=== design 1 ===
Figure 1. M1 wires (design 1).
The bar under the picture is 20 um long.
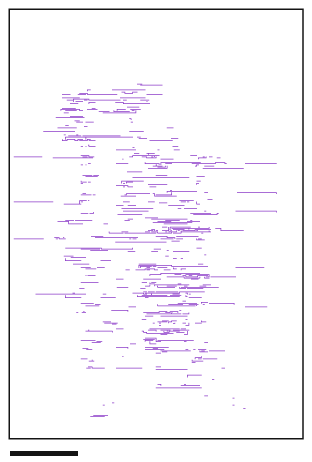

--- config.mk ---
export PLATFORM = sky130hd
export DESIGN_NAME = counter_driver
export DESIGN_NICKNAME = d
export VERILOG_FILES = /design/src/rtl/counter_driver.sv
export SDC_FILE = /design/constraint.sdc
export NUM_CORES = 1
export LEC_CHECK = 0
export CORE_AREA = 4 4 82 122
export DETAILED_ROUTE_END_ITERATION = 16
export DIE_AREA = 0 0 86 126
export SYNTH_ARGS = -nofsm -noshare
export SYNTH_HDL_FRONTEND = slang
export SYNTH_HIERARCHICAL = 1
export SYNTH_SLANG_ARGS = --single-unit
--- constraint.sdc ---
create_clock -name clk -period 2.85 [get_ports clk]
set_input_delay 0.7125 -clock clk [delete_from_list [all_inputs] [get_ports clk]]
set_output_delay 0.7125 -clock clk [all_outputs]
set_load 0.005 [all_outputs]
--- src/rtl/counter_driver.sv ---
// counter_driver: host queues LOAD/UP/DOWN/WAIT commands, FSM drives an up/down counter; first drive
// cycle lands 2 edges after the push, cmd_ready = !full. Macro CTRDRV_SAT_STOP_EN stops UP/DOWN at max/zero.
module counter_driver_fifo #(
  parameter int DW    = 8,
  parameter int DEPTH = 4
) (
  input  logic          clk,
  input  logic          rst,
  input  logic          push_vld,
  output logic          push_rdy,
  input  logic [DW-1:0] push_dat,
  input  logic          pop_en,
  output logic          pop_vld,
  output logic [DW-1:0] pop_dat
);
  localparam int AW = $clog2(DEPTH);
  localparam logic [AW:0] FULL_CNT = DEPTH[AW:0];

  logic [DW-1:0] mem [DEPTH];
  logic [AW-1:0] wr_ptr;
  logic [AW-1:0] rd_ptr;
  logic [AW:0]   cnt;
  logic          push;
  logic          pop;

  // Ready comes only from the registered occupancy, so a full FIFO never accepts even when popping.
  assign push_rdy = (cnt != FULL_CNT);
  assign pop_vld  = (cnt != '0);
  assign pop_dat  = mem[rd_ptr];
  assign push     = push_vld & push_rdy;
  assign pop      = pop_en & pop_vld;

  always_ff @(posedge clk) begin
    if (push) mem[wr_ptr] <= push_dat;
  end

  always_ff @(posedge clk or posedge rst) begin
    if (rst) begin
      wr_ptr <= '0;
      rd_ptr <= '0;
      cnt    <= '0;
    end else begin
      if (push) wr_ptr <= wr_ptr + 1'b1;
      if (pop)  rd_ptr <= rd_ptr + 1'b1;
      case ({push, pop})
        2'b10:   cnt <= cnt + 1'b1;
        2'b01:   cnt <= cnt - 1'b1;
        default: cnt <= cnt;
      endcase
    end
  end
endmodule

module counter_driver #(
  parameter int WIDTH      = 4,
  parameter int FIFO_DEPTH = 4
) (
  input  logic             clk,
  input  logic             rst,
  input  logic             cmd_valid,
  output logic             cmd_ready,
  input  logic [1:0]       cmd_op,
  input  logic [WIDTH-1:0] cmd_arg,
  output logic             load_n,
  output logic             ce,
  output logic             up_down,
  output logic [WIDTH-1:0] data_load,
  input  logic [WIDTH-1:0] count_out,
  input  logic             max_count,
  input  logic             zero,
  output logic             busy,
  output logic             done,
  output logic             sat
);
  typedef enum logic [1:0] {OP_LOAD = 2'b00, OP_UP = 2'b01, OP_DOWN = 2'b10, OP_WAIT = 2'b11} op_t;
  typedef enum logic [1:0] {IDLE, EXEC, DONE} state_t;
  typedef struct packed {
    op_t              op;
    logic [WIDTH-1:0] arg;
  } cmd_t;

  cmd_t             cmd_in;
  cmd_t             head;
  logic             fifo_vld;
  logic             pop;
  state_t           state, state_d;
  op_t              op_q, op_d;
  logic [WIDTH-1:0] rem, rem_d;
  logic [WIDTH-1:0] data_load_q, data_load_d;
  logic             load_n_q, load_n_d;
  logic             ce_q, ce_d;
  logic             up_down_q, up_down_d;
  logic             done_q, done_d;
  logic             sat_q, sat_d;
  logic             stop_q, stop_d;
  logic             hit;
  logic             stop_now;
  logic             unused_mon;

  assign cmd_in.op  = op_t'(cmd_op);
  assign cmd_in.arg = cmd_arg;

  counter_driver_fifo #(.DW($bits(cmd_t)), .DEPTH(FIFO_DEPTH)) u_fifo (
    .clk      (clk),
    .rst      (rst),
    .push_vld (cmd_valid),
    .push_rdy (cmd_ready),
    .push_dat (cmd_in),
    .pop_en   (pop),
    .pop_vld  (fifo_vld),
    .pop_dat  (head)
  );

`ifdef CTRDRV_SAT_STOP_EN
  assign hit      = up_down_q ? max_count : zero;
  assign stop_now = ce_q & hit;
  assign ce       = ce_q & ~hit;
`else
  assign hit      = 1'b0;
  assign stop_now = 1'b0;
  assign ce       = ce_q;
`endif

  // Counter status is only acted on when stopping is enabled; count_out is for the host.
  assign unused_mon = ^{count_out, max_count, zero, hit};

  always_comb begin
    state_d     = state;
    op_d        = op_q;
    rem_d       = rem;
    load_n_d    = 1'b1;
    ce_d        = 1'b0;
    up_down_d   = up_down_q;
    data_load_d = data_load_q;
    done_d      = 1'b0;
    sat_d       = 1'b0;
    stop_d      = stop_q;
    pop         = 1'b0;
    case (state)
      IDLE: begin
        if (fifo_vld) begin
          pop     = 1'b1;
          state_d = EXEC;
          op_d    = head.op;
          rem_d   = head.arg;
          stop_d  = 1'b0;
        end
      end
      EXEC: begin
        if (stop_now) begin
          state_d = DONE;
          stop_d  = 1'b1;
        end else begin
          case (op_q)
            OP_LOAD: begin
              load_n_d    = 1'b0;
              data_load_d = rem;
              state_d     = DONE;
            end
            OP_UP, OP_DOWN: begin
              if (rem == '0) begin
                state_d = DONE;
              end else begin
                ce_d      = 1'b1;
                up_down_d = (op_q == OP_UP);
                rem_d     = rem - 1'b1;
                if (rem == WIDTH'(1)) state_d = DONE;
              end
            end
            default: begin
              if (rem == '0) begin
                state_d = DONE;
              end else begin
                rem_d = rem - 1'b1;
                if (rem == WIDTH'(1)) state_d = DONE;
              end
            end
          endcase
        end
      end
      DONE: begin
        // A hit on the final UP/DOWN cycle still counts as an early stop.
        done_d  = 1'b1;
        sat_d   = stop_q | stop_now;
        state_d = IDLE;
      end
      default: state_d = IDLE;
    endcase
  end

  always_ff @(posedge clk or posedge rst) begin
    if (rst) begin
      state       <= IDLE;
      op_q        <= OP_LOAD;
      rem         <= '0;
      load_n_q    <= 1'b1;
      ce_q        <= 1'b0;
      up_down_q   <= 1'b1;
      data_load_q <= '0;
      done_q      <= 1'b0;
      sat_q       <= 1'b0;
      stop_q      <= 1'b0;
    end else begin
      state       <= state_d;
      op_q        <= op_d;
      rem         <= rem_d;
      load_n_q    <= load_n_d;
      ce_q        <= ce_d;
      up_down_q   <= up_down_d;
      data_load_q <= data_load_d;
      done_q      <= done_d;
      sat_q       <= sat_d;
      stop_q      <= stop_d;
    end
  end

  assign load_n    = load_n_q;
  assign up_down   = up_down_q;
  assign data_load = data_load_q;
  assign done      = done_q;
  assign sat       = sat_q;
  assign busy      = (state != IDLE) | fifo_vld;
endmodule
=== design 2 ===
File: src/rtl/sd_cmd_pkg.sv
// Shared encodings for the SD host command path: FSM states, frame/response field layout.
// Consumed by sd_cmd_controller (optional index check: CMD_RESP_INDEX_CHECK_EN).
package sd_cmd_pkg;

  localparam int CMD_W        = 40;
  localparam int RESP_W       = 136;
  localparam int ARG_W        = 32;
  localparam int IDX_W        = 6;
  localparam int ARG_LSB      = 0;
  localparam int IDX_LSB      = ARG_LSB + ARG_W;
  localparam int DIR_POS      = IDX_LSB + IDX_W;
  localparam int START_POS    = DIR_POS + 1;
  localparam int RESP_DATA_W  = 128;
  localparam int RESP_IDX_LSB = RESP_DATA_W;

  localparam logic START_BIT = 1'b0;
  localparam logic DIR_HOST  = 1'b1;

  typedef enum logic [1:0] {
    ST_IDLE,
    ST_SEND,
    ST_WAIT_RESP,
    ST_ACK
  } cmd_state_e;

  // PHY appends CRC7 and the end bit; the host only supplies the leading 40 bits.
  function automatic logic [CMD_W-1:0] build_frame(input logic [IDX_W-1:0] idx,
                                                   input logic [ARG_W-1:0] arg);
    return {START_BIT, DIR_HOST, idx, arg};
  endfunction

endpackage

File: src/rtl/sd_cmd_controller.sv
// SD host command-path controller: issues a 40-bit frame to the PHY, captures the response.
// Build option: define CMD_RESP_INDEX_CHECK_EN to flag response index mismatches on index_error.
module sd_cmd_controller
  import sd_cmd_pkg::*;
(
  input  logic                   clock,
  input  logic                   reset,
  input  logic                   new_command,
  input  logic [ARG_W-1:0]       cmd_argument,
  input  logic [IDX_W-1:0]       cmd_index,
  input  logic                   TIMEOUT_ENABLE,
  input  logic                   TIMEOUT,
  input  logic                   ack_in,
  input  logic                   strobe_in,
  input  logic [RESP_W-1:0]      cmd_in,
  output logic                   strobe_out,
  output logic                   ack_out,
  output logic [CMD_W-1:0]       cmd_out,
  output logic [RESP_DATA_W-1:0] response,
  output logic                   command_complete,
  output logic                   command_timeout,
  output logic                   index_error
);

  cmd_state_e             state_q, state_d;
  logic [CMD_W-1:0]       cmd_out_q, cmd_out_d;
  logic [RESP_DATA_W-1:0] response_q, response_d;
  logic                   strobe_out_q, strobe_out_d;
  logic                   ack_out_q, ack_out_d;
  logic                   complete_q, complete_d;
  logic                   timeout_q, timeout_d;
  logic                   index_error_q, index_error_d;
  logic                   capture;
  logic                   timeout_hit;

  assign timeout_hit = TIMEOUT_ENABLE & TIMEOUT;

  // NOTE: every signal written here gets a default first, so no path can infer a latch.
  always_comb begin
    state_d      = state_q;
    cmd_out_d    = cmd_out_q;
    response_d   = response_q;
    strobe_out_d = strobe_out_q;
    ack_out_d    = ack_out_q;
    complete_d   = 1'b0;
    timeout_d    = 1'b0;
    capture      = 1'b0;

    unique case (state_q)
      ST_IDLE: begin
        if (new_command) begin
          cmd_out_d    = build_frame(cmd_index, cmd_argument);
          strobe_out_d = 1'b1;
          state_d      = ST_SEND;
        end
      end
      ST_SEND: begin
        // Timeout outranks a same-cycle PHY accept.
        if (timeout_hit) begin
          strobe_out_d = 1'b0;
          timeout_d    = 1'b1;
          state_d      = ST_IDLE;
        end else if (ack_in) begin
          strobe_out_d = 1'b0;
          state_d      = ST_WAIT_RESP;
        end
      end
      ST_WAIT_RESP: begin
        if (timeout_hit) begin
          timeout_d = 1'b1;
          state_d   = ST_IDLE;
        end else if (strobe_in) begin
          response_d = cmd_in[RESP_DATA_W-1:0];
          capture    = 1'b1;
          ack_out_d  = 1'b1;
          state_d    = ST_ACK;
        end
      end
      ST_ACK: begin
        // Once the response is captured the transfer always finishes; TIMEOUT is ignored.
        if (!strobe_in) begin
          ack_out_d  = 1'b0;
          complete_d = 1'b1;
          state_d    = ST_IDLE;
        end
      end
      default: begin
        strobe_out_d = 1'b0;
        ack_out_d    = 1'b0;
        state_d      = ST_IDLE;
      end
    endcase
  end

`ifdef CMD_RESP_INDEX_CHECK_EN
  always_comb begin
    index_error_d = index_error_q;
    if (capture) begin
      index_error_d = (cmd_in[RESP_IDX_LSB +: IDX_W] != cmd_out_q[IDX_LSB +: IDX_W]);
    end
  end

  logic unused_cmd_in;
  assign unused_cmd_in = ^cmd_in[RESP_W-1:RESP_IDX_LSB+IDX_W];
`else
  assign index_error_d = 1'b0;

  logic unused_cmd_in;
  assign unused_cmd_in = ^{cmd_in[RESP_W-1:RESP_DATA_W], capture};
`endif

  // NOTE: state is updated with non-blocking assignments so every flop samples pre-edge values.
  always_ff @(posedge clock) begin
    if (reset) begin
      state_q       <= ST_IDLE;
      cmd_out_q     <= '0;
      response_q    <= '0;
      strobe_out_q  <= 1'b0;
      ack_out_q     <= 1'b0;
      complete_q    <= 1'b0;
      timeout_q     <= 1'b0;
      index_error_q <= 1'b0;
    end else begin
      state_q       <= state_d;
      cmd_out_q     <= cmd_out_d;
      response_q    <= response_d;
      strobe_out_q  <= strobe_out_d;
      ack_out_q     <= ack_out_d;
      complete_q    <= complete_d;
      timeout_q     <= timeout_d;
      index_error_q <= index_error_d;
    end
  end

  assign strobe_out       = strobe_out_q;
  assign ack_out          = ack_out_q;
  assign cmd_out          = cmd_out_q;
  assign response         = response_q;
  assign command_complete = complete_q;
  assign command_timeout  = timeout_q;
  assign index_error      = index_error_q;

endmodule

File: config.mk
export PLATFORM = sky130hd
export DESIGN_NAME = sd_cmd_controller
export DESIGN_NICKNAME = d
export VERILOG_FILES = /design/src/rtl/sd_cmd_pkg.sv /design/src/rtl/sd_cmd_controller.sv
export SDC_FILE = /design/constraint.sdc
export NUM_CORES = 1
export LEC_CHECK = 0
export ABC_AREA = 1
export ABC_CLOCK_PERIOD_IN_PS = 2900
export CAP_MARGIN = 20
export CELL_PAD_IN_SITES_DETAIL_PLACEMENT = 1
export CELL_PAD_IN_SITES_GLOBAL_PLACEMENT = 1
export CORE_UTILIZATION = 29
export DETAILED_ROUTE_END_ITERATION = 16
export PLACE_DENSITY_LB_ADDON = 0.1
export SYNTH_ARGS = -nofsm -noshare
export SYNTH_HDL_FRONTEND = slang
export SYNTH_SLANG_ARGS = --single-unit
File: constraint.sdc
create_clock -name clock -period 2.9 [get_ports clock]
set_clock_uncertainty 0.15 [all_clocks]
set_input_delay 0.58 -clock clock [delete_from_list [all_inputs] [get_ports clock]]
set_output_delay 0.58 -clock clock [all_outputs]
set_load 0.005 [all_outputs]
=== design 3 ===
$ cat src/rtl/gate_vector_sequencer.sv
// ============================================================================
// gate_vector_sequencer: applies all 16 vectors to a C=(A|B)^(D&E) block,
// checks the returned bit, reports pass/fail, error count and first failure.
// Revision: 1.0
// ============================================================================
`default_nettype none

module gate_vector_sequencer #(
  parameter int SETTLE_CYCLES = 2,
  parameter int CNT_W         = 5
) (
  input  logic             iClk,
  input  logic             iRst,
  input  logic             iStart,
  input  logic             iC,
  output logic             oA,
  output logic             oB,
  output logic             oD,
  output logic             oE,
  output logic             oBusy,
  output logic             oDone,
  output logic             oPass,
  output logic [CNT_W-1:0] oErrCnt,
  output logic [3:0]       oFirstErr,
  output logic             oFirstErrValid
);

  typedef enum logic [1:0] {
    IDLE   = 2'd0,
    SETTLE = 2'd1,
    SAMPLE = 2'd2,
    DONE   = 2'd3
  } state_t;

  localparam logic [3:0]       C_WAIT_LAST = 4'(SETTLE_CYCLES - 1);
  localparam logic [CNT_W-1:0] C_CNT_MAX   = '1;

  state_t           rState, wState;
  logic [3:0]       rIndex, wIndex;
  logic [3:0]       rWait, wWait;
  logic [CNT_W-1:0] rErrCnt, wErrCnt;
  logic [3:0]       rFirstErr, wFirstErr;
  logic             rFirstErrValid, wFirstErrValid;
  logic             rPass, wPass;
  logic             rBusy, wBusy;
  logic             rDone, wDone;
  logic [3:0]       rVec, wVec;
  logic             wExpected;

  always_ff @(posedge iClk or posedge iRst) begin
    if (iRst) begin
      rState         <= IDLE;
      rIndex         <= '0;
      rWait          <= '0;
      rErrCnt        <= '0;
      rFirstErr      <= '0;
      rFirstErrValid <= 1'b0;
      rPass          <= 1'b0;
      rBusy          <= 1'b0;
      rDone          <= 1'b0;
      rVec           <= '0;
    end else begin
      rState         <= wState;
      rIndex         <= wIndex;
      rWait          <= wWait;
      rErrCnt        <= wErrCnt;
      rFirstErr      <= wFirstErr;
      rFirstErrValid <= wFirstErrValid;
      rPass          <= wPass;
      rBusy          <= wBusy;
      rDone          <= wDone;
      rVec           <= wVec;
    end
  end

  // Outputs are registered from the next-state values so they line up with the state they describe.
  always_comb begin
    wState         = rState;
    wIndex         = rIndex;
    wWait          = rWait;
    wErrCnt        = rErrCnt;
    wFirstErr      = rFirstErr;
    wFirstErrValid = rFirstErrValid;
    wPass          = rPass;
    wExpected      = (rIndex[3] | rIndex[2]) ^ (rIndex[1] & rIndex[0]);

    case (rState)
      IDLE: begin
        if (iStart) begin
          wState         = SETTLE;
          wIndex         = '0;
          wWait          = '0;
          wErrCnt        = '0;
          wFirstErr      = '0;
          wFirstErrValid = 1'b0;
          wPass          = 1'b0;
        end
      end
      SETTLE: begin
        if (rWait == C_WAIT_LAST) begin
          wState = SAMPLE;
          wWait  = '0;
        end else begin
          wWait = rWait + 4'd1;
        end
      end
      SAMPLE: begin
        if (iC != wExpected) begin
          if (rErrCnt != C_CNT_MAX) begin
            wErrCnt = rErrCnt + 1'b1;
          end
          if (!rFirstErrValid) begin
            wFirstErr      = rIndex;
            wFirstErrValid = 1'b1;
          end
        end
        if (rIndex == 4'd15) begin
          wState = DONE;
          wPass  = (wErrCnt == '0);
        end else begin
          wIndex = rIndex + 4'd1;
          wState = SETTLE;
        end
      end
      DONE: begin
        wState = IDLE;
      end
      default: begin
        wState = IDLE;
      end
    endcase

    wBusy = (wState == SETTLE) || (wState == SAMPLE);
    wDone = (wState == DONE);
    wVec  = wBusy ? wIndex : 4'd0;
  end

  assign oA             = rVec[3];
  assign oB             = rVec[2];
  assign oD             = rVec[1];
  assign oE             = rVec[0];
  assign oBusy          = rBusy;
  assign oDone          = rDone;
  assign oPass          = rPass;
  assign oErrCnt        = rErrCnt;
  assign oFirstErr      = rFirstErr;
  assign oFirstErrValid = rFirstErrValid;

endmodule

`default_nettype wire

$ cat config.mk
export PLATFORM = sky130hd
export DESIGN_NAME = gate_vector_sequencer
export DESIGN_NICKNAME = d
export VERILOG_FILES = /design/src/rtl/gate_vector_sequencer.sv
export SDC_FILE = /design/constraint.sdc
export NUM_CORES = 1
export LEC_CHECK = 0
export ABC_AREA = 1
export CORE_AREA = 2 2 65 60
export CTS_CLUSTER_SIZE = 14
export DETAILED_ROUTE_END_ITERATION = 6
export DIE_AREA = 0 0 67 62
export GPL_TIMING_DRIVEN = 1
export PLACE_DENSITY = 0.64
export SETUP_SLACK_MARGIN = 0.15
export SYNTH_ARGS = -nofsm -noshare
export SYNTH_HDL_FRONTEND = slang
export SYNTH_SLANG_ARGS = --single-unit
$ cat constraint.sdc
create_clock -name iClk -period 1.8 [get_ports iClk]
set_input_delay 0.36 -clock iClk [delete_from_list [all_inputs] [get_ports iClk]]
set_output_delay 0.36 -clock iClk [all_outputs]
set_load 0.03 [all_outputs]

==> gallery <==
Metal 2.
picture 1
The bar under the picture is 20 um long. Cells faint in the background.
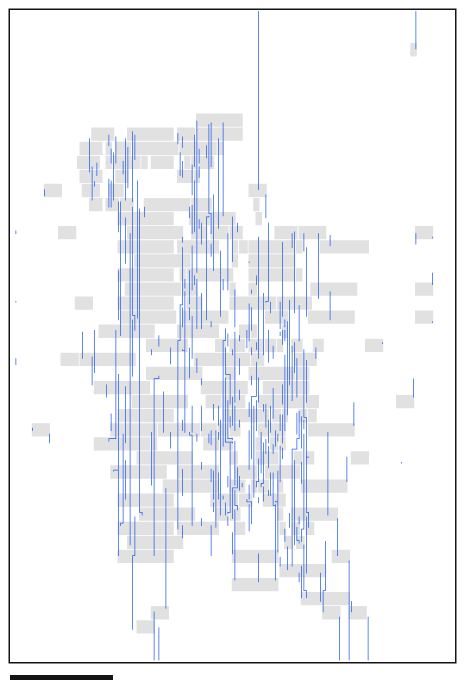
picture 2
The bar under the picture is 50 um long. Cells faint in the background.
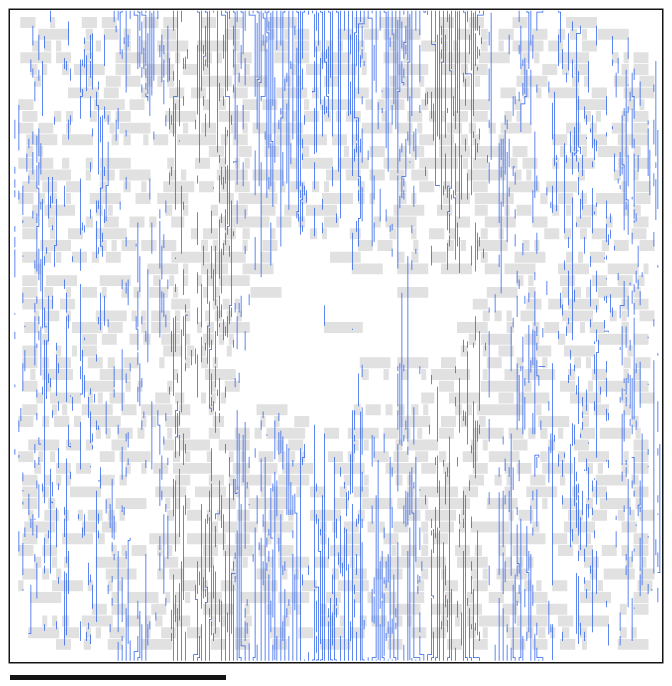
picture 3
The bar under the picture is 20 um long. Cells faint in the background.
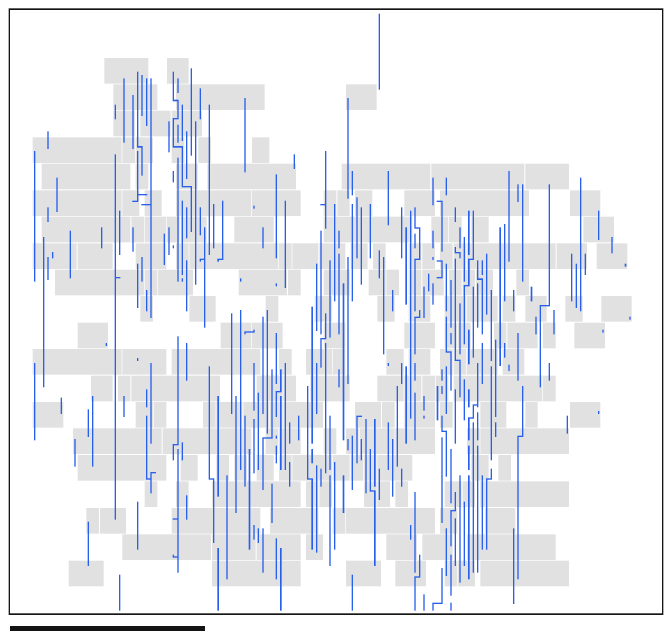
- smallest die: picture 3
- largest die: picture 2
picture 3 -> design 3
picture 2 -> design 2
picture 1 -> design 1

Key to picture 2:
wire length on this layer	10300 um
share of all routed wire	49%

Figure 2. Local utilization (design 3).
The die is cut into 7 by 6 equal tiles; white is low, dark blue is high, 0 to 100% covered.
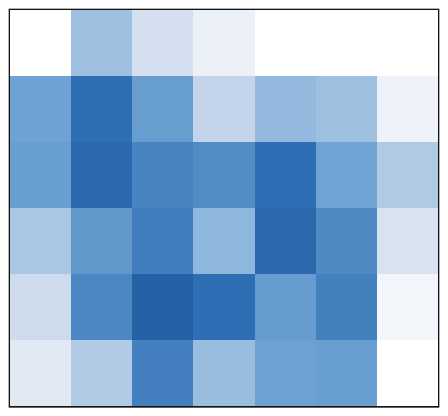
mean over tiles	42%
fullest tile	80%
tiles over 75% full	9.5%
nearly empty tiles	12%
emptiest ninth of the die	top right
Core ar.: 3570 um2
fp util: 37.6%
Layout Utilization: 50.8%

==> results.sh, design 3 <==
# source this file to load flow results
export IMPL_cts_tree="done"
export IMPL_outcome="complete, no violations"
export IMPL_rsz0062_at_grt="false"
export IMPL_antenna_found_initial=0
export IMPL_crit_family="adder cells"
export IMPL_maxSlewHeadroom_pct=73.1
export IMPL_firstDrtPassIters=4
export IMPL_worst_slew_pin_slew_ns=0.398
export IMPL_power_frac_comb_pct=47.5
export IMPL_critPathBufInv=1
export IMPL_comb_cell_power_mw=1.08
export IMPL_syn_area_um2=1340
export IMPL_num_rows=21
export IMPL_io_buffers=20
export IMPL_dp_cells=232
export IMPL_crit_fanout=3
export IMPL_place_hpwl_um=2250
export IMPL_cts_sinks=27
export IMPL_warnings=27
export IMPL_synthCells=158
export IMPL_dr_total_vias=1196
export IMPL_first_global_vias=1195
-- design 3: layer usage --
layer	vias up	GRT usage (%)	share of wire (%)
li1	591	-	-
met1	567	20.4	44
met2	31	29.0	49
met3	7	2.34	5.0
met4	0	7.87	1.9
met5	-	0	0
-- design 3: layout make-up --
class	count	area, um2	share of cell area, %
Tap cell	46	57.6	3.17
Sequential cell	27	677	37.3
Inverter	23	88.8	4.89
Timing Repair Buffer	31	277	15.2
Clock buffer	3	41.3	2.27
Multi-Input combinational cell	108	671	36.9
Clock inverter	1	5.00	0.275
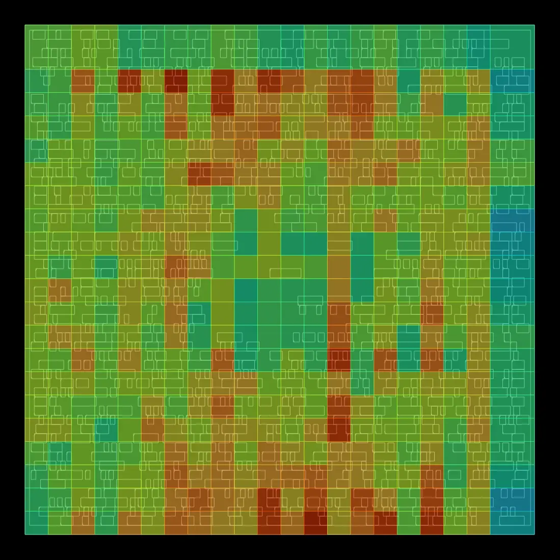
Figure 3: design 2, routing congestion map.
Layout Utilization: 48.3%
met2 Track Usage GR: 30.9%
GRT busiest layer: met2
met1 Resource Use GR: 20.0%

==> results.sh, design 2 <==
# source this file to load flow results
export IMPL_seq_area_frac_synth_pct=53.7
export IMPL_drt_met1_wl_um=8400
export IMPL_p_total_mw=7.44
export IMPL_slew_violations=0
export IMPL_grtUsageTotal_pct=17.8
export IMPL_tns_ns=0
export IMPL_area_growth_syn_to_layout_pct=63.4
export IMPL_place_gp_congestion=0.736
export IMPL_io_buffers=343
export IMPL_setup_viol=0
export IMPL_max_freq_mhz=487
export IMPL_yosys_area_share_aoi_pct=23.1
export IMPL_inv_count=140
export IMPL_post_cts_buffers=0
export IMPL_grt_pass1_wl_um=30900
export IMPL_swShare_pct=29.3
export IMPL_maxUsedRoutingLayer="met4"
export IMPL_hold_buffers=0
export IMPL_place_hpwl_um=14900
export IMPL_path_class="register to primary output"
export IMPL_clock_power_mw=2.38
export IMPL_ant_nets=0
export IMPL_post_synth_num_cell_types=20
export IMPL_signal_buffers=354
export IMPL_pg_seq_mw=2.99
export IMPL_htreeDepth=4
export IMPL_cts_root_buf="clkbuf_16"
export IMPL_critical_path_max_stage_delay_ns=0.55
export IMPL_timing_final_ws_setup_ns=0.847
export IMPL_outcome="complete, no violations"
export IMPL_fp_util_pct=29.6
export IMPL_first_global_vias=5800
export IMPL_ys_async_sr_fraction_pct=0
export IMPL_worstHoldPathType="register to register"
export IMPL_seq_area_um2=3460
export IMPL_worst_setup_path_end_kind="primary output"
export IMPL_wl_per_cell_um=14.8
export IMPL_crit_family="buffers and inverters"
export IMPL_cts_buffer_depth=2
export IMPL_leakagePower_nw=3.84
export IMPL_yosys_cells=788
export IMPL_powerDensity_nw_per_um2=706
export IMPL_simple_gate_area_share_pct=7.10
export IMPL_grt_max_degree=81
export IMPL_dr_total_vias=6135
export IMPL_synthCells=788
export IMPL_rsz0062_at_grt="false"
export IMPL_core_um2=21800
export IMPL_logic_gate_count=420
export IMPL_top_logic_kind="AND-OR/OR-AND gates"
==> design 2: path summary, 6_finish.rpt <==
| check | from | end | slack (ns) | cells past startpoint |
|---|---|---|---|---|
| worst max-delay path | response[10] | response[10] | 0.85 | 1 |
| worst min-delay path | response[43] | response[43] | 0.29 | 2 |
| worst max register to register | state_q[0] | strobe_out | 0.99 | 10 |
| worst min register to register | response[43] | response[43] | 0.29 | 2 |
==> design 2: state kept, by name (all words and copies together), names as in the netlist <==
| register | flops |
|---|---|
| strobe_out | 1 |
| cmd_out | 39 |
| response | 128 |
| ack_out | 1 |
| command_timeout | 1 |
| state_q | 2 |
| command_complete | 1 |
Figure 4. The metal 3 layer (design 1).
The bar under the picture is 20 um long. Cells faint in the background.
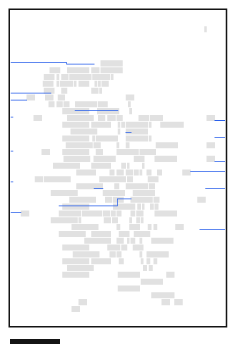
share of all routed wire	4.3%
wire length on this layer	159 um
via count: 1230
M3 GR Usage: 2.61%

## Picture notes: Figure 1
longest straight run	19.8 um
wire length on this layer	1500 um
nets with wire on the layer	169
share of all routed wire	40%
main direction	horizontal
Routed WL: 3710 um
met1 Resource Use GR: 8.62%

==> results.sh, design 1 <==
# source this file to load flow results
export IMPL_clk_latency_ns=0.28
export IMPL_seq_area_frac_synth_pct=59.7
export IMPL_synthXorXnorAreaFrac_pct=2.41
export IMPL_io_buffers=18
export IMPL_post_synth_cell_area_avg_um2=14.3
export IMPL_cts_tree="done"
export IMPL_area_growth_syn_to_layout_pct=19.8
export IMPL_busiest_layer="met2"
export IMPL_synthFlopType="edfxtp_1"
export IMPL_grt_max_degree=17
export IMPL_post_synth_num_cell_types=46
export IMPL_top_cell_area_share_pct=33.1
export IMPL_outcome="complete, no violations"
export IMPL_place_hpwl_um=2880
export IMPL_finalNonFillerCells=284
export IMPL_wl_per_cell_um=13.1
export IMPL_hold_buffers=0
export IMPL_fp_nets=177
export IMPL_first_global_vias=1288
export IMPL_p_total_mw=2.87
export IMPL_fin_crit_ns=2.76
export IMPL_place_gp_congestion=0.761
export IMPL_firstDrtPassIters=4
export IMPL_core_um2=8880
export IMPL_rsz0062_at_grt="false"
export IMPL_critPathBufInv=1
design 1: where the power goes:
part           total (mW)  switching, mW  internal [mW]
Clock               0.547          0.227          0.320
Sequential           1.13          0.169          0.963
Combinational        1.19          0.567          0.622
design 1: layout make-up:
cell class / instances / share of cell area, %
timing repair buffer: 20 / 7.49
clock inverter: 2 / 0.336
sequential: 47 / 49.8
multi-input combinational: 83 / 29.8
clock buffer: 6 / 4.94
tap: 110 / 5.28
inverter: 16 / 2.30

=== design 4 ===
`src/rtl/sha1_feeder.sv`:
```
// sha1_feeder: buffers 16-word SHA-1 blocks in two ping-pong slots and replays each one as the 80-cycle Din/load7/phase_advance7 pattern.
// Latency: strobes rise in the cycle after edge E+2, where E is the edge accepting the 16th word. Din lags load7 by one cycle.
// Backpressure: word_ready is low while the fill slot is still full. The sequencer never stalls mid-block.
// Optional feature: define SHA1_FEEDER_STATS_EN to build the blocks_issued / idle_cycles counters. Otherwise they are tied to 0.
module sha1_feeder (
   input  logic        clk,
   input  logic        rst_n,
   input  logic [31:0] word_in,
   input  logic        word_valid,
   output logic        word_ready,
   output logic [31:0] Din,
   output logic        load7,
   output logic        phase_advance7,
   output logic        blk_start,
   output logic        busy,
   output logic [31:0] blocks_issued,
   output logic [31:0] idle_cycles
);

   typedef enum logic {IDLE = 1'b0, RUN = 1'b1} state_t;

   localparam logic [6:0] LAST_RND = 7'd79;
   localparam logic [6:0] REL_RND  = 7'd16;

   state_t      state_q, state_d;
   logic [6:0]  rnd_q, rnd_d;
   logic        rd_sel_q, rd_sel_d;
   logic        wr_sel_q, wr_sel_d;
   logic [3:0]  wr_idx_q, wr_idx_d;
   logic [1:0]  full_q, full_d;
   logic [31:0] slot_q [2][16];

   logic        word_ready_q, word_ready_d;
   logic [31:0] din_q, din_d;
   logic        load7_q, load7_d;
   logic        pa_q, pa_d;
   logic        blk_q, blk_d;
   logic        busy_q, busy_d;

   logic        accept;
   logic [3:0]  rd_idx;

   assign accept = word_valid && word_ready_q;
   // Round r presents word r-1. At r = 16 the 4-bit wrap yields index 15.
   assign rd_idx = rnd_q[3:0] - 4'd1;

   // Next-state logic for the fill pointer, the slot flags, the sequencer and the output strobes.
   always_comb begin
      state_d      = state_q;
      rnd_d        = rnd_q;
      rd_sel_d     = rd_sel_q;
      wr_sel_d     = wr_sel_q;
      wr_idx_d     = wr_idx_q;
      full_d       = full_q;
      word_ready_d = word_ready_q;
      din_d        = '0;
      load7_d      = 1'b0;
      pa_d         = 1'b0;
      blk_d        = 1'b0;
      busy_d       = 1'b0;

      if (accept) begin
         wr_idx_d = wr_idx_q + 4'd1;
         if (wr_idx_q == 4'd15) begin
            full_d[wr_sel_q] = 1'b1;
            wr_sel_d         = ~wr_sel_q;
         end
      end

      case (state_q)
         IDLE: begin
            rnd_d = '0;
            if (full_q[rd_sel_q]) state_d = RUN;
         end
         RUN: begin
            busy_d  = 1'b1;
            load7_d = (rnd_q < 7'd16);
            pa_d    = (rnd_q == 7'd0) || (rnd_q == 7'd20) || (rnd_q == 7'd40) || (rnd_q == 7'd60);
            blk_d   = (rnd_q == 7'd0);
            if ((rnd_q >= 7'd1) && (rnd_q <= 7'd16)) din_d = slot_q[rd_sel_q][rd_idx];
            // The slot is released once its last word has been read. The release is applied after the fill update, so it wins on a collision.
            if (rnd_q == REL_RND) full_d[rd_sel_q] = 1'b0;
            if (rnd_q == LAST_RND) begin
               rnd_d    = '0;
               rd_sel_d = ~rd_sel_q;
               if (!full_q[~rd_sel_q]) state_d = IDLE;
            end else begin
               rnd_d = rnd_q + 7'd1;
            end
         end
         default: state_d = IDLE;
      endcase

      // word_ready is registered from the post-update flags, so it tracks !full[wr_sel] with no extra lag.
      word_ready_d = ~full_d[wr_sel_d];
   end

   // Control state and registered outputs, with synchronous active-low reset.
   always_ff @(posedge clk) begin
      if (!rst_n) begin
         state_q      <= IDLE;
         rnd_q        <= '0;
         rd_sel_q     <= 1'b0;
         wr_sel_q     <= 1'b0;
         wr_idx_q     <= '0;
         full_q       <= '0;
         word_ready_q <= 1'b1;
         din_q        <= '0;
         load7_q      <= 1'b0;
         pa_q         <= 1'b0;
         blk_q        <= 1'b0;
         busy_q       <= 1'b0;
      end else begin
         state_q      <= state_d;
         rnd_q        <= rnd_d;
         rd_sel_q     <= rd_sel_d;
         wr_sel_q     <= wr_sel_d;
         wr_idx_q     <= wr_idx_d;
         full_q       <= full_d;
         word_ready_q <= word_ready_d;
         din_q        <= din_d;
         load7_q      <= load7_d;
         pa_q         <= pa_d;
         blk_q        <= blk_d;
         busy_q       <= busy_d;
      end
   end

   // Slot storage needs no reset, because the full flags and wr_idx decide what is valid.
   always_ff @(posedge clk) begin
      if (rst_n && accept) slot_q[wr_sel_q][wr_idx_q] <= word_in;
   end

   assign word_ready     = word_ready_q;
   assign Din            = din_q;
   assign load7          = load7_q;
   assign phase_advance7 = pa_q;
   assign blk_start      = blk_q;
   assign busy           = busy_q;

`ifdef SHA1_FEEDER_STATS_EN
   logic [31:0] blocks_q, idle_q;

   // Block and idle-cycle counters, kept in step with the registered strobes. They wrap modulo 2^32.
   always_ff @(posedge clk) begin
      if (!rst_n) begin
         blocks_q <= '0;
         idle_q   <= '0;
      end else begin
         if (blk_d)            blocks_q <= blocks_q + 32'd1;
         if (state_q == IDLE)  idle_q   <= idle_q + 32'd1;
      end
   end

   assign blocks_issued = blocks_q;
   assign idle_cycles   = idle_q;
`else
   assign blocks_issued = '0;
   assign idle_cycles   = '0;
`endif

endmodule

```
`config.mk`:
```
export PLATFORM = sky130hd
export DESIGN_NAME = sha1_feeder
export DESIGN_NICKNAME = d
export VERILOG_FILES = /design/src/rtl/sha1_feeder.sv
export SDC_FILE = /design/constraint.sdc
export NUM_CORES = 1
export LEC_CHECK = 0
export ABC_AREA = 1
export CAP_MARGIN = 20
export CORE_AREA = 2 2 392 238
export DETAILED_ROUTE_END_ITERATION = 10
export DIE_AREA = 0 0 394 240
export HOLD_SLACK_MARGIN = 0.08
export PLACE_DENSITY_LB_ADDON = 0.15
export RECOVER_POWER = 25
export SYNTH_ARGS = -nofsm -noshare
export SYNTH_HDL_FRONTEND = slang
export SYNTH_SLANG_ARGS = --single-unit
```
`constraint.sdc`:
```
create_clock -name clk -period 7.3 [get_ports clk]
set_input_delay 1.46 -clock clk [delete_from_list [all_inputs] [get_ports clk]]
set_output_delay 1.46 -clock clk [all_outputs]
set_load 0.005 [all_outputs]
```
=== design 5 ===
File: config.mk
export PLATFORM = sky130hd
export DESIGN_NAME = mem_access_unit
export DESIGN_NICKNAME = d
export VERILOG_FILES = /design/src/rtl/mem_access_unit.sv
export SDC_FILE = /design/constraint.sdc
export NUM_CORES = 1
export LEC_CHECK = 0
export CORE_AREA = 2 2 132 134
export CTS_CLUSTER_SIZE = 8
export DETAILED_ROUTE_END_ITERATION = 10
export DIE_AREA = 0 0 134 136
export PLACE_DENSITY = 0.64
export SLEW_MARGIN = 20
export SYNTH_ARGS = -nofsm -noshare
export SYNTH_HDL_FRONTEND = slang
export SYNTH_SLANG_ARGS = --single-unit
File: constraint.sdc
create_clock -name clk -period 3.3 [get_ports clk]
set_input_delay 0.66 -clock clk [delete_from_list [all_inputs] [get_ports clk]]
set_output_delay 0.66 -clock clk [all_outputs]
set_load 0.05 [all_outputs]
File: src/rtl/mem_access_unit.sv
// Load/store unit between the core and a word-wide 1 KiB data memory.
// Handles sub-word stores by read-modify-write, extended sub-word loads and misalignment faults.
module mem_access_unit (
  input  logic        clk,
  input  logic        rst_n,
  input  logic        req_valid,
  output logic        req_ready,
  input  logic        req_we,
  input  logic [1:0]  req_size,
  input  logic        req_unsigned,
  input  logic [31:0] req_addr,
  input  logic [31:0] req_wdata,
  output logic        resp_valid,
  output logic [31:0] resp_rdata,
  output logic        resp_fault,
  output logic [9:0]  mem_addr,
  output logic [31:0] mem_din,
  output logic        mem_we,
  input  logic [31:0] mem_dout
);

  typedef enum logic [2:0] {IDLE, LOAD, RMW_RD, WRITE, RESP} state_t;

  state_t      state_reg, state_next;
  logic        we_reg;
  logic [1:0]  size_reg;
  logic        unsigned_reg;
  logic [9:0]  addr_reg;
  logic [31:0] wdata_reg;
  logic [31:0] merge_reg;
  logic        resp_valid_reg;
  logic [31:0] resp_rdata_reg;
  logic        resp_fault_reg;

  logic        misaligned;
  logic [4:0]  shamt;
  logic [31:0] lane;
  logic [31:0] lane_mask;
  logic [31:0] load_data;
  logic [31:0] merged;
  logic        unused_bits;

  // Size 3 decodes as word everywhere, so size[1] alone means "word".
  assign misaligned = ((req_size == 2'd1) && req_addr[0]) ||
                      (req_size[1] && (req_addr[1:0] != 2'b00));

  assign shamt     = {addr_reg[1:0], 3'b000};
  assign lane      = mem_dout >> shamt;
  assign lane_mask = (size_reg == 2'd0) ? 32'h0000_00ff : 32'h0000_ffff;
  assign merged    = (mem_dout & ~(lane_mask << shamt)) | ((wdata_reg & lane_mask) << shamt);

  always_comb begin
    load_data = mem_dout;
    case (size_reg)
      2'd0: load_data = unsigned_reg ? {24'h0, lane[7:0]} : {{24{lane[7]}}, lane[7:0]};
      2'd1: load_data = unsigned_reg ? {16'h0, lane[15:0]} : {{16{lane[15]}}, lane[15:0]};
      default: load_data = mem_dout;
    endcase
  end

  always_comb begin
    state_next = state_reg;
    case (state_reg)
      IDLE: begin
        if (req_valid) begin
          if (misaligned)       state_next = RESP;
          else if (!req_we)     state_next = LOAD;
          else if (req_size[1]) state_next = WRITE;
          else                  state_next = RMW_RD;
        end
      end
      LOAD:    state_next = RESP;
      RMW_RD:  state_next = WRITE;
      WRITE:   state_next = RESP;
      RESP:    state_next = IDLE;
      default: state_next = IDLE;
    endcase
  end

  always_ff @(posedge clk) begin
    if (!rst_n) begin
      state_reg      <= IDLE;
      we_reg         <= 1'b0;
      size_reg       <= 2'd0;
      unsigned_reg   <= 1'b0;
      addr_reg       <= 10'd0;
      wdata_reg      <= 32'd0;
      merge_reg      <= 32'd0;
      resp_valid_reg <= 1'b0;
      resp_rdata_reg <= 32'd0;
      resp_fault_reg <= 1'b0;
    end else begin
      state_reg      <= state_next;
      resp_valid_reg <= (state_next == RESP);
      case (state_reg)
        IDLE: begin
          if (req_valid) begin
            we_reg         <= req_we;
            size_reg       <= req_size;
            unsigned_reg   <= req_unsigned;
            addr_reg       <= req_addr[9:0];
            wdata_reg      <= req_wdata;
            merge_reg      <= req_wdata;
            resp_rdata_reg <= 32'd0;
            resp_fault_reg <= misaligned;
          end
        end
        LOAD:    resp_rdata_reg <= load_data;
        RMW_RD:  merge_reg      <= merged;
        default: ;
      endcase
    end
  end

  assign req_ready  = (state_reg == IDLE);
  assign resp_valid = resp_valid_reg;
  assign resp_rdata = resp_rdata_reg;
  assign resp_fault = resp_fault_reg;
  // Reset gating keeps a WRITE interrupted by reset from reaching memory.
  assign mem_we     = (state_reg == WRITE) && rst_n;
  assign mem_din    = merge_reg;
  assign mem_addr   = (state_reg == IDLE) ? {req_addr[9:2], 2'b00} : {addr_reg[9:2], 2'b00};

  assign unused_bits = ^{req_addr[31:10], we_reg};

endmodule

=== design 6 ===
--- src/rtl/test_frame_checker_pkg.sv ---
// Shared types and constants for the receive-side test frame checker.
// Multi-byte header fields are stored byte-swapped: frame byte k sits at bits [8k+7:8k].
package test_frame_checker_pkg;

  localparam logic [7:0]  TEST_FRAME_TOS        = 8'hDE;
  localparam logic [7:0]  TEST_FRAME_PROTO      = 8'hFD;
  localparam logic [15:0] ETH_TYPE_IPV4_SWAPPED = 16'h0008;
  localparam int unsigned TEST_HDR_BYTES        = 34;

  typedef struct packed {
    logic [31:0] err_bytes;
    logic [31:0] err_frames;
    logic [31:0] recv_bytes;
    logic [31:0] recv_frames;
  } port_result_t;

  typedef struct packed {
    logic [31:0] dst_ip;
    logic [31:0] src_ip;
    logic [15:0] checksum;
    logic [7:0]  proto;
    logic [7:0]  ttl;
    logic [15:0] frag;
    logic [15:0] id;
    logic [15:0] total_len;
    logic [7:0]  tos;
    logic [3:0]  version;
    logic [3:0]  ihl;
  } ip_header_t;

  typedef struct packed {
    logic [47:0] pad;
    ip_header_t  ip;
    logic [15:0] ether_type;
    logic [47:0] src_mac;
    logic [47:0] dst_mac;
  } frame_header_t;

  typedef enum logic [1:0] {
    ST_SYNC,
    ST_HEADER,
    ST_PAYLOAD
  } chk_state_t;

  function automatic logic [3:0] popcount8(input logic [7:0] v);
    logic [3:0] n;
    n = '0;
    for (int unsigned i = 0; i < 8; i++) n += {3'd0, v[i]};
    return n;
  endfunction

endpackage

--- src/rtl/ip_header_checksum.sv ---
// IPv4 header checksum over a byte-swapped header; result comes out in the same swapped form.
module ip_header_checksum
  import test_frame_checker_pkg::*;
(
  input  ip_header_t  i_hdr,
  output logic [15:0] o_csum
);
  ip_header_t  w_hdr;
  logic [19:0] w_sum;
  logic [16:0] w_fold;

  // One's-complement sums commute with byte swapping, so the swapped words are summed directly.
  always_comb begin
    w_hdr          = i_hdr;
    w_hdr.checksum = '0;
    w_sum          = '0;
    for (int unsigned i = 0; i < 10; i++) w_sum += {4'd0, w_hdr[16*i +: 16]};
    w_fold = {1'b0, w_sum[15:0]} + {13'd0, w_sum[19:16]};
    o_csum = ~(w_fold[15:0] + {15'd0, w_fold[16]});
  end
endmodule

--- config.mk ---
export PLATFORM = sky130hd
export DESIGN_NAME = ip_header_checksum
export DESIGN_NICKNAME = d
export VERILOG_FILES = /design/src/rtl/test_frame_checker_pkg.sv /design/src/rtl/ip_header_checksum.sv
export SDC_FILE = /design/constraint.sdc
export NUM_CORES = 1
export LEC_CHECK = 0
export ABC_AREA = 0
export CORE_MARGIN = 2
export CORE_UTILIZATION = 49
export DETAILED_ROUTE_END_ITERATION = 16
export PLACE_DENSITY = 0.91
export SLEW_MARGIN = 5
export SYNTH_ARGS = -nofsm -noshare
export SYNTH_HDL_FRONTEND = slang
export SYNTH_SLANG_ARGS = --single-unit
--- constraint.sdc ---
create_clock -name vclk -period 16.5
set_input_delay 2.475 -clock vclk [all_inputs]
set_output_delay 2.475 -clock vclk [all_outputs]
set_load 0.01 [all_outputs]
=== design 7 ===
<file path="src/rtl/irq_dispatch_seq_if.sv">
// Bus between the SM83 decoder/IRQ logic and the interrupt dispatch sequencer.
// MCYC qualifies every input and every output update; nothing is sampled between strobes.
interface irq_dispatch_seq_if;
  // Strobe semantics: inputs are meaningful only in a CLK cycle with MCYC=1,
  // and outputs hold steady from one MCYC strobe to the next.
  logic       MCYC;
  logic [7:0] PENDING;
  logic       INSTR_DONE;
  logic       OP_EI;
  logic       OP_DI;
  logic       OP_RETI;
  logic       OP_HALT;
  logic       IME;
  logic       HALTED;
  logic       WAKE;
  logic       BUSY;
  logic       PUSH_HI;
  logic       PUSH_LO;
  logic       JUMP;
  logic [7:0] VEC;
  logic [7:0] CPU_IRQ_ACK;
  logic [2:0] DBG_STATE;

  modport master (
    output MCYC, PENDING, INSTR_DONE, OP_EI, OP_DI, OP_RETI, OP_HALT,
    input  IME, HALTED, WAKE, BUSY, PUSH_HI, PUSH_LO, JUMP, VEC, CPU_IRQ_ACK, DBG_STATE
  );

  modport slave (
    input  MCYC, PENDING, INSTR_DONE, OP_EI, OP_DI, OP_RETI, OP_HALT,
    output IME, HALTED, WAKE, BUSY, PUSH_HI, PUSH_LO, JUMP, VEC, CPU_IRQ_ACK, DBG_STATE
  );
endinterface

</file>
<file path="src/rtl/irq_dispatch_seq.sv">
// SM83 interrupt dispatch sequencer: IME/EI-delay bookkeeping, HALT wake-up and
// the WAIT..PUSH_HI..PUSH_LO..JUMP entry sequence with one-hot IF acknowledge.
module irq_dispatch_seq #(
  parameter logic [7:0]  VEC_BASE    = 8'h40,
  parameter int unsigned WAIT_CYCLES = 2
) (
  input logic           CLK,
  input logic           SYNC_RES,
  irq_dispatch_seq_if.slave bus
);

  typedef enum logic [2:0] {
    S_IDLE    = 3'd0,
    S_HALT    = 3'd1,
    S_WAIT    = 3'd2,
    S_PUSH_HI = 3'd3,
    S_PUSH_LO = 3'd4,
    S_JUMP    = 3'd5
  } state_e;

  state_e     state_q, state_d;
  logic       ime_q, ime_d;
  logic       ei_pend_q, ei_pend_d;
  logic [1:0] cnt_q, cnt_d;
  logic       halted_q, halted_d;
  logic       wake_q, wake_d;
  logic       busy_q, busy_d;
  logic       push_hi_q, push_hi_d;
  logic       push_lo_q, push_lo_d;
  logic       jump_q, jump_d;
  logic [7:0] vec_q, vec_d;
  logic [7:0] ack_q, ack_d;

  logic [2:0] win_k;
  logic       any_pend;
  logic       ime_eff;

  assign any_pend = |bus.PENDING;
  // Effective enable at this boundary: a pending EI matures now, RETI is immediate, DI wins.
  assign ime_eff  = (ime_q | ei_pend_q | bus.OP_RETI) & ~bus.OP_DI;

  always_comb begin
    win_k = 3'd0;
    for (int i = 7; i >= 0; i--) begin
      if (bus.PENDING[i]) win_k = 3'(i);
    end
  end

  always_comb begin
    state_d   = state_q;
    ime_d     = ime_q;
    ei_pend_d = ei_pend_q;
    cnt_d     = cnt_q;
    halted_d  = halted_q;
    wake_d    = wake_q;
    busy_d    = busy_q;
    push_hi_d = push_hi_q;
    push_lo_d = push_lo_q;
    jump_d    = jump_q;
    vec_d     = vec_q;
    ack_d     = ack_q;
    if (bus.MCYC) begin
      halted_d  = 1'b0;
      wake_d    = 1'b0;
      busy_d    = 1'b0;
      push_hi_d = 1'b0;
      push_lo_d = 1'b0;
      jump_d    = 1'b0;
      ack_d     = 8'h00;
      unique case (state_q)
        S_IDLE: begin
          if (bus.INSTR_DONE) begin
            if (ei_pend_q) begin
              ime_d     = 1'b1;
              ei_pend_d = 1'b0;
            end
            if (bus.OP_EI)   ei_pend_d = 1'b1;
            if (bus.OP_RETI) ime_d     = 1'b1;
            if (bus.OP_DI) begin
              ime_d     = 1'b0;
              ei_pend_d = 1'b0;
            end
          end
          if (bus.INSTR_DONE && ime_eff && any_pend) begin
            state_d   = S_WAIT;
            busy_d    = 1'b1;
            ime_d     = 1'b0;
            ei_pend_d = 1'b0;
            cnt_d     = 2'(WAIT_CYCLES - 1);
          end else if (bus.OP_HALT) begin
            state_d  = S_HALT;
            halted_d = 1'b1;
          end
        end
        S_HALT: begin
          if (any_pend) begin
            wake_d = 1'b1;
            if (ime_q) begin
              state_d   = S_WAIT;
              busy_d    = 1'b1;
              ime_d     = 1'b0;
              ei_pend_d = 1'b0;
              cnt_d     = 2'(WAIT_CYCLES - 1);
            end else begin
              state_d = S_IDLE;
            end
          end else begin
            halted_d = 1'b1;
          end
        end
        S_WAIT: begin
          busy_d = 1'b1;
          if (cnt_q == 2'd0) begin
            state_d   = S_PUSH_HI;
            push_hi_d = 1'b1;
          end else begin
            cnt_d = cnt_q - 2'd1;
          end
        end
        S_PUSH_HI: begin
          // Late priority decision: whatever is pending now is what gets serviced.
          state_d   = S_PUSH_LO;
          busy_d    = 1'b1;
          push_lo_d = 1'b1;
          if (any_pend) begin
            vec_d = VEC_BASE + {2'b00, win_k, 3'b000};
            ack_d = 8'd1 << win_k;
          end else begin
            vec_d = 8'h00;
          end
        end
        S_PUSH_LO: begin
          state_d = S_JUMP;
          busy_d  = 1'b1;
          jump_d  = 1'b1;
        end
        S_JUMP: begin
          state_d = S_IDLE;
        end
        default: begin
          state_d = S_IDLE;
        end
      endcase
    end
  end

  always_ff @(posedge CLK) begin
    if (SYNC_RES) begin
      state_q   <= S_IDLE;
      ime_q     <= 1'b0;
      ei_pend_q <= 1'b0;
      cnt_q     <= 2'd0;
      halted_q  <= 1'b0;
      wake_q    <= 1'b0;
      busy_q    <= 1'b0;
      push_hi_q <= 1'b0;
      push_lo_q <= 1'b0;
      jump_q    <= 1'b0;
      vec_q     <= 8'h00;
      ack_q     <= 8'h00;
    end else begin
      state_q   <= state_d;
      ime_q     <= ime_d;
      ei_pend_q <= ei_pend_d;
      cnt_q     <= cnt_d;
      halted_q  <= halted_d;
      wake_q    <= wake_d;
      busy_q    <= busy_d;
      push_hi_q <= push_hi_d;
      push_lo_q <= push_lo_d;
      jump_q    <= jump_d;
      vec_q     <= vec_d;
      ack_q     <= ack_d;
    end
  end

  assign bus.IME         = ime_q;
  assign bus.HALTED      = halted_q;
  assign bus.WAKE        = wake_q;
  assign bus.BUSY        = busy_q;
  assign bus.PUSH_HI     = push_hi_q;
  assign bus.PUSH_LO     = push_lo_q;
  assign bus.JUMP        = jump_q;
  assign bus.VEC         = vec_q;
  assign bus.CPU_IRQ_ACK = ack_q;
  assign bus.DBG_STATE   = state_q;

endmodule
</file>
<file path="src/flat_wrapper.sv">
// flat-port wrapper written by rule: the top's interface ports become plain ports
module irq_dispatch_seq_flat 
#(
  parameter logic [7:0]  VEC_BASE    = 8'h40,
  parameter int unsigned WAIT_CYCLES = 2
)
  (CLK, SYNC_RES, bus_MCYC, bus_PENDING, bus_INSTR_DONE, bus_OP_EI, bus_OP_DI, bus_OP_RETI, bus_OP_HALT, bus_IME, bus_HALTED, bus_WAKE, bus_BUSY, bus_PUSH_HI, bus_PUSH_LO, bus_JUMP, bus_VEC, bus_CPU_IRQ_ACK, bus_DBG_STATE);
  irq_dispatch_seq_if bus_i ();
  input logic CLK;
  input logic SYNC_RES;
  input wire logic [$bits(bus_i.MCYC)-1:0] bus_MCYC;
  input wire logic [$bits(bus_i.PENDING)-1:0] bus_PENDING;
  input wire logic [$bits(bus_i.INSTR_DONE)-1:0] bus_INSTR_DONE;
  input wire logic [$bits(bus_i.OP_EI)-1:0] bus_OP_EI;
  input wire logic [$bits(bus_i.OP_DI)-1:0] bus_OP_DI;
  input wire logic [$bits(bus_i.OP_RETI)-1:0] bus_OP_RETI;
  input wire logic [$bits(bus_i.OP_HALT)-1:0] bus_OP_HALT;
  output wire logic [$bits(bus_i.IME)-1:0] bus_IME;
  output wire logic [$bits(bus_i.HALTED)-1:0] bus_HALTED;
  output wire logic [$bits(bus_i.WAKE)-1:0] bus_WAKE;
  output wire logic [$bits(bus_i.BUSY)-1:0] bus_BUSY;
  output wire logic [$bits(bus_i.PUSH_HI)-1:0] bus_PUSH_HI;
  output wire logic [$bits(bus_i.PUSH_LO)-1:0] bus_PUSH_LO;
  output wire logic [$bits(bus_i.JUMP)-1:0] bus_JUMP;
  output wire logic [$bits(bus_i.VEC)-1:0] bus_VEC;
  output wire logic [$bits(bus_i.CPU_IRQ_ACK)-1:0] bus_CPU_IRQ_ACK;
  output wire logic [$bits(bus_i.DBG_STATE)-1:0] bus_DBG_STATE;
  assign bus_i.MCYC = bus_MCYC;
  assign bus_i.PENDING = bus_PENDING;
  assign bus_i.INSTR_DONE = bus_INSTR_DONE;
  assign bus_i.OP_EI = bus_OP_EI;
  assign bus_i.OP_DI = bus_OP_DI;
  assign bus_i.OP_RETI = bus_OP_RETI;
  assign bus_i.OP_HALT = bus_OP_HALT;
  assign bus_IME = bus_i.IME;
  assign bus_HALTED = bus_i.HALTED;
  assign bus_WAKE = bus_i.WAKE;
  assign bus_BUSY = bus_i.BUSY;
  assign bus_PUSH_HI = bus_i.PUSH_HI;
  assign bus_PUSH_LO = bus_i.PUSH_LO;
  assign bus_JUMP = bus_i.JUMP;
  assign bus_VEC = bus_i.VEC;
  assign bus_CPU_IRQ_ACK = bus_i.CPU_IRQ_ACK;
  assign bus_DBG_STATE = bus_i.DBG_STATE;
  irq_dispatch_seq #(.VEC_BASE(VEC_BASE), .WAIT_CYCLES(WAIT_CYCLES)) u_core (.CLK(CLK), .SYNC_RES(SYNC_RES), .bus(bus_i));
endmodule
</file>
<file path="config.mk">
export PLATFORM = sky130hd
export DESIGN_NAME = irq_dispatch_seq_flat
export DESIGN_NICKNAME = d
export VERILOG_FILES = /design/src/rtl/irq_dispatch_seq_if.sv /design/src/rtl/irq_dispatch_seq.sv /design/src/flat_wrapper.sv
export SDC_FILE = /design/constraint.sdc
export NUM_CORES = 1
export LEC_CHECK = 0
export ABC_AREA = 0
export CORE_MARGIN = 2
export CORE_UTILIZATION = 49
export DETAILED_ROUTE_END_ITERATION = 7
export PLACE_DENSITY = 0.95
export SETUP_SLACK_MARGIN = 0.1
export SLEW_MARGIN = 20
export SYNTH_ARGS = -nofsm -noshare
export SYNTH_HDL_FRONTEND = slang
export SYNTH_SLANG_ARGS = --single-unit
</file>
<file path="constraint.sdc">
create_clock -name CLK -period 3.65 [get_ports CLK]
set_clock_uncertainty 0.2 [all_clocks]
set_input_delay 0.5475 -clock CLK [delete_from_list [all_inputs] [get_ports CLK]]
set_output_delay 0.5475 -clock CLK [all_outputs]
set_load 0.01 [all_outputs]
</file>
=== design 8 ===
`config.mk`:
```
export PLATFORM = sky130hd
export DESIGN_NAME = full_adder
export DESIGN_NICKNAME = d
export VERILOG_FILES = /design/src/rtl/full_adder.sv
export SDC_FILE = /design/constraint.sdc
export NUM_CORES = 1
export LEC_CHECK = 0
export CAP_MARGIN = 15
export CORE_AREA = 2 2 39 41
export DETAILED_ROUTE_END_ITERATION = 10
export DIE_AREA = 0 0 41 43
export HOLD_SLACK_MARGIN = 0.02
export PLACE_DENSITY = 0.37
export SLEW_MARGIN = 20
export SYNTH_ARGS = -nofsm -noshare
export SYNTH_HDL_FRONTEND = slang
export SYNTH_SLANG_ARGS = --single-unit
```
`constraint.sdc`:
```
create_clock -name clk -period 1.4 [get_ports clk]
set_input_delay 0.14 -clock clk [delete_from_list [all_inputs] [get_ports clk]]
set_output_delay 0.14 -clock clk [all_outputs]
set_load 0.02 [all_outputs]
```
`src/rtl/full_adder.sv`:
```
// full_adder
// ----------
// Parameterisable-width binary adder built from a ripple chain of 1-bit
// full-adder cells, with an optional output register qualified by a valid
// strobe. It serves as the arithmetic leaf cell of datapath blocks.
//
// Parameters
//   WIDTH   : operand / sum width in bits (1..64)
//   REG_OUT : 1 = sum/carryOut/outValid registered (1-cycle latency)
//             0 = purely combinational; clk/resetN unused, outValid = inValid
//
// Ports
//   clk      in   rising-edge clock
//   resetN   in   asynchronous active-low reset
//   a, b     in   WIDTH-bit operands
//   carryIn  in   carry into bit 0
//   inValid  in   operands valid; captured on rising clk when high
//   sum      out  (a + b + carryIn) mod 2^WIDTH
//   carryOut out  carry out of bit WIDTH-1
//   outValid out  sum/carryOut hold a freshly captured result
//   overflow out  signed two's-complement overflow (only with the macro)
//
// Build option
//   FULL_ADDER_OVF_EN : when defined, adds the 'overflow' output port,
//                       computed as c[WIDTH] ^ c[WIDTH-1] and timed like sum.
//
// Handshake: a result is accepted on every rising edge where inValid is high
// (no backpressure); outValid is high for exactly the cycle after each such
// edge, so back-to-back operands yield back-to-back results.

module full_adder #(
  parameter int unsigned WIDTH   = 1,
  parameter bit          REG_OUT = 1'b1
) (
  input  logic             clk,
  input  logic             resetN,
  input  logic [WIDTH-1:0] a,
  input  logic [WIDTH-1:0] b,
  input  logic             carryIn,
  input  logic             inValid,
  output logic [WIDTH-1:0] sum,
  output logic             carryOut,
`ifdef FULL_ADDER_OVF_EN
  output logic             overflow,
`endif
  output logic             outValid
);

  // Ripple carry chain: c[i] is the carry into cell i, c[WIDTH] the carry out.
  logic [WIDTH:0]   c;
  logic [WIDTH-1:0] s;

  assign c[0] = carryIn;

  for (genvar i = 0; i < WIDTH; i++) begin : g_cell
    assign s[i]   = a[i] ^ b[i] ^ c[i];
    assign c[i+1] = (a[i] & b[i]) | (a[i] & c[i]) | (b[i] & c[i]);
  end

`ifdef FULL_ADDER_OVF_EN
  // Signed overflow: carry into the sign bit differs from carry out of it.
  logic ovf_comb;
  assign ovf_comb = c[WIDTH] ^ c[WIDTH-1];
`endif

  if (REG_OUT) begin : g_reg
    logic [WIDTH-1:0] sum_q, sum_d;
    logic             cout_q, cout_d;
    logic             valid_q, valid_d;
`ifdef FULL_ADDER_OVF_EN
    logic             ovf_q, ovf_d;
`endif

    // Results are only loaded when inValid is high; otherwise the held value
    // is selected, so X on the operands while idle cannot reach the outputs.
    always_comb begin
      sum_d   = sum_q;
      cout_d  = cout_q;
      valid_d = inValid;
`ifdef FULL_ADDER_OVF_EN
      ovf_d   = ovf_q;
`endif
      if (inValid) begin
        sum_d  = s;
        cout_d = c[WIDTH];
`ifdef FULL_ADDER_OVF_EN
        ovf_d  = ovf_comb;
`endif
      end
    end

    always_ff @(posedge clk or negedge resetN) begin
      if (!resetN) begin
        sum_q   <= '0;
        cout_q  <= 1'b0;
        valid_q <= 1'b0;
`ifdef FULL_ADDER_OVF_EN
        ovf_q   <= 1'b0;
`endif
      end else begin
        sum_q   <= sum_d;
        cout_q  <= cout_d;
        valid_q <= valid_d;
`ifdef FULL_ADDER_OVF_EN
        ovf_q   <= ovf_d;
`endif
      end
    end

    assign sum      = sum_q;
    assign carryOut = cout_q;
    assign outValid = valid_q;
`ifdef FULL_ADDER_OVF_EN
    assign overflow = ovf_q;
`endif
  end else begin : g_comb
    assign sum      = s;
    assign carryOut = c[WIDTH];
    assign outValid = inValid;
`ifdef FULL_ADDER_OVF_EN
    assign overflow = ovf_comb;
`endif
  end

endmodule

```
Figure 5. M4 wires (design 4).
The bar under the picture is 100 um long.
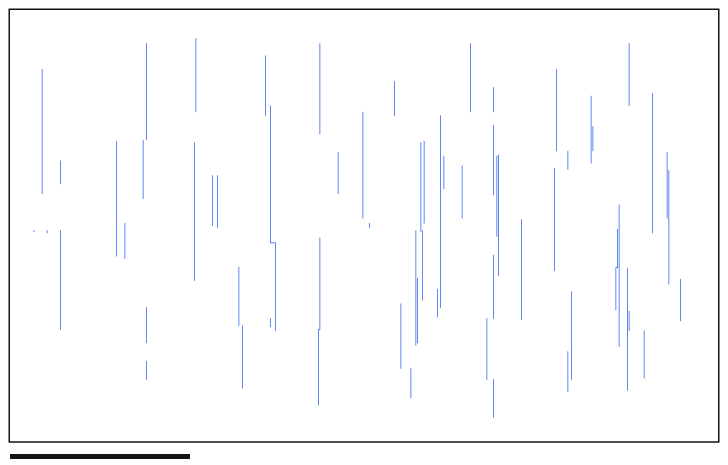
nets with wire on the layer	33
longest straight run	107 um
Routed WL: 123000 um
via count: 29400

==> results.sh, design 4 <==
# source this file to load flow results
export IMPL_outcome="complete, but fails checks"
export IMPL_violations="max-capacitance violations, max-slew violations"
export IMPL_clk_latency_ns=0.69
export IMPL_grt_pass1_wl_um=182000
export IMPL_post_cts_buffers=0
export IMPL_rsz0062_at_grt="false"
export IMPL_nWellTaps=1232
export IMPL_largest_register="slot_q"
export IMPL_cts_tree="done"
export IMPL_critPathCapture="Din[30]"
export IMPL_crit_path_start="rnd_q[0]"
export IMPL_htreeDepth=3
export IMPL_logic_gate_count=2472
export IMPL_tns_ns=0
export IMPL_worst_slew_pin_slew_ns=2.18
export IMPL_die_area_um2=94600
export IMPL_most_common_cell="nand2_1"
export IMPL_edf_count=1024
export IMPL_cts_resized=0
export IMPL_post_synth_num_cell_types=28
export IMPL_io_buffers=71
export IMPL_seq_area_um2=31800
export IMPL_drt_met1_wl_um=58400
export IMPL_ioPinCount=136
export IMPL_synthFlopType="edfxtp_1"
export IMPL_sh_comb_area_pct=21.3
export IMPL_fin_skew_ns=0.0164
export IMPL_place_hpwl_um=66000
export IMPL_adder_share_pct=0.222
export IMPL_syn_area_um2=45200
export IMPL_worst_setup_path_end_kind="register"
export IMPL_antenna_cells=0
export IMPL_core_um2=91100
export IMPL_drtIter0Drc=3396
export IMPL_cts_sinks=1078
export IMPL_clk_share_pct=6.02
export IMPL_hold_ws_ns=0.538
export IMPL_area_growth_syn_to_layout_pct=10.3
export IMPL_numCtsBuffers=96
export IMPL_seq_share_pct=63.9
export IMPL_drv_cap=17
export IMPL_largest_area_cell="edfxtp_1"
export IMPL_maxUsedRoutingLayer="met5"
export IMPL_grt_max_degree=213
export IMPL_rr_worst_depth=9
export IMPL_cts_root_buf="clkbuf_16"
export IMPL_yosys_cells=4159
export IMPL_timing_rr_start="rnd_q[0]"
export IMPL_overflow=0
export IMPL_drive_gt1_share_pct=5.76
export IMPL_top_logic_kind="simple AND/OR/NAND/NOR gates"
export IMPL_fin_crit_sh_pct=59.0
export IMPL_fin_util_pct=54.7
export IMPL_clock_buffers=117
export IMPL_finalHoldViolations=0
export IMPL_slew_violations=561
export IMPL_synthCells=4159
export IMPL_ant_nets=0
export IMPL_ff_count=1078
[design 4: routing by layer]
metal / vias to the layer above / global-route usage [%]
met2: 1245 / 36.6
li1: 13800 / -
met4: 2 / 5.97
met5: - / 0
met3: 158 / 5.27
met1: 14200 / 41.3
[design 4: critical path, stage by stage (launching register included)]
cell	delay (ns)
dfxtp_4	0.91
inv_8	0.36
ha_4	0.74
buf_4	0.71
buf_4	0.72
nand3_1	0.18
nand3_1	0.18
nand3_1	0.13
nand2_1	0.11
nor2_1	0.05
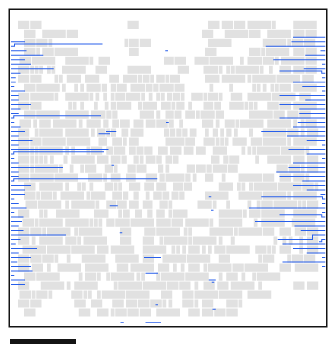
Figure 6: design 6, the metal 3 layer.
The bar under the picture is 20 um long. Cells faint in the background.
wire length on this layer	833 um
share of all routed wire	9.3%
M3 GR Usage: 3.87%
via count: 3345
Routed WL: 8930 um

==> results.sh, design 6 <==
# source this file to load flow results
export IMPL_fp_util_pct=50.3
export IMPL_seq_share_pct=0
export IMPL_cp_start_kind="primary input"
export IMPL_fp_nets=742
export IMPL_ys_warnings_count=0
export IMPL_drt_met1_wl_um=3010
export IMPL_inv_count=167
export IMPL_drive_gt1_share_pct=1.66
export IMPL_maxSlewHeadroom_pct=60.1
export IMPL_syn_area_um2=4110
export IMPL_crit_fanout=4
export IMPL_post_synth_cell_area_avg_um2=9.26
export IMPL_finalHoldViolations=0
export IMPL_fin_util_pct=71.5
export IMPL_worst_setup_path_end_kind="primary output"
export IMPL_routed_via_density=4.72
export IMPL_place_hpwl_um=8690
export IMPL_warnings=49
export IMPL_outcome="complete, no violations"
export IMPL_post_synth_num_cell_types=37
export IMPL_largest_area_cell="fa_1"
export IMPL_nFillCells=603
export IMPL_min_from="i_hdr[144]"
export IMPL_met2_length_um=4940
export IMPL_die_x_um=95.6
export IMPL_holdPathEnd="o_csum[0]"
export IMPL_max_freq_mhz=74.4
export IMPL_cts_resized=0
export IMPL_mostFrequentLayoutCells="167 x inv_1, 160 x clkdlybuf4s50_1, 111 x fa_1"
export IMPL_num_rows=33
export IMPL_finalNonFillerCells=709
export IMPL_ant_nets=0
export IMPL_worst_slew_pin_slew_ns=0.593
export IMPL_timing_final_ws_setup_ns=3.06
export IMPL_wl_per_cell_um=12.6
export IMPL_critical_path_max_stage_delay_ns=0.60
export IMPL_antenna_found_initial=0
[design 6: kinds of logic after synthesis]
group | synth area share (%)
and+or+nand+nor | 7.24
adders and majority gates | 62.3
buffers and inverters | 15.2
AOI/OAI and AO/OA | 8.25
xor gates and xnor gates | 7.00
[design 6: synthesized netlist by cell type (all sizes together), types with 2 or more instances]
cell    number
a211oi       4
a21o         4
a21oi       12
and3         2
fa         111
ha          27
inv        167
nand2        9
nand2b       7
nand3        4
nor2        21
nor2b        2
nor3         4
o211ai       2
o21a         5
o21ai       12
o31a         3
o31ai        3
or2          3
xnor2       20
xor2        12
Figure 7. M1 wires (design 5).
The bar under the picture is 50 um long.
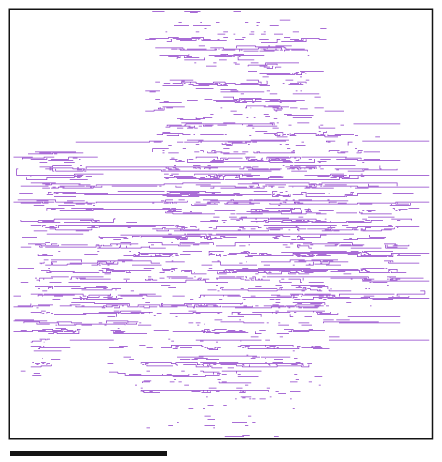
nets with wire on the layer	659
longest straight run	49.2 um
met1 Resource Use GR: 20.6%
via count: 4323
Routed WL: 15600 um

==> results.sh, design 5 <==
# source this file to load flow results
export IMPL_numCtsBuffers=9
export IMPL_cts_tree="done"
export IMPL_cts_root_buf="clkbuf_16"
export IMPL_signal_buffers=168
export IMPL_drive_gt1_share_pct=10.9
export IMPL_min_from="resp_rdata[2]"
export IMPL_bufAreaShareNonClock_pct=24.9
export IMPL_maxSlewHeadroom_pct=41.6
export IMPL_critical_path_slowest_cell="clkdlybuf4s50_1"
export IMPL_io_buffers=156
export IMPL_ys_warnings_count=0
export IMPL_outcome="complete, no violations"
export IMPL_num_rows=48
export IMPL_fin_crit_ns=3.08
export IMPL_dpl_worst_slack_ns=0.547
export IMPL_yosys_cells=516
export IMPL_htreeDepth=3
export IMPL_firstDrtPassIters=4
export IMPL_routed_via_density=4.90
export IMPL_cts_sinks=98
export IMPL_area_growth_syn_to_layout_pct=45.1
export IMPL_seq_area_frac_synth_pct=42.3
export IMPL_post_synth_num_cell_types=47
-- design 5: logic make-up after synthesis --
kind of cell    synth area share (%)
compound gates                  25.9
simple gates                    13.1
flops                           42.3
mux                             13.3
buf+inv                         5.37
other cells                   0.0808
-- design 5: layer usage --
layer	global-route usage (%)	share of wire, %	vias up	routed length (um)
met5	0	0	-	0
met1	20.6	43	2003	6710
met4	4.61	1.6	0	255
li1	-	-	2165	-
met2	29.1	49	140	7590
met3	5.67	6.9	15	1070
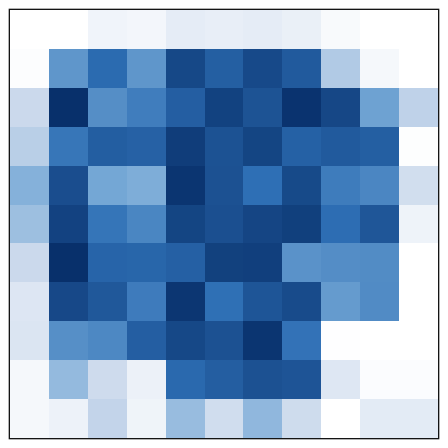
Figure 8: design 7, local utilization.
The die is cut into 11 by 11 equal tiles; white is low, dark blue is high, 0 to 100% covered.
densest ninth of the die	middle
mean over tiles	53%
emptiest ninth of the die	bottom right
Layout Utilization: 67.6%
Core ar.: 2520 um2
fp util: 52.9%

==> results.sh, design 7 <==
# source this file to load flow results
export IMPL_sh_comb_area_pct=42.8
export IMPL_drive_gt1_share_pct=6.25
export IMPL_finalNonFillerCells=222
export IMPL_place_hpwl_um=2500
export IMPL_largest_register_ffs=8
export IMPL_ioPinCount=42
export IMPL_cts_buffer_depth=2
export IMPL_fin_nets=210
export IMPL_met2_length_um=1550
export IMPL_r2r_end="u_core.bus.CPU_IRQ_ACK[6]"
export IMPL_slew_violations=0
export IMPL_ff_count=25
export IMPL_numCtsBuffers=3
export IMPL_hold_ws_ns=0.275
export IMPL_die_x_um=56.2
export IMPL_synthXorXnorAreaFrac_pct=0
export IMPL_io_buffers=37
export IMPL_fin_crit_sh_pct=69.8
export IMPL_seq_area_um2=500
export IMPL_met1_usage_pct=30.0
export IMPL_cts_resized=0
export IMPL_nFillCells=212
export IMPL_drt_met1_wl_um=1390
export IMPL_ys_warnings_count=0
export IMPL_seq_area_frac_synth_pct=37.5
export IMPL_outcome="complete, no violations"
export IMPL_worstHoldPathType="register to register"
export IMPL_maxUsedRoutingLayer="met4"
export IMPL_crit_family="buffers and inverters"
export IMPL_wl_per_cell_um=14.6
export IMPL_fin_crit_ns=2.55
export IMPL_post_cts_buffers=0
export IMPL_routed_via_density=5.86
-- design 7: placed cells by master (no fill, tap or decap), types with 2 or more instances in the layout --
master,instances
clkdlybuf4s50_1,37
dfxtp_1,25
nor2_1,20
nand2_1,15
a21oi_1,11
inv_1,8
o21ai_0,7
nor2b_1,5
nand2b_1,5
nand3_1,4
nor3_1,4
a211oi_1,4
conb_1,4
mux2i_1,3
a22oi_1,3
clkbuf_4,3
nor4_4,2
a31oi_1,2
o211ai_1,2
a221oi_1,2
o21bai_1,2
Figure 9. M1 wires (design 8).
The bar under the picture is 10 um long.
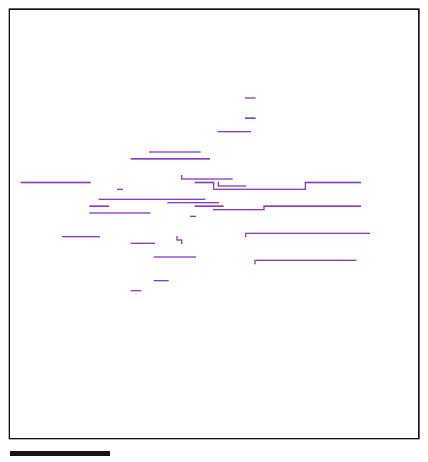
main direction	horizontal
wire length on this layer	130 um
longest straight run	12.4 um
share of all routed wire	54%
nets with wire on the layer	18
met1 Resource Use GR: 5.23%
via count: 92
Routed WL: 239 um

Figure 10. Local utilization (design 8).
The die is cut into 8 by 9 equal tiles; white is low, dark blue is high, 0 to 100% covered.
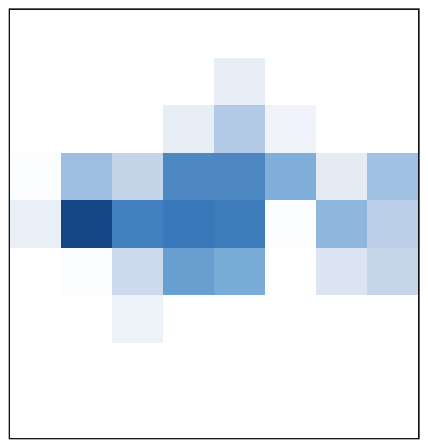
fullest tile	91%
nearly empty tiles	67%
mean over tiles	13%
densest ninth of the die	middle
tiles over 75% full	1.4%
fp util: 8.50%
Core ar.: 1380 um2
Layout Utilization: 17.6%

==> results.sh, design 8 <==
# source this file to load flow results
export IMPL_placed_area_um2=218
export IMPL_first_global_vias=105
export IMPL_warnings=26
export IMPL_max_freq_mhz=762
export IMPL_maxUsedRoutingLayer="met3"
export IMPL_post_synth_cell_area_avg_um2=19.6
export IMPL_ant_nets=0
export IMPL_seq_area_um2=75.1
export IMPL_worst_slew_pin_slew_ns=0.207
export IMPL_ys_area_um2=118
export IMPL_die_height_um=43
export IMPL_grt_max_degree=4
export IMPL_cts_root_buf="clkbuf_4"
export IMPL_path_class="register to primary output"
export IMPL_area_growth_syn_to_layout_pct=107
export IMPL_hold_buffers=0
export IMPL_ys_ff=3
export IMPL_cp_start_kind="register"
export IMPL_outcome="complete, no violations"
export IMPL_nFillCells=158
export IMPL_top_cells_by_count="3 x dfrtp_1, 2 x mux2_2, 1 x fa_1"
export IMPL_maxSlewHeadroom_pct=86.1
export IMPL_crit_path_cell_trace="clkdlybuf4s50_1"
export IMPL_adder_share_pct=17.0
export IMPL_drv_cap=0
export IMPL_setup_viol=0
export IMPL_die_area_um2=1760
export IMPL_cts_buffer_depth=2
export IMPL_die_x_um=41
export IMPL_timing_final_ws_setup_ns=0.0878
export IMPL_critical_path_max_stage_delay_ns=0.60
export IMPL_yosys_area_share_aoi_pct=0
export IMPL_cp_depth=1
export IMPL_dpl_worst_slack_ns=-0.0370
export IMPL_met3_length_um=41
export IMPL_busiest_layer="met3"
export IMPL_largest_cell_class="non-clock buffers"
export IMPL_firstDrtPassIters=2
export IMPL_design_area_um2=244
export IMPL_most_common_cell="dfrtp_1"
export IMPL_top_cell_area_share_pct=63.8
export IMPL_mux_share_pct=19.1
export IMPL_met2_usage_pct=2.50
export IMPL_cts_resized=0
export IMPL_htreeDepth=1
export IMPL_fin_crit_sh_pct=93.7
export IMPL_fin_nets=26
export IMPL_timing_rr_start="carryOut"
export IMPL_ys_async_sr_fraction_pct=100
export IMPL_yosys_cells=6
export IMPL_cts_sinks=3
-- design 8: per-stage QoR --
step	hold WS, ns	TNS, ns	instances	util, %
3_3_place_gp	0.329	-0.0225	30	15.7
2_1_floorplan	-0.156	0	6	-
5_1_grt	0.0995	0	34	17.6
3_5_place_dp	0.335	-0.0370	30	15.7
6_report	0.0907	0	34	17.6
4_1_cts	0.0872	0	34	17.6
-- design 8: cells in the final DEF (no fill, tap or decap) --
cell	Yosys	final
clkbuf_1	0	1
clkbuf_4	0	3
clkdlybuf4s50_1	0	8
dfrtp_1	3	3
fa_1	1	1
mux2_2	2	2

=== design 9 ===
Figure 11. Local utilization (design 9).
The die is cut into 9 by 9 equal tiles; white is low, dark blue is high, 0 to 100% covered.
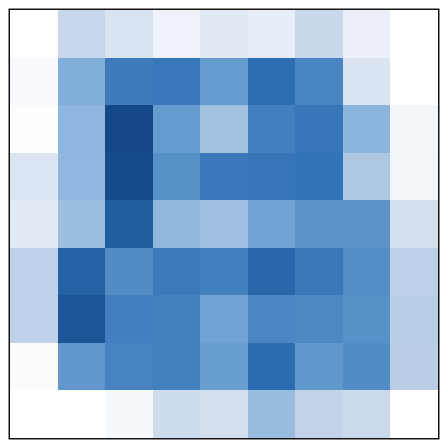

**src/rtl/prog_loader_uart.sv**
```systemverilog
// UART (8N1) program loader: receives an A5/LEN/DATA[/CHK] frame and writes it into the program BRAM.
// Optional trailing XOR checksum byte enabled by defining PLOADER_CHECKSUM_EN.
module prog_loader_uart #(
  parameter int CLK_HZ = 50_000_000,
  parameter int BAUD   = 115200,
  parameter int ADDR_W = 11
) (
  input  logic              clk,
  input  logic              rst_n,
  input  logic              rxd,
  output logic [ADDR_W-1:0] ram_addr,
  output logic [7:0]        ram_data,
  output logic              ram_we,
  output logic              cpu_hold,
  output logic              load_done,
  output logic              load_err
);
  localparam int DIV  = CLK_HZ / BAUD;
  localparam int HALF = DIV / 2;
  localparam int CW   = $clog2(DIV + 1);

  typedef enum logic [1:0] {R_IDLE, R_START, R_BITS, R_STOP} rx_state_t;
`ifdef PLOADER_CHECKSUM_EN
  typedef enum logic [1:0] {F_SYNC, F_LEN, F_DATA, F_CHK} fr_state_t;
  logic [7:0] acc_q, acc_d;
`else
  typedef enum logic [1:0] {F_SYNC, F_LEN, F_DATA} fr_state_t;
  logic       last_q, last_d;
`endif

  rx_state_t   rs_q, rs_d;
  fr_state_t   fs_q, fs_d;
  logic        rx_s1_q, rx_s2_q, rx_prev_q;
  logic [CW-1:0] cnt_q, cnt_d;
  logic [2:0]  bit_q, bit_d;
  logic [7:0]  sh_q, sh_d;
  logic        bv_q, bv_d, fe_q, fe_d;
  logic [8:0]  rem_q, rem_d;
  logic [ADDR_W-1:0] addr_q, addr_d;
  logic [7:0]  data_q, data_d;
  logic        we_q, we_d, hold_q, hold_d, done_q, done_d, err_q, err_d;

  // Receiver: counts from the synchronized falling edge and samples mid-bit.
  always_comb begin
    rs_d  = rs_q;
    cnt_d = cnt_q + CW'(1);
    bit_d = bit_q;
    sh_d  = sh_q;
    bv_d  = 1'b0;
    fe_d  = 1'b0;
    case (rs_q)
      R_IDLE: begin
        cnt_d = '0;
        if (rx_prev_q && !rx_s2_q) rs_d = R_START;
        else                       rs_d = R_IDLE;
      end
      R_START: begin
        if (cnt_q == CW'(HALF - 1)) begin
          cnt_d = '0;
          bit_d = 3'd0;
          if (!rx_s2_q) rs_d = R_BITS;
          else          rs_d = R_IDLE;
        end else begin
          rs_d = R_START;
        end
      end
      R_BITS: begin
        if (cnt_q == CW'(DIV - 1)) begin
          cnt_d = '0;
          sh_d  = {rx_s2_q, sh_q[7:1]};
          bit_d = bit_q + 3'd1;
          if (bit_q == 3'd7) rs_d = R_STOP;
          else               rs_d = R_BITS;
        end else begin
          rs_d = R_BITS;
        end
      end
      R_STOP: begin
        if (cnt_q == CW'(DIV - 1)) begin
          bv_d = rx_s2_q;
          fe_d = !rx_s2_q;
          rs_d = R_IDLE;
        end else begin
          rs_d = R_STOP;
        end
      end
      default: rs_d = R_IDLE;
    endcase
  end

  // Frame parser: address advances the clk after each write strobe.
  always_comb begin
    fs_d   = fs_q;
    addr_d = we_q ? addr_q + ADDR_W'(1) : addr_q;
    data_d = data_q;
    we_d   = 1'b0;
    hold_d = hold_q;
    done_d = 1'b0;
    err_d  = err_q;
    rem_d  = rem_q;
`ifdef PLOADER_CHECKSUM_EN
    acc_d  = acc_q;
`else
    last_d = 1'b0;
    if (we_q && last_q) begin
      done_d = 1'b1;
      hold_d = 1'b0;
    end else begin
      done_d = 1'b0;
    end
`endif
    if (fe_q && fs_q != F_SYNC) begin
      err_d = 1'b1;
      fs_d  = F_SYNC;
    end else if (bv_q) begin
      case (fs_q)
        F_SYNC: begin
          if (sh_q == 8'hA5) begin
            addr_d = '0;
            err_d  = 1'b0;
            hold_d = 1'b1;
            fs_d   = F_LEN;
`ifdef PLOADER_CHECKSUM_EN
            acc_d  = 8'h00;
`endif
          end else begin
            fs_d = F_SYNC;
          end
        end
        F_LEN: begin
          rem_d = (sh_q == 8'h00) ? 9'd256 : {1'b0, sh_q};
          fs_d  = F_DATA;
        end
        F_DATA: begin
          we_d   = 1'b1;
          data_d = sh_q;
          rem_d  = rem_q - 9'd1;
`ifdef PLOADER_CHECKSUM_EN
          acc_d  = acc_q ^ sh_q;
          if (rem_q == 9'd1) fs_d = F_CHK;
          else               fs_d = F_DATA;
`else
          last_d = (rem_q == 9'd1);
          if (rem_q == 9'd1) fs_d = F_SYNC;
          else               fs_d = F_DATA;
`endif
        end
`ifdef PLOADER_CHECKSUM_EN
        F_CHK: begin
          if (sh_q == acc_q) begin
            done_d = 1'b1;
            hold_d = 1'b0;
          end else begin
            err_d = 1'b1;
          end
          fs_d = F_SYNC;
        end
`endif
        default: fs_d = F_SYNC;
      endcase
    end else begin
      fs_d = fs_q;
    end
  end

  // State and output registers with synchronous active-low reset.
  always_ff @(posedge clk) begin
    if (!rst_n) begin
      rx_s1_q <= 1'b1; rx_s2_q <= 1'b1; rx_prev_q <= 1'b1;
      rs_q <= R_IDLE; cnt_q <= '0; bit_q <= 3'd0; sh_q <= 8'h00;
      bv_q <= 1'b0; fe_q <= 1'b0;
      fs_q <= F_SYNC; rem_q <= 9'd0; addr_q <= '0; data_q <= 8'h00;
      we_q <= 1'b0; hold_q <= 1'b0; done_q <= 1'b0; err_q <= 1'b0;
`ifdef PLOADER_CHECKSUM_EN
      acc_q <= 8'h00;
`else
      last_q <= 1'b0;
`endif
    end else begin
      rx_s1_q <= rxd; rx_s2_q <= rx_s1_q; rx_prev_q <= rx_s2_q;
      rs_q <= rs_d; cnt_q <= cnt_d; bit_q <= bit_d; sh_q <= sh_d;
      bv_q <= bv_d; fe_q <= fe_d;
      fs_q <= fs_d; rem_q <= rem_d; addr_q <= addr_d; data_q <= data_d;
      we_q <= we_d; hold_q <= hold_d; done_q <= done_d; err_q <= err_d;
`ifdef PLOADER_CHECKSUM_EN
      acc_q <= acc_d;
`else
      last_q <= last_d;
`endif
    end
  end

  assign ram_addr  = addr_q;
  assign ram_data  = data_q;
  assign ram_we    = we_q;
  assign cpu_hold  = hold_q;
  assign load_done = done_q;
  assign load_err  = err_q;
endmodule

```
**config.mk**
```make
export PLATFORM = sky130hd
export DESIGN_NAME = prog_loader_uart
export DESIGN_NICKNAME = d
export VERILOG_FILES = /design/src/rtl/prog_loader_uart.sv
export SDC_FILE = /design/constraint.sdc
export NUM_CORES = 1
export LEC_CHECK = 0
export CAP_MARGIN = 0
export CORE_MARGIN = 4
export CORE_UTILIZATION = 46
export CTS_CLUSTER_DIAMETER = 50
export CTS_CLUSTER_SIZE = 40
export DETAILED_ROUTE_END_ITERATION = 10
export PLACE_DENSITY = 0.66
export SYNTH_ARGS = -nofsm -noshare
export SYNTH_HDL_FRONTEND = slang
export SYNTH_SLANG_ARGS = --single-unit
export TNS_END_PERCENT = 50
```
**constraint.sdc**
```tcl
create_clock -name clk -period 4 [get_ports clk]
set_input_delay 0.4 -clock clk [delete_from_list [all_inputs] [get_ports clk]]
set_output_delay 0.4 -clock clk [all_outputs]
set_load 0.05 [all_outputs]
```
=== design 10 ===
<file path="config.mk">
export PLATFORM = sky130hd
export DESIGN_NAME = pool_fc_flatten
export DESIGN_NICKNAME = d
export VERILOG_FILES = /design/src/rtl/cim_pkg.sv /design/src/rtl/vec_fifo.sv /design/src/rtl/pool_fc_flatten.sv
export SDC_FILE = /design/constraint.sdc
export NUM_CORES = 1
export LEC_CHECK = 0
export CELL_PAD_IN_SITES_DETAIL_PLACEMENT = 2
export CELL_PAD_IN_SITES_GLOBAL_PLACEMENT = 2
export CORE_UTILIZATION = 37
export CTS_BUF_LIST = sky130_fd_sc_hd__clkbuf_16
export CTS_CLUSTER_SIZE = 12
export DETAILED_ROUTE_END_ITERATION = 8
export PLACE_DENSITY_LB_ADDON = 0.1
export RECOVER_POWER = 100
export SKIP_CTS_REPAIR_TIMING = 1
export SLEW_MARGIN = 0
export SYNTH_ARGS = -nofsm -noshare
export SYNTH_HDL_FRONTEND = slang
export SYNTH_HIERARCHICAL = 1
export SYNTH_SLANG_ARGS = --single-unit
</file>
<file path="constraint.sdc">
create_clock -name clk -period 3.8 [get_ports clk]
set_input_delay 0.76 -clock clk [delete_from_list [all_inputs] [get_ports clk]]
set_output_delay 0.76 -clock clk [all_outputs]
set_load 0.02 [all_outputs]
</file>
<file path="src/rtl/cim_pkg.sv">
`default_nettype none
// ============================================================================
//  Module  : cim_pkg
//  Brief   : Shared types and helpers for the CIM layer bridges.
//  Rev     : 1.0  initial release
// ============================================================================
package cim_pkg;

    typedef enum logic [1:0] {
        FILL      = 2'd0,
        START     = 2'd1,
        WAIT_BUSY = 2'd2,
        WAIT_DONE = 2'd3
    } flatten_state_t;

    // Address width for an n-entry buffer; never narrower than one bit.
    function automatic int addr_w(input int n);
        return (n > 1) ? $clog2(n) : 1;
    endfunction

endpackage
`default_nettype wire

</file>
<file path="src/rtl/vec_fifo.sv">
`default_nettype none
// ============================================================================
//  Module  : vec_fifo
//  Brief   : Synchronous FIFO of channel vectors, same-cycle push and pop.
//  Rev     : 1.0  initial release
// ============================================================================
module vec_fifo #(
    parameter int WIDTH = 10,
    parameter int DEPTH = 2
) (
    input  logic             clk,
    input  logic             rst,
    input  logic             push,
    input  logic [WIDTH-1:0] push_data,
    input  logic             pop,
    output logic [WIDTH-1:0] head,
    output logic             full,
    output logic             empty
);

    localparam int PTR_W = (DEPTH > 1) ? $clog2(DEPTH) : 1;
    localparam int CNT_W = $clog2(DEPTH + 1);

    logic [WIDTH-1:0] r_mem [DEPTH];
    logic [PTR_W-1:0] r_wr_ptr;
    logic [PTR_W-1:0] r_rd_ptr;
    logic [CNT_W-1:0] r_count;
    logic             w_push;
    logic             w_pop;

    assign full   = (r_count == CNT_W'(DEPTH));
    assign empty  = (r_count == '0);
    assign w_push = push & ~full;
    assign w_pop  = pop & ~empty;
    assign head   = r_mem[r_rd_ptr];

    // Depth is a power of two, so the pointers wrap naturally.
    always_ff @(posedge clk) begin
        if (rst) begin
            r_wr_ptr <= '0;
            r_rd_ptr <= '0;
            r_count  <= '0;
        end else begin
            if (w_push) begin
                r_wr_ptr <= r_wr_ptr + 1'b1;
            end
            if (w_pop) begin
                r_rd_ptr <= r_rd_ptr + 1'b1;
            end
            case ({w_push, w_pop})
                2'b10:   r_count <= r_count + 1'b1;
                2'b01:   r_count <= r_count - 1'b1;
                default: r_count <= r_count;
            endcase
        end
    end

    always_ff @(posedge clk) begin
        if (w_push) begin
            r_mem[r_wr_ptr] <= push_data;
        end
    end

endmodule
`default_nettype wire

</file>
<file path="src/rtl/pool_fc_flatten.sv">
`default_nettype none
// ============================================================================
//  Module  : pool_fc_flatten
//  Brief   : Flattens pooled channel vectors (HWC) into the fc input buffer
//            and hands the completed frame to the fc layer.
//  Rev     : 1.0  initial release
// ============================================================================
module pool_fc_flatten
    import cim_pkg::*;
#(
    parameter  int INPUT_CHANNELS = 5,
    parameter  int POOLED_WIDTH   = 12,
    parameter  int DATATYPE_SIZE  = 2,
    parameter  int FIFO_DEPTH     = 2,
    localparam int OUTPUT_SIZE    = INPUT_CHANNELS * POOLED_WIDTH * POOLED_WIDTH
) (
    input  logic                             clk,
    input  logic                             rst,
    input  logic                             i_valid,
    input  logic [DATATYPE_SIZE-1:0]         i_data [INPUT_CHANNELS-1:0],
    output logic                             o_busy,
    output logic                             o_ibuf_we,
    output logic [DATATYPE_SIZE-1:0]         o_ibuf_wr_data,
    output logic [addr_w(OUTPUT_SIZE)-1:0]   o_ibuf_addr,
    output logic                             o_start,
    input  logic                             i_fc_busy
);

    localparam int AW     = addr_w(OUTPUT_SIZE);
    localparam int PX_W   = $clog2(POOLED_WIDTH * POOLED_WIDTH + 1);
    localparam int CH_W   = (INPUT_CHANNELS > 1) ? $clog2(INPUT_CHANNELS) : 1;
    localparam int WORD_W = INPUT_CHANNELS * DATATYPE_SIZE;

    localparam logic [PX_W-1:0] c_num_px  = PX_W'(POOLED_WIDTH * POOLED_WIDTH);
    localparam logic [PX_W-1:0] c_last_px = PX_W'(POOLED_WIDTH * POOLED_WIDTH - 1);
    localparam logic [CH_W-1:0] c_last_ch = CH_W'(INPUT_CHANNELS - 1);

    flatten_state_t    r_state;
    logic [PX_W-1:0]   r_px;
    logic [CH_W-1:0]   r_ch;
    logic [PX_W-1:0]   r_accepted;

    logic [WORD_W-1:0] w_push_word;
    logic [WORD_W-1:0] w_head;
    logic              w_fifo_full;
    logic              w_fifo_empty;
    logic              w_accept;
    logic              w_we;
    logic              w_last_ch;
    logic              w_pop;
    logic              w_last_addr;
    logic              w_release;
    logic [AW-1:0]     w_addr;

    for (genvar g = 0; g < INPUT_CHANNELS; g++) begin : g_pack
        assign w_push_word[g*DATATYPE_SIZE +: DATATYPE_SIZE] = i_data[g];
    end

    vec_fifo #(
        .WIDTH (WORD_W),
        .DEPTH (FIFO_DEPTH)
    ) u_fifo (
        .clk       (clk),
        .rst       (rst),
        .push      (w_accept),
        .push_data (w_push_word),
        .pop       (w_pop),
        .head      (w_head),
        .full      (w_fifo_full),
        .empty     (w_fifo_empty)
    );

    // The fc handing the buffer back releases the pool in the same cycle.
    assign w_release   = (r_state == WAIT_DONE) & ~i_fc_busy;
    assign o_busy      = (r_state == FILL) ? (w_fifo_full | (r_accepted == c_num_px))
                                           : ~w_release;
    assign w_accept    = i_valid & ~o_busy;
    assign w_we        = (r_state == FILL) & ~w_fifo_empty;
    assign w_last_ch   = (r_ch == c_last_ch);
    assign w_pop       = w_we & w_last_ch;
    assign w_last_addr = w_last_ch & (r_px == c_last_px);
    assign w_addr      = AW'(r_px) * AW'(INPUT_CHANNELS) + AW'(r_ch);

    assign o_ibuf_we      = w_we;
    assign o_ibuf_addr    = w_we ? w_addr : '0;
    assign o_ibuf_wr_data = w_we ? w_head[r_ch*DATATYPE_SIZE +: DATATYPE_SIZE] : '0;

    always_ff @(posedge clk) begin
        if (rst) begin
            r_state    <= FILL;
            o_start    <= 1'b0;
            r_px       <= '0;
            r_ch       <= '0;
            r_accepted <= '0;
        end else begin
            o_start <= 1'b0;
            case (r_state)
                FILL: begin
                    if (w_we) begin
                        if (w_last_ch) begin
                            r_ch <= '0;
                            if (r_px != c_num_px) begin
                                r_px <= r_px + 1'b1;
                            end
                        end else begin
                            r_ch <= r_ch + 1'b1;
                        end
                        if (w_last_addr) begin
                            r_state <= START;
                            o_start <= 1'b1;
                        end
                    end
                end
                START: begin
                    r_state <= WAIT_BUSY;
                end
                WAIT_BUSY: begin
                    if (i_fc_busy) begin
                        r_state <= WAIT_DONE;
                    end
                end
                WAIT_DONE: begin
                    if (!i_fc_busy) begin
                        r_state <= FILL;
                        r_px    <= '0;
                        r_ch    <= '0;
                    end
                end
                default: begin
                    r_state <= FILL;
                end
            endcase

            // A vector taken on the release cycle is the first of the next frame.
            if (w_release) begin
                r_accepted <= w_accept ? PX_W'(1) : '0;
            end else if (w_accept && (r_accepted != c_num_px)) begin
                r_accepted <= r_accepted + 1'b1;
            end
        end
    end

endmodule
`default_nettype wire

</file>
Figure 12. M1 wires (design 10).
The bar under the picture is 20 um long.
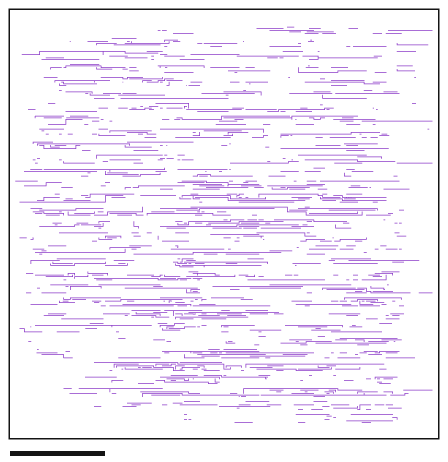
share of all routed wire	43%
longest straight run	29.0 um
nets with wire on the layer	350
main direction	horizontal
wire length on this layer	3740 um
via count: 2363
met1 Resource Use GR: 26.7%
Routed WL: 8690 um

==> results.sh, design 10 <==
# source this file to load flow results
export IMPL_fp_nets=334
export IMPL_cts_sinks=47
export IMPL_ys_area_um2=2850
export IMPL_simple_gate_area_share_pct=19.3
export IMPL_min_from="r_accepted[1]"
export IMPL_slew_violations=0
export IMPL_worstPathRequired_ns=3.04
export IMPL_overflow=0
export IMPL_met2_usage_pct=42.3
export IMPL_most_common_cell="ha_1"
export IMPL_routed_via_density=5.60
export IMPL_yosys_area_share_aoi_pct=12.9
export IMPL_max_freq_mhz=276
export IMPL_drv_cap=0
export IMPL_timing_rr_start="r_state[0]"
export IMPL_num_rows=31
export IMPL_path_class="register to primary output"
export IMPL_critical_path_max_stage_delay_ns=0.42
export IMPL_drtIter0Drc=94
export IMPL_largest_area_cell="edfxtp_1"
export IMPL_placed_area_um2=3290
export IMPL_worstHoldPathType="register to register"
export IMPL_busiest_layer="met2"
export IMPL_mux_share_pct=5.88
export IMPL_clkTransAtPathRegs_ns=0.07
export IMPL_design_area_um2=3420
export IMPL_fin_nets=371
export IMPL_grt_pass1_wl_um=14100
export IMPL_fin_crit_ns=3.63
export IMPL_largest_register="u_fifo/r_mem"
export IMPL_fin_skew_ns=0.0128
export IMPL_rr_worst_depth=8
export IMPL_worst_setup_path_end_kind="primary output"
export IMPL_maxUsedRoutingLayer="met4"
export IMPL_grt_max_degree=18
export IMPL_firstDrtPassIters=4
export IMPL_ys_async_sr_fraction_pct=0
export IMPL_ir_worst_vdd_v=0.000296
export IMPL_holdPathEnd="r_accepted[1]"
export IMPL_ant_nets=0
export IMPL_regToRegSetupSlack_ns=0.53
export IMPL_cp_start_kind="register"
export IMPL_top_logic_kind="simple AND/OR/NAND/NOR gates"
export IMPL_outcome="complete, no violations"
export IMPL_adder_share_pct=15.6
export IMPL_clk_latency_ns=0.29
-- design 10: area by class of cell --
class	count	area, um2
multi-input cells	216	1610
well taps	99	124
fillers	773	3910
clock buffers	5	125
clock inverters	3	46.3
inverters	17	68.8
repair buffers	35	298
flip-flops and latches	47	1150
-- design 10: power by group --
group | switching (mW) | internal [mW] | total (mW)
logic | 0.311 | 0.178 | 0.490
clock network | 0.207 | 0.313 | 0.520
registers | 0.0383 | 0.601 | 0.640
total | 0.557 | 1.09 | 1.65
Figure 13. The metal 3 layer (design 9).
The bar under the picture is 20 um long. Cells faint in the background.
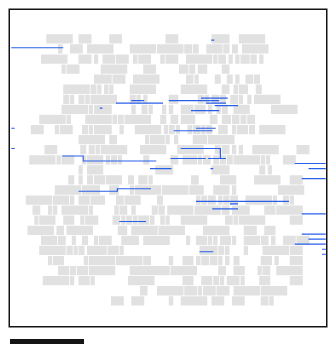
longest straight run	24.8 um
main direction	horizontal
share of all routed wire	4.6%
nets with wire on the layer	27
wire length on this layer	253 um
M3 GR Usage: 3.88%
Routed WL: 5550 um
via count: 2224

Figure 14. Routing congestion map (design 9).
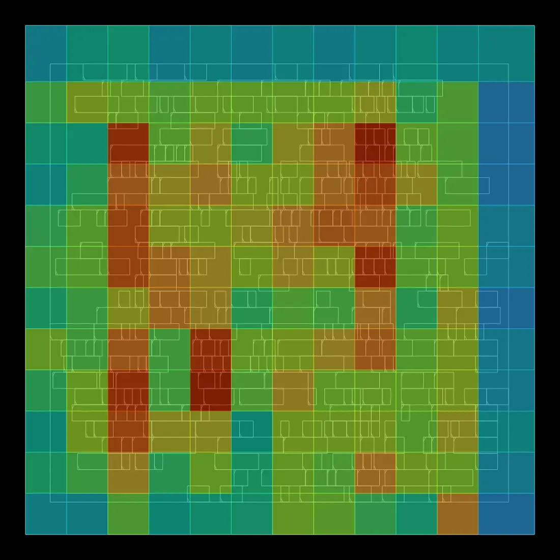
GRT Overall Usage: 16.0%
met1 Resource Use GR: 21.1%
met2 Track Usage GR: 24.1%

About Figure 11:
mean over tiles	43%
tiles over 75% full	9.9%
fullest tile	90%
nearly empty tiles	8.6%
emptiest ninth of the die	top right
densest ninth of the die	middle
fp util: 48.7%
Core ar.: 5640 um2
Layout Utilization: 57.1%

==> results.sh, design 9 <==
# source this file to load flow results
export IMPL_outcome="complete, no violations"
export IMPL_fin_crit_ns=2.24
export IMPL_worstHoldPathType="register to register"
export IMPL_leakagePower_nw=1.17
export IMPL_tns_ns=0
export IMPL_critPathBufInv=1
export IMPL_synthCells=320
export IMPL_ys_warnings_count=0
export IMPL_path_class="register to register"
export IMPL_cts_root_buf="clkbuf_8"
export IMPL_ys_async_sr_fraction_pct=0
export IMPL_routed_via_density=5.30
export IMPL_finalNonFillerCells=420
export IMPL_numCtsBuffers=9
export IMPL_drc=0
export IMPL_swShare_pct=21.4
export IMPL_cp_start_kind="register"
export IMPL_power_leader="sequential cells"
export IMPL_ioPinCount=26
export IMPL_inv_count=14
export IMPL_fin_skew_ns=0.00854
export IMPL_placed_area_um2=3030
export IMPL_synthFlopType="dfxtp_1"
export IMPL_clkTransAtPathRegs_ns=0.07
export IMPL_firstDrtPassIters=5
export IMPL_synthXorXnorAreaFrac_pct=5.41
export IMPL_regToRegSetupSlack_ns=1.76
export IMPL_overflow=0
export IMPL_post_synth_cell_area_avg_um2=8.59
export IMPL_top_cell_area_share_pct=45.1
export IMPL_power_frac_comb_pct=1.4
export IMPL_comb_cell_power_mw=0.0170
export IMPL_slew_violations=0
export IMPL_seqPwrFrac_pct=52.9
export IMPL_cts_tree="done"
export IMPL_drive_gt1_share_pct=6.61
export IMPL_p_total_mw=1.17
export IMPL_setup_viol=0
export IMPL_fin_crit_sh_pct=56.1
export IMPL_rsz0062_at_grt="false"
export IMPL_mux_share_pct=3.28
export IMPL_worst_slew_pin_slew_ns=0.953
export IMPL_hold_depth=1
export IMPL_powerDensity_nw_per_um2=365
export IMPL_wl_per_cell_um=13.2
export IMPL_pg_seq_mw=0.622
export IMPL_yosys_cells=320
export IMPL_num_rows=27
export IMPL_critical_path_slowest_cell="nand3_1"
export IMPL_seq_area_um2=1240
export IMPL_rr_worst_depth=5
export IMPL_dpl_worst_slack_ns=1.47
export IMPL_hold_ws_ns=0.418
export IMPL_design_area_um2=3220
export IMPL_area_growth_syn_to_layout_pct=17.1
export IMPL_crit_family="simple AND/OR/NAND/NOR gates"
export IMPL_bufAreaShareNonClock_pct=7.77
export IMPL_clock_buffers=11
export IMPL_first_global_vias=2034
export IMPL_nWellTaps=72
export IMPL_antenna_cells=0
export IMPL_cts_buffer_depth=2
export IMPL_grt_pass1_wl_um=9420
[design 9: sequential cells by signal, indices dropped and copies added (netlist names), 2 cells and up]
signal / flops
ram_data: 8
rem_q: 9
rs_q: 2
bit_q: 3
sh_q: 8
ram_addr: 11
cnt_q: 9
fs_q: 2
[design 9: metal layers]
metal  track usage [%]  wire length (um)  vias up
li1                  -                 -     1149
met1              21.1              2710     1015
met2              24.1              2480       52
met3              3.88               252        8
met4              8.63               108        0
met5                 0                 0        -

==> notes/layouts.md <==
Pictures saved along the way, in no particular order.

Metal 2.
The bar under the picture is 20 um long. Cells faint in the background.
Plate I
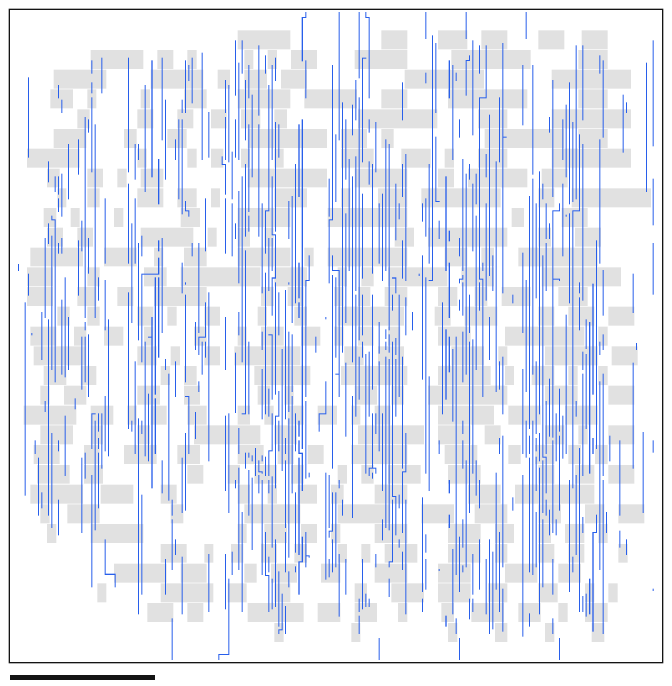
Plate II
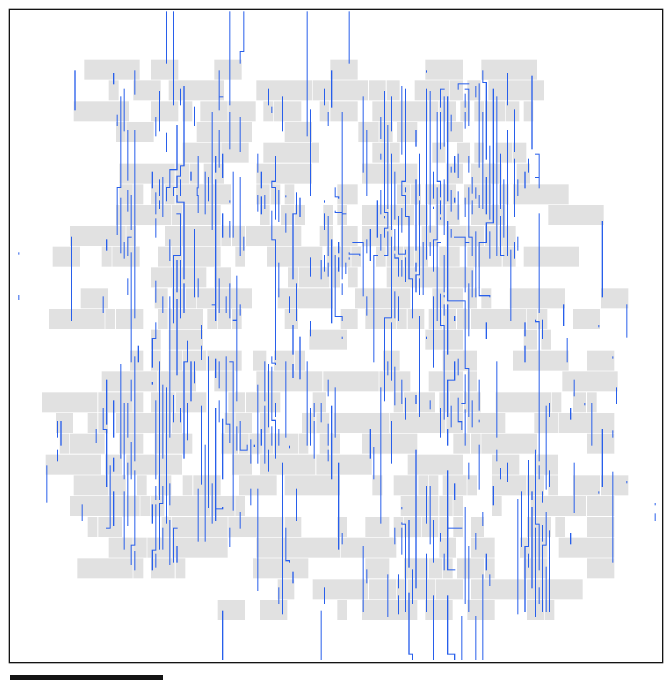
Plate I: design 10
Plate II: design 9


=== design 11 ===
**src/rtl/apb_debug_fabric.sv**
```systemverilog
// apb_debug_fabric: one upstream APB completer fanned out to NUM_TARGETS
// downstream APB targets selected by the PADDR MSBs. Decode errors and
// targets that never answer are terminated with PSLVERR. Error responses
// are counted. A stretched CORE_RESET is generated from RESET_REQUEST.
//
// Handshake: an upstream transfer is a setup cycle (PSEL=1, PENABLE=0)
// followed by one or more access cycles (PSEL=1, PENABLE=1). The transfer
// completes in the access cycle where PREADY=1, and PRDATA/PSLVERR are
// valid only in that cycle. Dropping PSEL during access abandons the
// transfer with no response.
module apb_debug_fabric #(
    parameter int NUM_TARGETS = 2,
    parameter int ADDR_W      = 5,
    parameter int DATA_W      = 8,
    parameter int SEL_W       = 2,
    parameter int TIMEOUT     = 15,
    parameter int RESET_HOLD  = 4
) (
    input  logic                          PCLK,
    input  logic                          PRESET,
    // upstream APB
    input  logic                          PSEL,
    input  logic                          PENABLE,
    input  logic                          PWRITE,
    input  logic [ADDR_W-1:0]             PADDR,
    input  logic [DATA_W-1:0]             PWDATA,
    output logic [DATA_W-1:0]             PRDATA,
    output logic                          PREADY,
    output logic                          PSLVERR,
    // downstream APB
    output logic [NUM_TARGETS-1:0]        T_PSEL,
    output logic                          T_PENABLE,
    output logic                          T_PWRITE,
    output logic [ADDR_W-SEL_W-1:0]       T_PADDR,
    output logic [DATA_W-1:0]             T_PWDATA,
    input  logic [NUM_TARGETS*DATA_W-1:0] T_PRDATA,
    input  logic [NUM_TARGETS-1:0]        T_PREADY,
    // sideband
    input  logic                          RESET_REQUEST,
    output logic                          CORE_RESET,
    output logic                          BUSY,
    output logic [7:0]                    ERR_COUNT
);

    // NUM_TARGETS always fits in SEL_W+1 bits because 2**SEL_W >= NUM_TARGETS.
    localparam logic [SEL_W:0] LP_NUM_T   = (SEL_W + 1)'(NUM_TARGETS);
    localparam logic [7:0]     LP_TIMEOUT = 8'(TIMEOUT);
    localparam logic [7:0]     LP_HOLD    = 8'(RESET_HOLD);

    typedef enum logic {
        ST_IDLE   = 1'b0,
        ST_ACCESS = 1'b1
    } state_t;

    state_t                  r_state;
    logic [SEL_W-1:0]        r_idx;
    logic                    r_bad;
    logic [7:0]              r_wait;
    logic [7:0]              r_err_count;
    logic                    r_core_reset;
    logic [7:0]              r_hold;

    logic [SEL_W-1:0]        w_idx;
    logic                    w_idx_ok;
    logic                    w_setup;
    logic                    w_access_phase;
    logic                    w_sel_ready;
    logic [DATA_W-1:0]       w_sel_rdata;
    logic [NUM_TARGETS-1:0]  w_idx_hot;
    logic [NUM_TARGETS-1:0]  w_lat_hot;
    logic                    w_timeout;

    // Address decode of the current PADDR (used in the setup cycle).
    assign w_idx    = PADDR[ADDR_W-1 -: SEL_W];
    assign w_idx_ok = ({1'b0, w_idx} < LP_NUM_T);
    assign w_setup  = PSEL & ~PENABLE;

    // An access cycle of the transfer that the FSM has accepted.
    assign w_access_phase = (r_state == ST_ACCESS) & PSEL & PENABLE;

    // One-hot of the live and latched index, and the latched target's response.
    always_comb begin
        w_idx_hot   = '0;
        w_lat_hot   = '0;
        w_sel_ready = 1'b0;
        w_sel_rdata = '0;
        for (int i = 0; i < NUM_TARGETS; i++) begin
            if (w_idx == SEL_W'(i)) begin
                w_idx_hot[i] = 1'b1;
            end
            if (r_idx == SEL_W'(i)) begin
                w_lat_hot[i] = 1'b1;
                w_sel_ready  = T_PREADY[i];
                w_sel_rdata  = T_PRDATA[i*DATA_W +: DATA_W];
            end
        end
    end

    // Wait budget exhausted with the target still not ready; a target that
    // answers in this same cycle wins and completes normally.
    assign w_timeout = w_access_phase & ~r_bad & ~w_sel_ready & (r_wait == LP_TIMEOUT);

    // Upstream response: decode error, normal completion, or timeout error.
    always_comb begin
        PREADY  = 1'b0;
        PSLVERR = 1'b0;
        PRDATA  = '0;
        if (w_access_phase) begin
            if (r_bad) begin
                PREADY  = 1'b1;
                PSLVERR = 1'b1;
            end else if (w_sel_ready) begin
                PREADY = 1'b1;
                PRDATA = w_sel_rdata;
            end else if (w_timeout) begin
                PREADY  = 1'b1;
                PSLVERR = 1'b1;
            end
        end
    end

    // Downstream select: live decode in setup, latched index during access.
    always_comb begin
        T_PSEL = '0;
        if (r_state == ST_IDLE) begin
            if (w_setup && w_idx_ok) begin
                T_PSEL = w_idx_hot;
            end
        end else begin
            if (PSEL && !r_bad && !w_timeout) begin
                T_PSEL = w_lat_hot;
            end
        end
    end

    assign T_PENABLE = (r_state == ST_ACCESS) & PENABLE;
    assign T_PWRITE  = PWRITE;
    assign T_PADDR   = PADDR[ADDR_W-SEL_W-1:0];
    assign T_PWDATA  = PWDATA;
    assign BUSY      = (r_state == ST_ACCESS);
    assign ERR_COUNT = r_err_count;
    assign CORE_RESET = r_core_reset;

    // Transfer FSM: accept a setup cycle, then count waits until completion or abort.
    always_ff @(posedge PCLK) begin
        if (PRESET) begin
            r_state <= ST_IDLE;
            r_idx   <= '0;
            r_bad   <= 1'b0;
            r_wait  <= '0;
        end else begin
            case (r_state)
                ST_IDLE: begin
                    if (w_setup) begin
                        r_state <= ST_ACCESS;
                        r_idx   <= w_idx;
                        r_bad   <= ~w_idx_ok;
                        r_wait  <= '0;
                    end
                end
                ST_ACCESS: begin
                    if (!PSEL || PREADY) begin
                        r_state <= ST_IDLE;
                    end else if (PENABLE && !w_sel_ready && !r_bad && (r_wait != 8'hFF)) begin
                        r_wait <= r_wait + 8'd1;
                    end
                end
                default: begin
                    r_state <= ST_IDLE;
                end
            endcase
        end
    end

    // Saturating count of completed error responses.
    always_ff @(posedge PCLK) begin
        if (PRESET) begin
            r_err_count <= '0;
        end else if (PREADY && PSLVERR && (r_err_count != 8'hFF)) begin
            r_err_count <= r_err_count + 8'd1;
        end
    end

    // CORE_RESET follows RESET_REQUEST and is stretched by RESET_HOLD cycles;
    // any request (or PRESET) reloads the hold so a re-pulse restarts it.
    always_ff @(posedge PCLK) begin
        if (PRESET) begin
            r_core_reset <= 1'b1;
            r_hold       <= LP_HOLD;
        end else if (RESET_REQUEST) begin
            r_core_reset <= 1'b1;
            r_hold       <= LP_HOLD;
        end else if (r_hold != 8'd0) begin
            r_core_reset <= 1'b1;
            r_hold       <= r_hold - 8'd1;
        end else begin
            r_core_reset <= 1'b0;
        end
    end

endmodule

```
**config.mk**
```make
export PLATFORM = sky130hd
export DESIGN_NAME = apb_debug_fabric
export DESIGN_NICKNAME = d
export VERILOG_FILES = /design/src/rtl/apb_debug_fabric.sv
export SDC_FILE = /design/constraint.sdc
export NUM_CORES = 1
export LEC_CHECK = 0
export ABC_AREA = 1
export CORE_MARGIN = 2
export CORE_UTILIZATION = 44
export CTS_CLUSTER_DIAMETER = 200
export CTS_CLUSTER_SIZE = 8
export DETAILED_ROUTE_END_ITERATION = 7
export PLACE_DENSITY_LB_ADDON = 0.15
export SETUP_SLACK_MARGIN = 0.3
export SLEW_MARGIN = 30
export SYNTH_ARGS = -nofsm -noshare
export SYNTH_HDL_FRONTEND = slang
export SYNTH_SLANG_ARGS = --single-unit
```
**constraint.sdc**
```tcl
create_clock -name PCLK -period 1.7 [get_ports PCLK]
set_input_delay 0.17 -clock PCLK [delete_from_list [all_inputs] [get_ports PCLK]]
set_output_delay 0.17 -clock PCLK [all_outputs]
set_load 0.005 [all_outputs]
```
=== design 12 ===
<file path="config.mk">
export PLATFORM = sky130hd
export DESIGN_NAME = i2c_rx_fifo
export DESIGN_NICKNAME = d
export VERILOG_FILES = /design/src/rtl/i2c_pkg.sv /design/src/rtl/i2c_rx_fifo_mem.sv /design/src/rtl/i2c_rx_fifo.sv
export SDC_FILE = /design/constraint.sdc
export NUM_CORES = 1
export LEC_CHECK = 0
export CAP_MARGIN = 40
export CELL_PAD_IN_SITES_DETAIL_PLACEMENT = 1
export CELL_PAD_IN_SITES_GLOBAL_PLACEMENT = 2
export CORE_MARGIN = 1.5
export CORE_UTILIZATION = 44
export CTS_BUF_LIST = sky130_fd_sc_hd__clkbuf_8
export DETAILED_ROUTE_END_ITERATION = 10
export GPL_ROUTABILITY_DRIVEN = 0
export GPL_TIMING_DRIVEN = 0
export PLACE_DENSITY = 0.78
export SYNTH_ARGS = -nofsm -noshare
export SYNTH_HDL_FRONTEND = slang
export SYNTH_HIERARCHICAL = 1
export SYNTH_SLANG_ARGS = --single-unit
export TNS_END_PERCENT = 5
</file>
<file path="constraint.sdc">
create_clock -name clk -period 2.3 [get_ports clk]
set_clock_uncertainty 0.05 [all_clocks]
set_input_delay 0.23 -clock clk [delete_from_list [all_inputs] [get_ports clk]]
set_output_delay 0.23 -clock clk [all_outputs]
set_load 0.1 [all_outputs]
</file>
<file path="src/rtl/i2c_pkg.sv">
// Shared I2C constants used by the RX FIFO, register block and master logic.
package i2c_pkg;
  localparam int BYTE_W           = 8;
  localparam int RX_FIFO_DEPTH    = 8;
  localparam int RX_FIFO_AF_LEVEL = 7;
endpackage

</file>
<file path="src/rtl/i2c_rx_fifo_mem.sv">
// RX FIFO storage: one synchronous write port, one asynchronous read port.
module i2c_rx_fifo_mem #(
  parameter int DATA_W = 8,
  parameter int DEPTH  = 8,
  parameter int AW     = $clog2(DEPTH)
) (
  input  logic              clk,
  input  logic              we,
  input  logic [AW-1:0]     waddr,
  input  logic [DATA_W-1:0] wdata,
  input  logic [AW-1:0]     raddr,
  output logic [DATA_W-1:0] rdata
);

  logic [DATA_W-1:0] mem [DEPTH];

  always_ff @(posedge clk) begin
    if (we) mem[waddr] <= wdata;
  end

  assign rdata = mem[raddr];

endmodule

</file>
<file path="src/rtl/i2c_rx_fifo.sv">
// I2C receive-byte FIFO, first-word-fall-through toward the APB side,
// with registered occupancy flags and overflow/underflow pulses.
module i2c_rx_fifo
  import i2c_pkg::*;
#(
  parameter int DATA_W   = BYTE_W,
  parameter int DEPTH    = RX_FIFO_DEPTH,
  parameter int AF_LEVEL = RX_FIFO_AF_LEVEL
) (
  input  logic                     clk,
  input  logic                     n_rst,
  input  logic                     flush,
  input  logic                     wr_en,
  input  logic [DATA_W-1:0]        wr_data,
  input  logic                     rd_en,
  output logic [DATA_W-1:0]        rd_data,
  output logic                     empty,
  output logic                     full,
  output logic                     almost_full,
  output logic [$clog2(DEPTH):0]   count,
  output logic                     overflow,
  output logic                     underflow
);

  localparam int AW = $clog2(DEPTH);
  localparam int CW = AW + 1;

  logic [AW:0]       wr_ptr;
  logic [AW:0]       rd_ptr;
  logic [CW-1:0]     next_count;
  logic [DATA_W-1:0] head;
  logic              do_wr;
  logic              do_rd;
  logic              mem_we;

  // A full FIFO still takes a write when the head is popped the same cycle.
  assign do_wr      = wr_en & (~full | rd_en);
  assign do_rd      = rd_en & ~empty;
  assign mem_we     = do_wr & ~flush & ~n_rst;
  assign next_count = count + CW'(do_wr) - CW'(do_rd);

  i2c_rx_fifo_mem #(
    .DATA_W (DATA_W),
    .DEPTH  (DEPTH),
    .AW     (AW)
  ) u_mem (
    .clk   (clk),
    .we    (mem_we),
    .waddr (wr_ptr[AW-1:0]),
    .wdata (wr_data),
    .raddr (rd_ptr[AW-1:0]),
    .rdata (head)
  );

  assign rd_data = empty ? '0 : head;

  always_ff @(posedge clk) begin
    if (n_rst || flush) begin
      wr_ptr      <= '0;
      rd_ptr      <= '0;
      count       <= '0;
      empty       <= 1'b1;
      full        <= 1'b0;
      almost_full <= 1'b0;
      overflow    <= 1'b0;
      underflow   <= 1'b0;
    end else begin
      if (do_wr) wr_ptr <= wr_ptr + 1'b1;
      if (do_rd) rd_ptr <= rd_ptr + 1'b1;
      count       <= next_count;
      empty       <= (next_count == '0);
      full        <= (next_count == CW'(DEPTH));
      almost_full <= (next_count >= CW'(AF_LEVEL));
      overflow    <= wr_en & full & ~rd_en;
      underflow   <= rd_en & empty;
    end
  end

endmodule

</file>
Figure 15. Local utilization (design 12).
The die is cut into 9 by 9 equal tiles; white is low, dark blue is high, 0 to 100% covered.
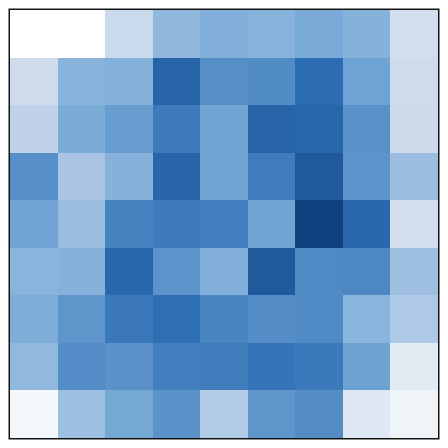
mean over tiles	52%
fullest tile	93%
nearly empty tiles	2.5%
tiles over 75% full	12%
emptiest ninth of the die	top left
fp util: 45.3%
Core ar.: 7210 um2
Layout Utilization: 58.7%

==> results.sh, design 12 <==
# source this file to load flow results
export IMPL_outcome="complete, but fails checks"
export IMPL_violations="negative setup slack"
export IMPL_crit_path_start="rd_ptr[0]"
export IMPL_timing_final_ws_setup_ns=-0.0853
export IMPL_yosys_cells=185
export IMPL_nFillCells=683
export IMPL_htreeDepth=3
export IMPL_ys_async_sr_fraction_pct=0
export IMPL_p_total_mw=3.15
export IMPL_die_area_um2=7950
export IMPL_firstDrtPassIters=4
export IMPL_seqPwrFrac_pct=50.2
export IMPL_intPower_mw=2.29
export IMPL_slew_violations=0
export IMPL_top_cell_area_share_pct=58.8
export IMPL_place_hpwl_um=4620
export IMPL_numCtsBuffers=9
export IMPL_seq_area_frac_synth_pct=68.0
export IMPL_swShare_pct=27.3
export IMPL_overflow=0
export IMPL_cts_tree="done"
export IMPL_clkPwrFrac_pct=31.0
export IMPL_largest_area_cell="edfxtp_1"
export IMPL_setup_viol=8
export IMPL_crit_fanout=5
export IMPL_critPathCapture="rd_data[6]"
export IMPL_cp_start_kind="register"
export IMPL_met3_length_um=223
export IMPL_path_class="register to primary output"
export IMPL_crit_path_cell_trace="buf_8 > buf_16 > mux4_2 > mux2_4 > nor2b_4 > buf_12"
export IMPL_routed_via_density=5.20
export IMPL_clk_latency_ns=0.34
export IMPL_warnings=29
export IMPL_r2r_end="full"
export IMPL_ir_worst_vdd_v=0.000340
export IMPL_p_sw_mw=0.859
export IMPL_regToRegSetupSlack_ns=0.10
export IMPL_cts_buffer_depth=2
export IMPL_placed_area_um2=3980
export IMPL_ys_area_um2=3270
export IMPL_largest_register_ffs=64
export IMPL_drv_cap=0
export IMPL_cts_root_buf="clkbuf_8"
design 12: final cells by class:
| class | instances | area share (%) |
|---|---|---|
| Tap cell | 99 | 2.93 |
| Timing Repair Buffer | 48 | 14.3 |
| Multi-Input combinational cell | 93 | 23.6 |
| Sequential cell | 79 | 52.6 |
| Clock buffer | 9 | 2.93 |
| Buffer | 6 | 1.48 |
| Inverter | 6 | 0.532 |
| Clock inverter | 7 | 1.54 |
design 12: layer usage:
layer	global-route usage [%]	up-vias
met5	0	-
met4	7.13	0
met3	4.52	7
met2	33.3	42
met1	24.8	929
li1	-	827
Figure 16. Local utilization (design 11).
The die is cut into 7 by 7 equal tiles; white is low, dark blue is high, 0 to 100% covered.
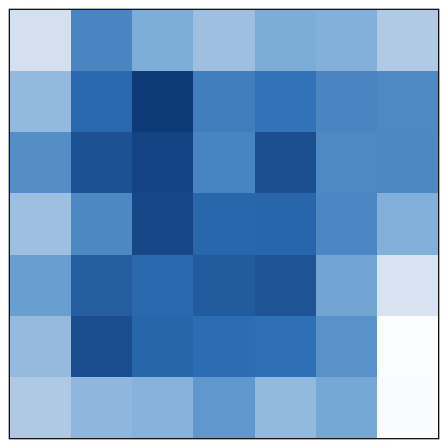
mean over tiles	59%
tiles over 75% full	33%
nearly empty tiles	2.0%
fp util: 45.5%
Core ar.: 3970 um2

Figure 17. M1 wires (design 11).
The bar under the picture is 20 um long.
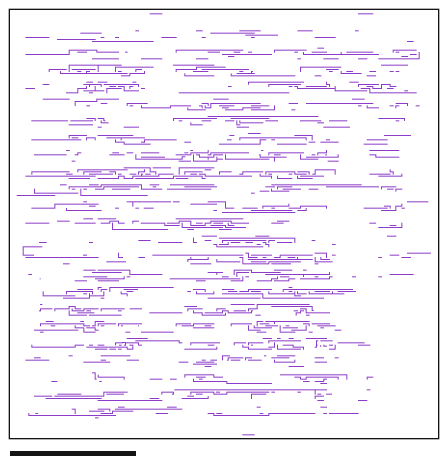
main direction	horizontal
longest straight run	24.1 um
nets with wire on the layer	337
via count: 1904
met1 Resource Use GR: 23.6%
Routed WL: 4690 um

==> results.sh, design 11 <==
# source this file to load flow results
export IMPL_largest_area_cell="dfxtp_1"
export IMPL_cts_tree="done"
export IMPL_top_cells_by_count="61 x nand2_1, 28 x dfxtp_1, 27 x nor2_1"
export IMPL_synthFlopType="dfxtp_1"
export IMPL_fin_skew_ns=0.00384
export IMPL_power_leader="sequential cells"
export IMPL_ioPinCount=72
export IMPL_numCtsBuffers=3
export IMPL_nFillCells=329
export IMPL_critical_path_max_stage_delay_ns=0.36
export IMPL_synthXorXnorAreaFrac_pct=4.84
export IMPL_met2_usage_pct=35.3
export IMPL_intPower_mw=1.08
export IMPL_min_from="PADDR[2]"
export IMPL_cts_resized=89
export IMPL_io_buffers=47
export IMPL_edf_count=0
export IMPL_ys_top_cells_by_area="dfxtp_1 31%, nand2_1 13%, a21oi_1 6.1%"
export IMPL_seq_share_pct=20.4
export IMPL_antenna_cells=0
export IMPL_outcome="complete, no violations"
export IMPL_met3_length_um=266
export IMPL_clock_buffers=4
export IMPL_design_area_um2=2820
export IMPL_p_sw_mw=0.410
export IMPL_die_height_um=68.1
export IMPL_cts_sinks=28
export IMPL_seq_area_um2=576
export IMPL_syn_area_um2=1810
export IMPL_critPathBufInv=1
export IMPL_nWellTaps=50
design 11: layout by cell type, fill, tap and decap left out, types with 4 or more instances in the layout:
cell              n
nand2_1          54
clkdlybuf4s50_1  33
buf_4            33
inv_1            23
nor2_1           23
a21oi_2          20
dfxtp_1          18
nand3_1          16
buf_2            12
dfxtp_2           9
nand2_2           9
nand3_2           9
xor2_1            8
a21oi_1           8
buf_6             7
o21ai_0           6
inv_2             4
nand2_4           4
o21ai_2           4
clkbuf_8          4


==> layout pictures side by side <==
Metal 2.
(a)
The bar under the picture is 20 um long. Cells faint in the background.
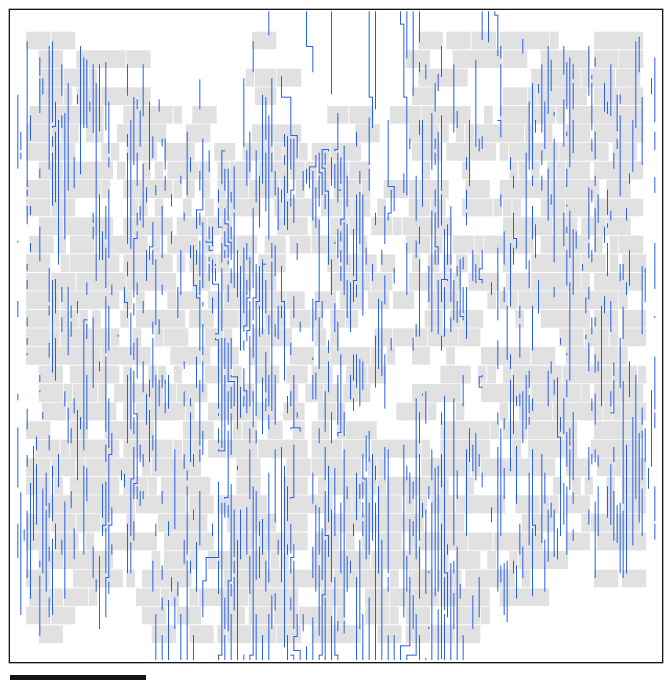
(b)
The bar under the picture is 100 um long. Cells faint in the background.
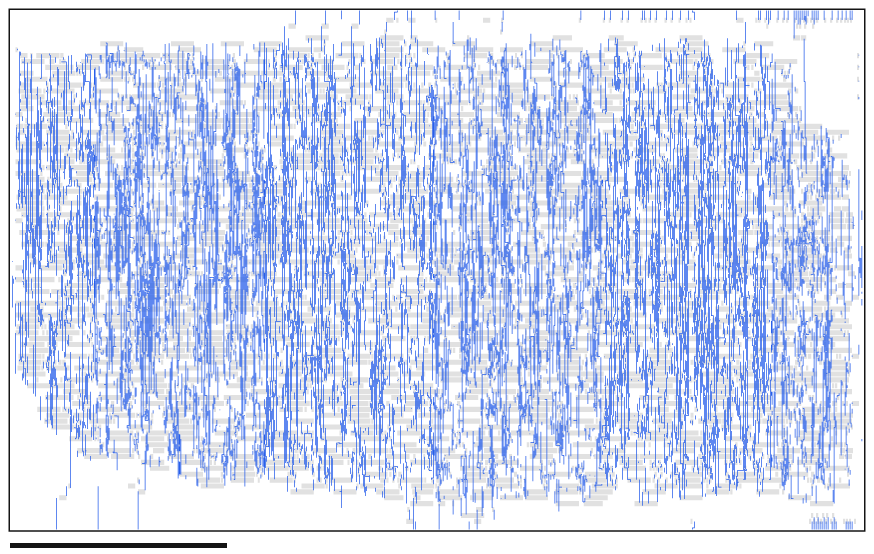
(c)
The bar under the picture is 20 um long. Cells faint in the background.
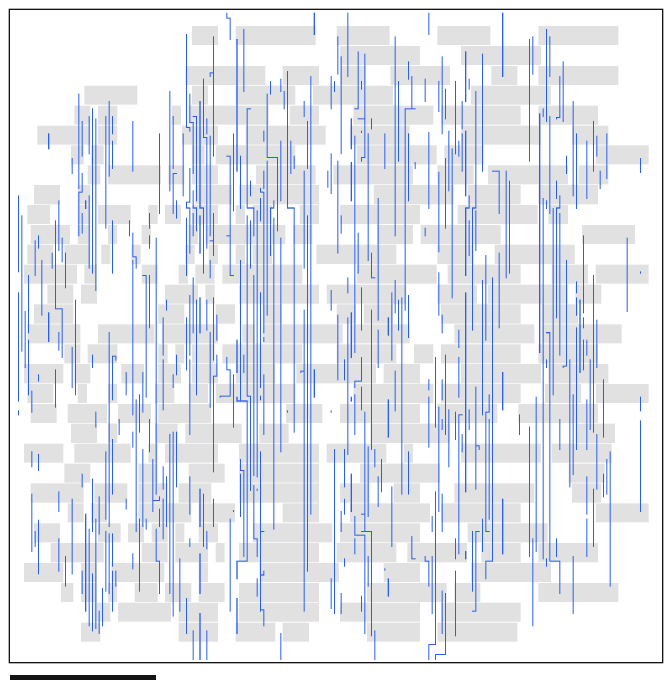
(d)
The bar under the picture is 20 um long. Cells faint in the background.
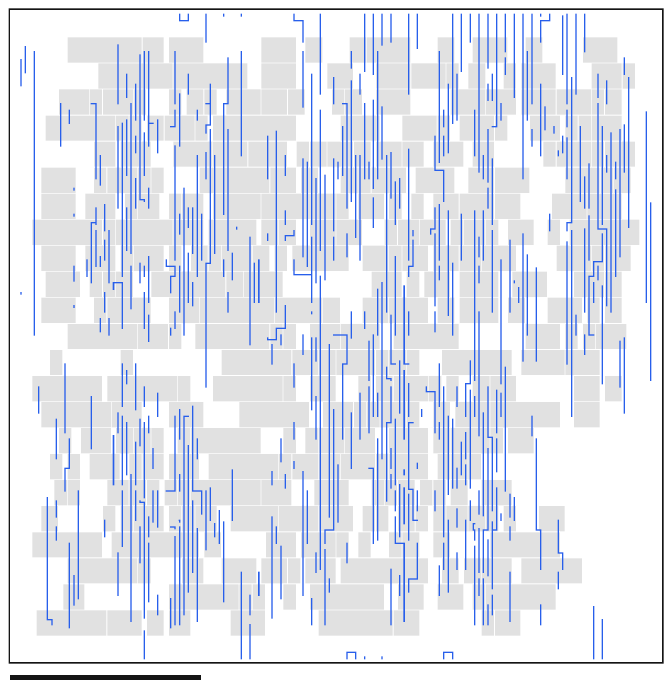
(e)
The bar under the picture is 50 um long. Cells faint in the background.
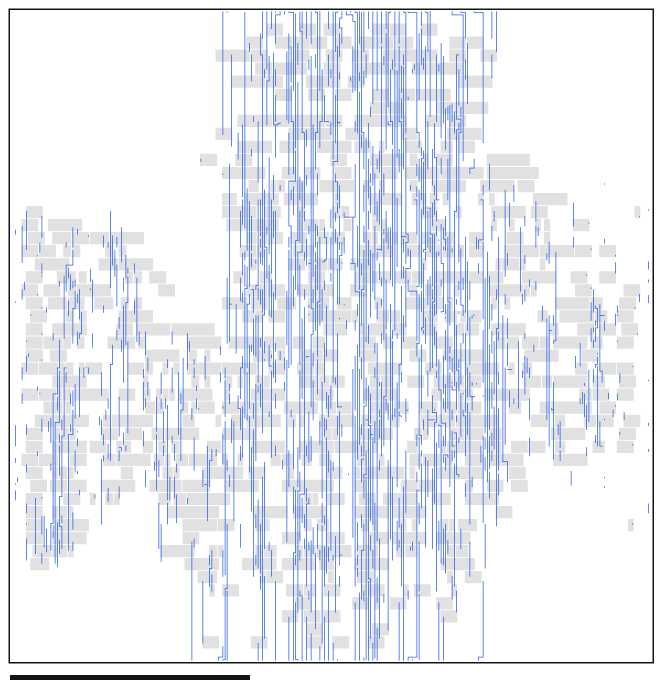
(f)
The bar under the picture is 10 um long. Cells faint in the background.
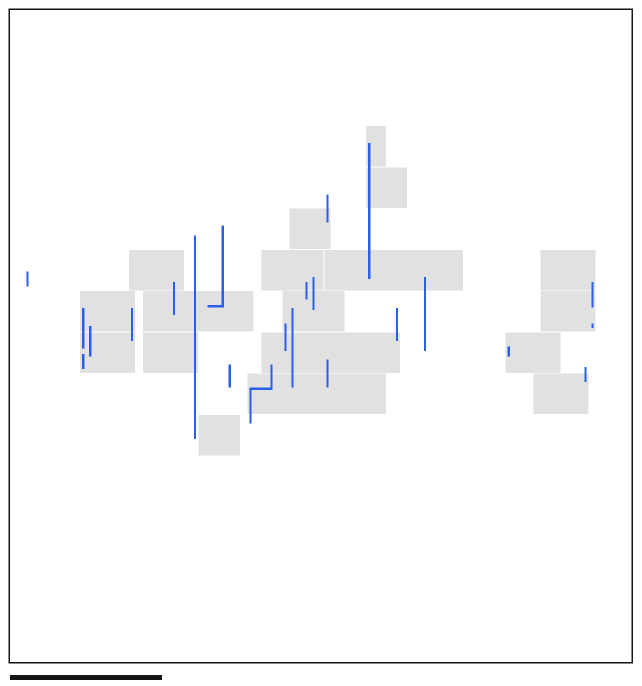
design 6: (a)
design 5: (e)
design 4: (b)
design 12: (c)
design 11: (d)
design 8: (f)

Key to (b):
nets with wire on the layer	2708
wire length on this layer	51.0 mm
main direction	vertical
share of all routed wire	41%


==> gallery <==
The metal 3 layer.
image #1
The bar under the picture is 50 um long. Cells faint in the background.
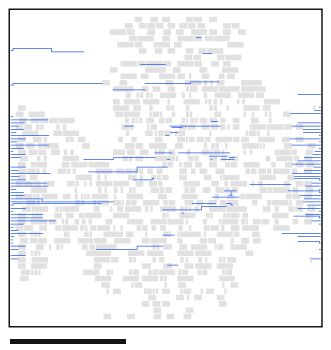
image #2
The bar under the picture is 20 um long. Cells faint in the background.
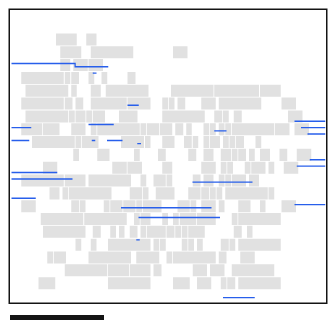
image #3
The bar under the picture is 20 um long. Cells faint in the background.
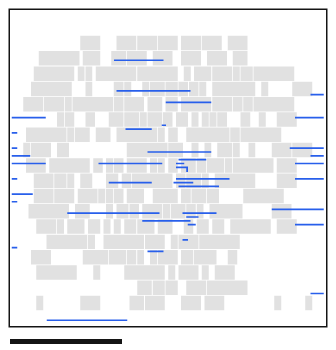
image #4
The bar under the picture is 50 um long. Cells faint in the background.
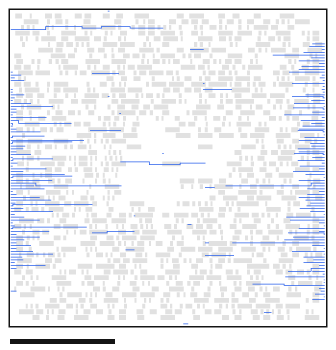
image #5
The bar under the picture is 10 um long. Cells faint in the background.
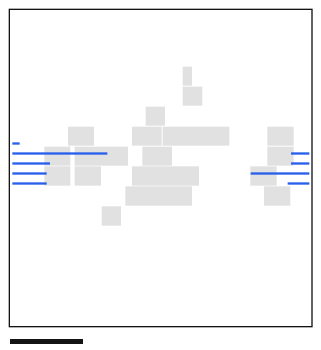
image #6
The bar under the picture is 20 um long. Cells faint in the background.
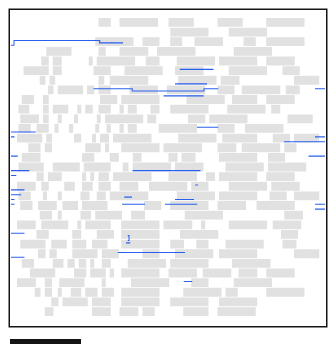
design 12 -> image #6
design 8 -> image #5
design 5 -> image #1
design 2 -> image #4
design 7 -> image #3
design 3 -> image #2
The one with the largest die is image #4.
The one with the smallest die is image #5.

Key to image #3:
wire length on this layer	203 um
longest straight run	16.1 um

Power figures rest on the tool's default switching activity, not on a simulated workload.
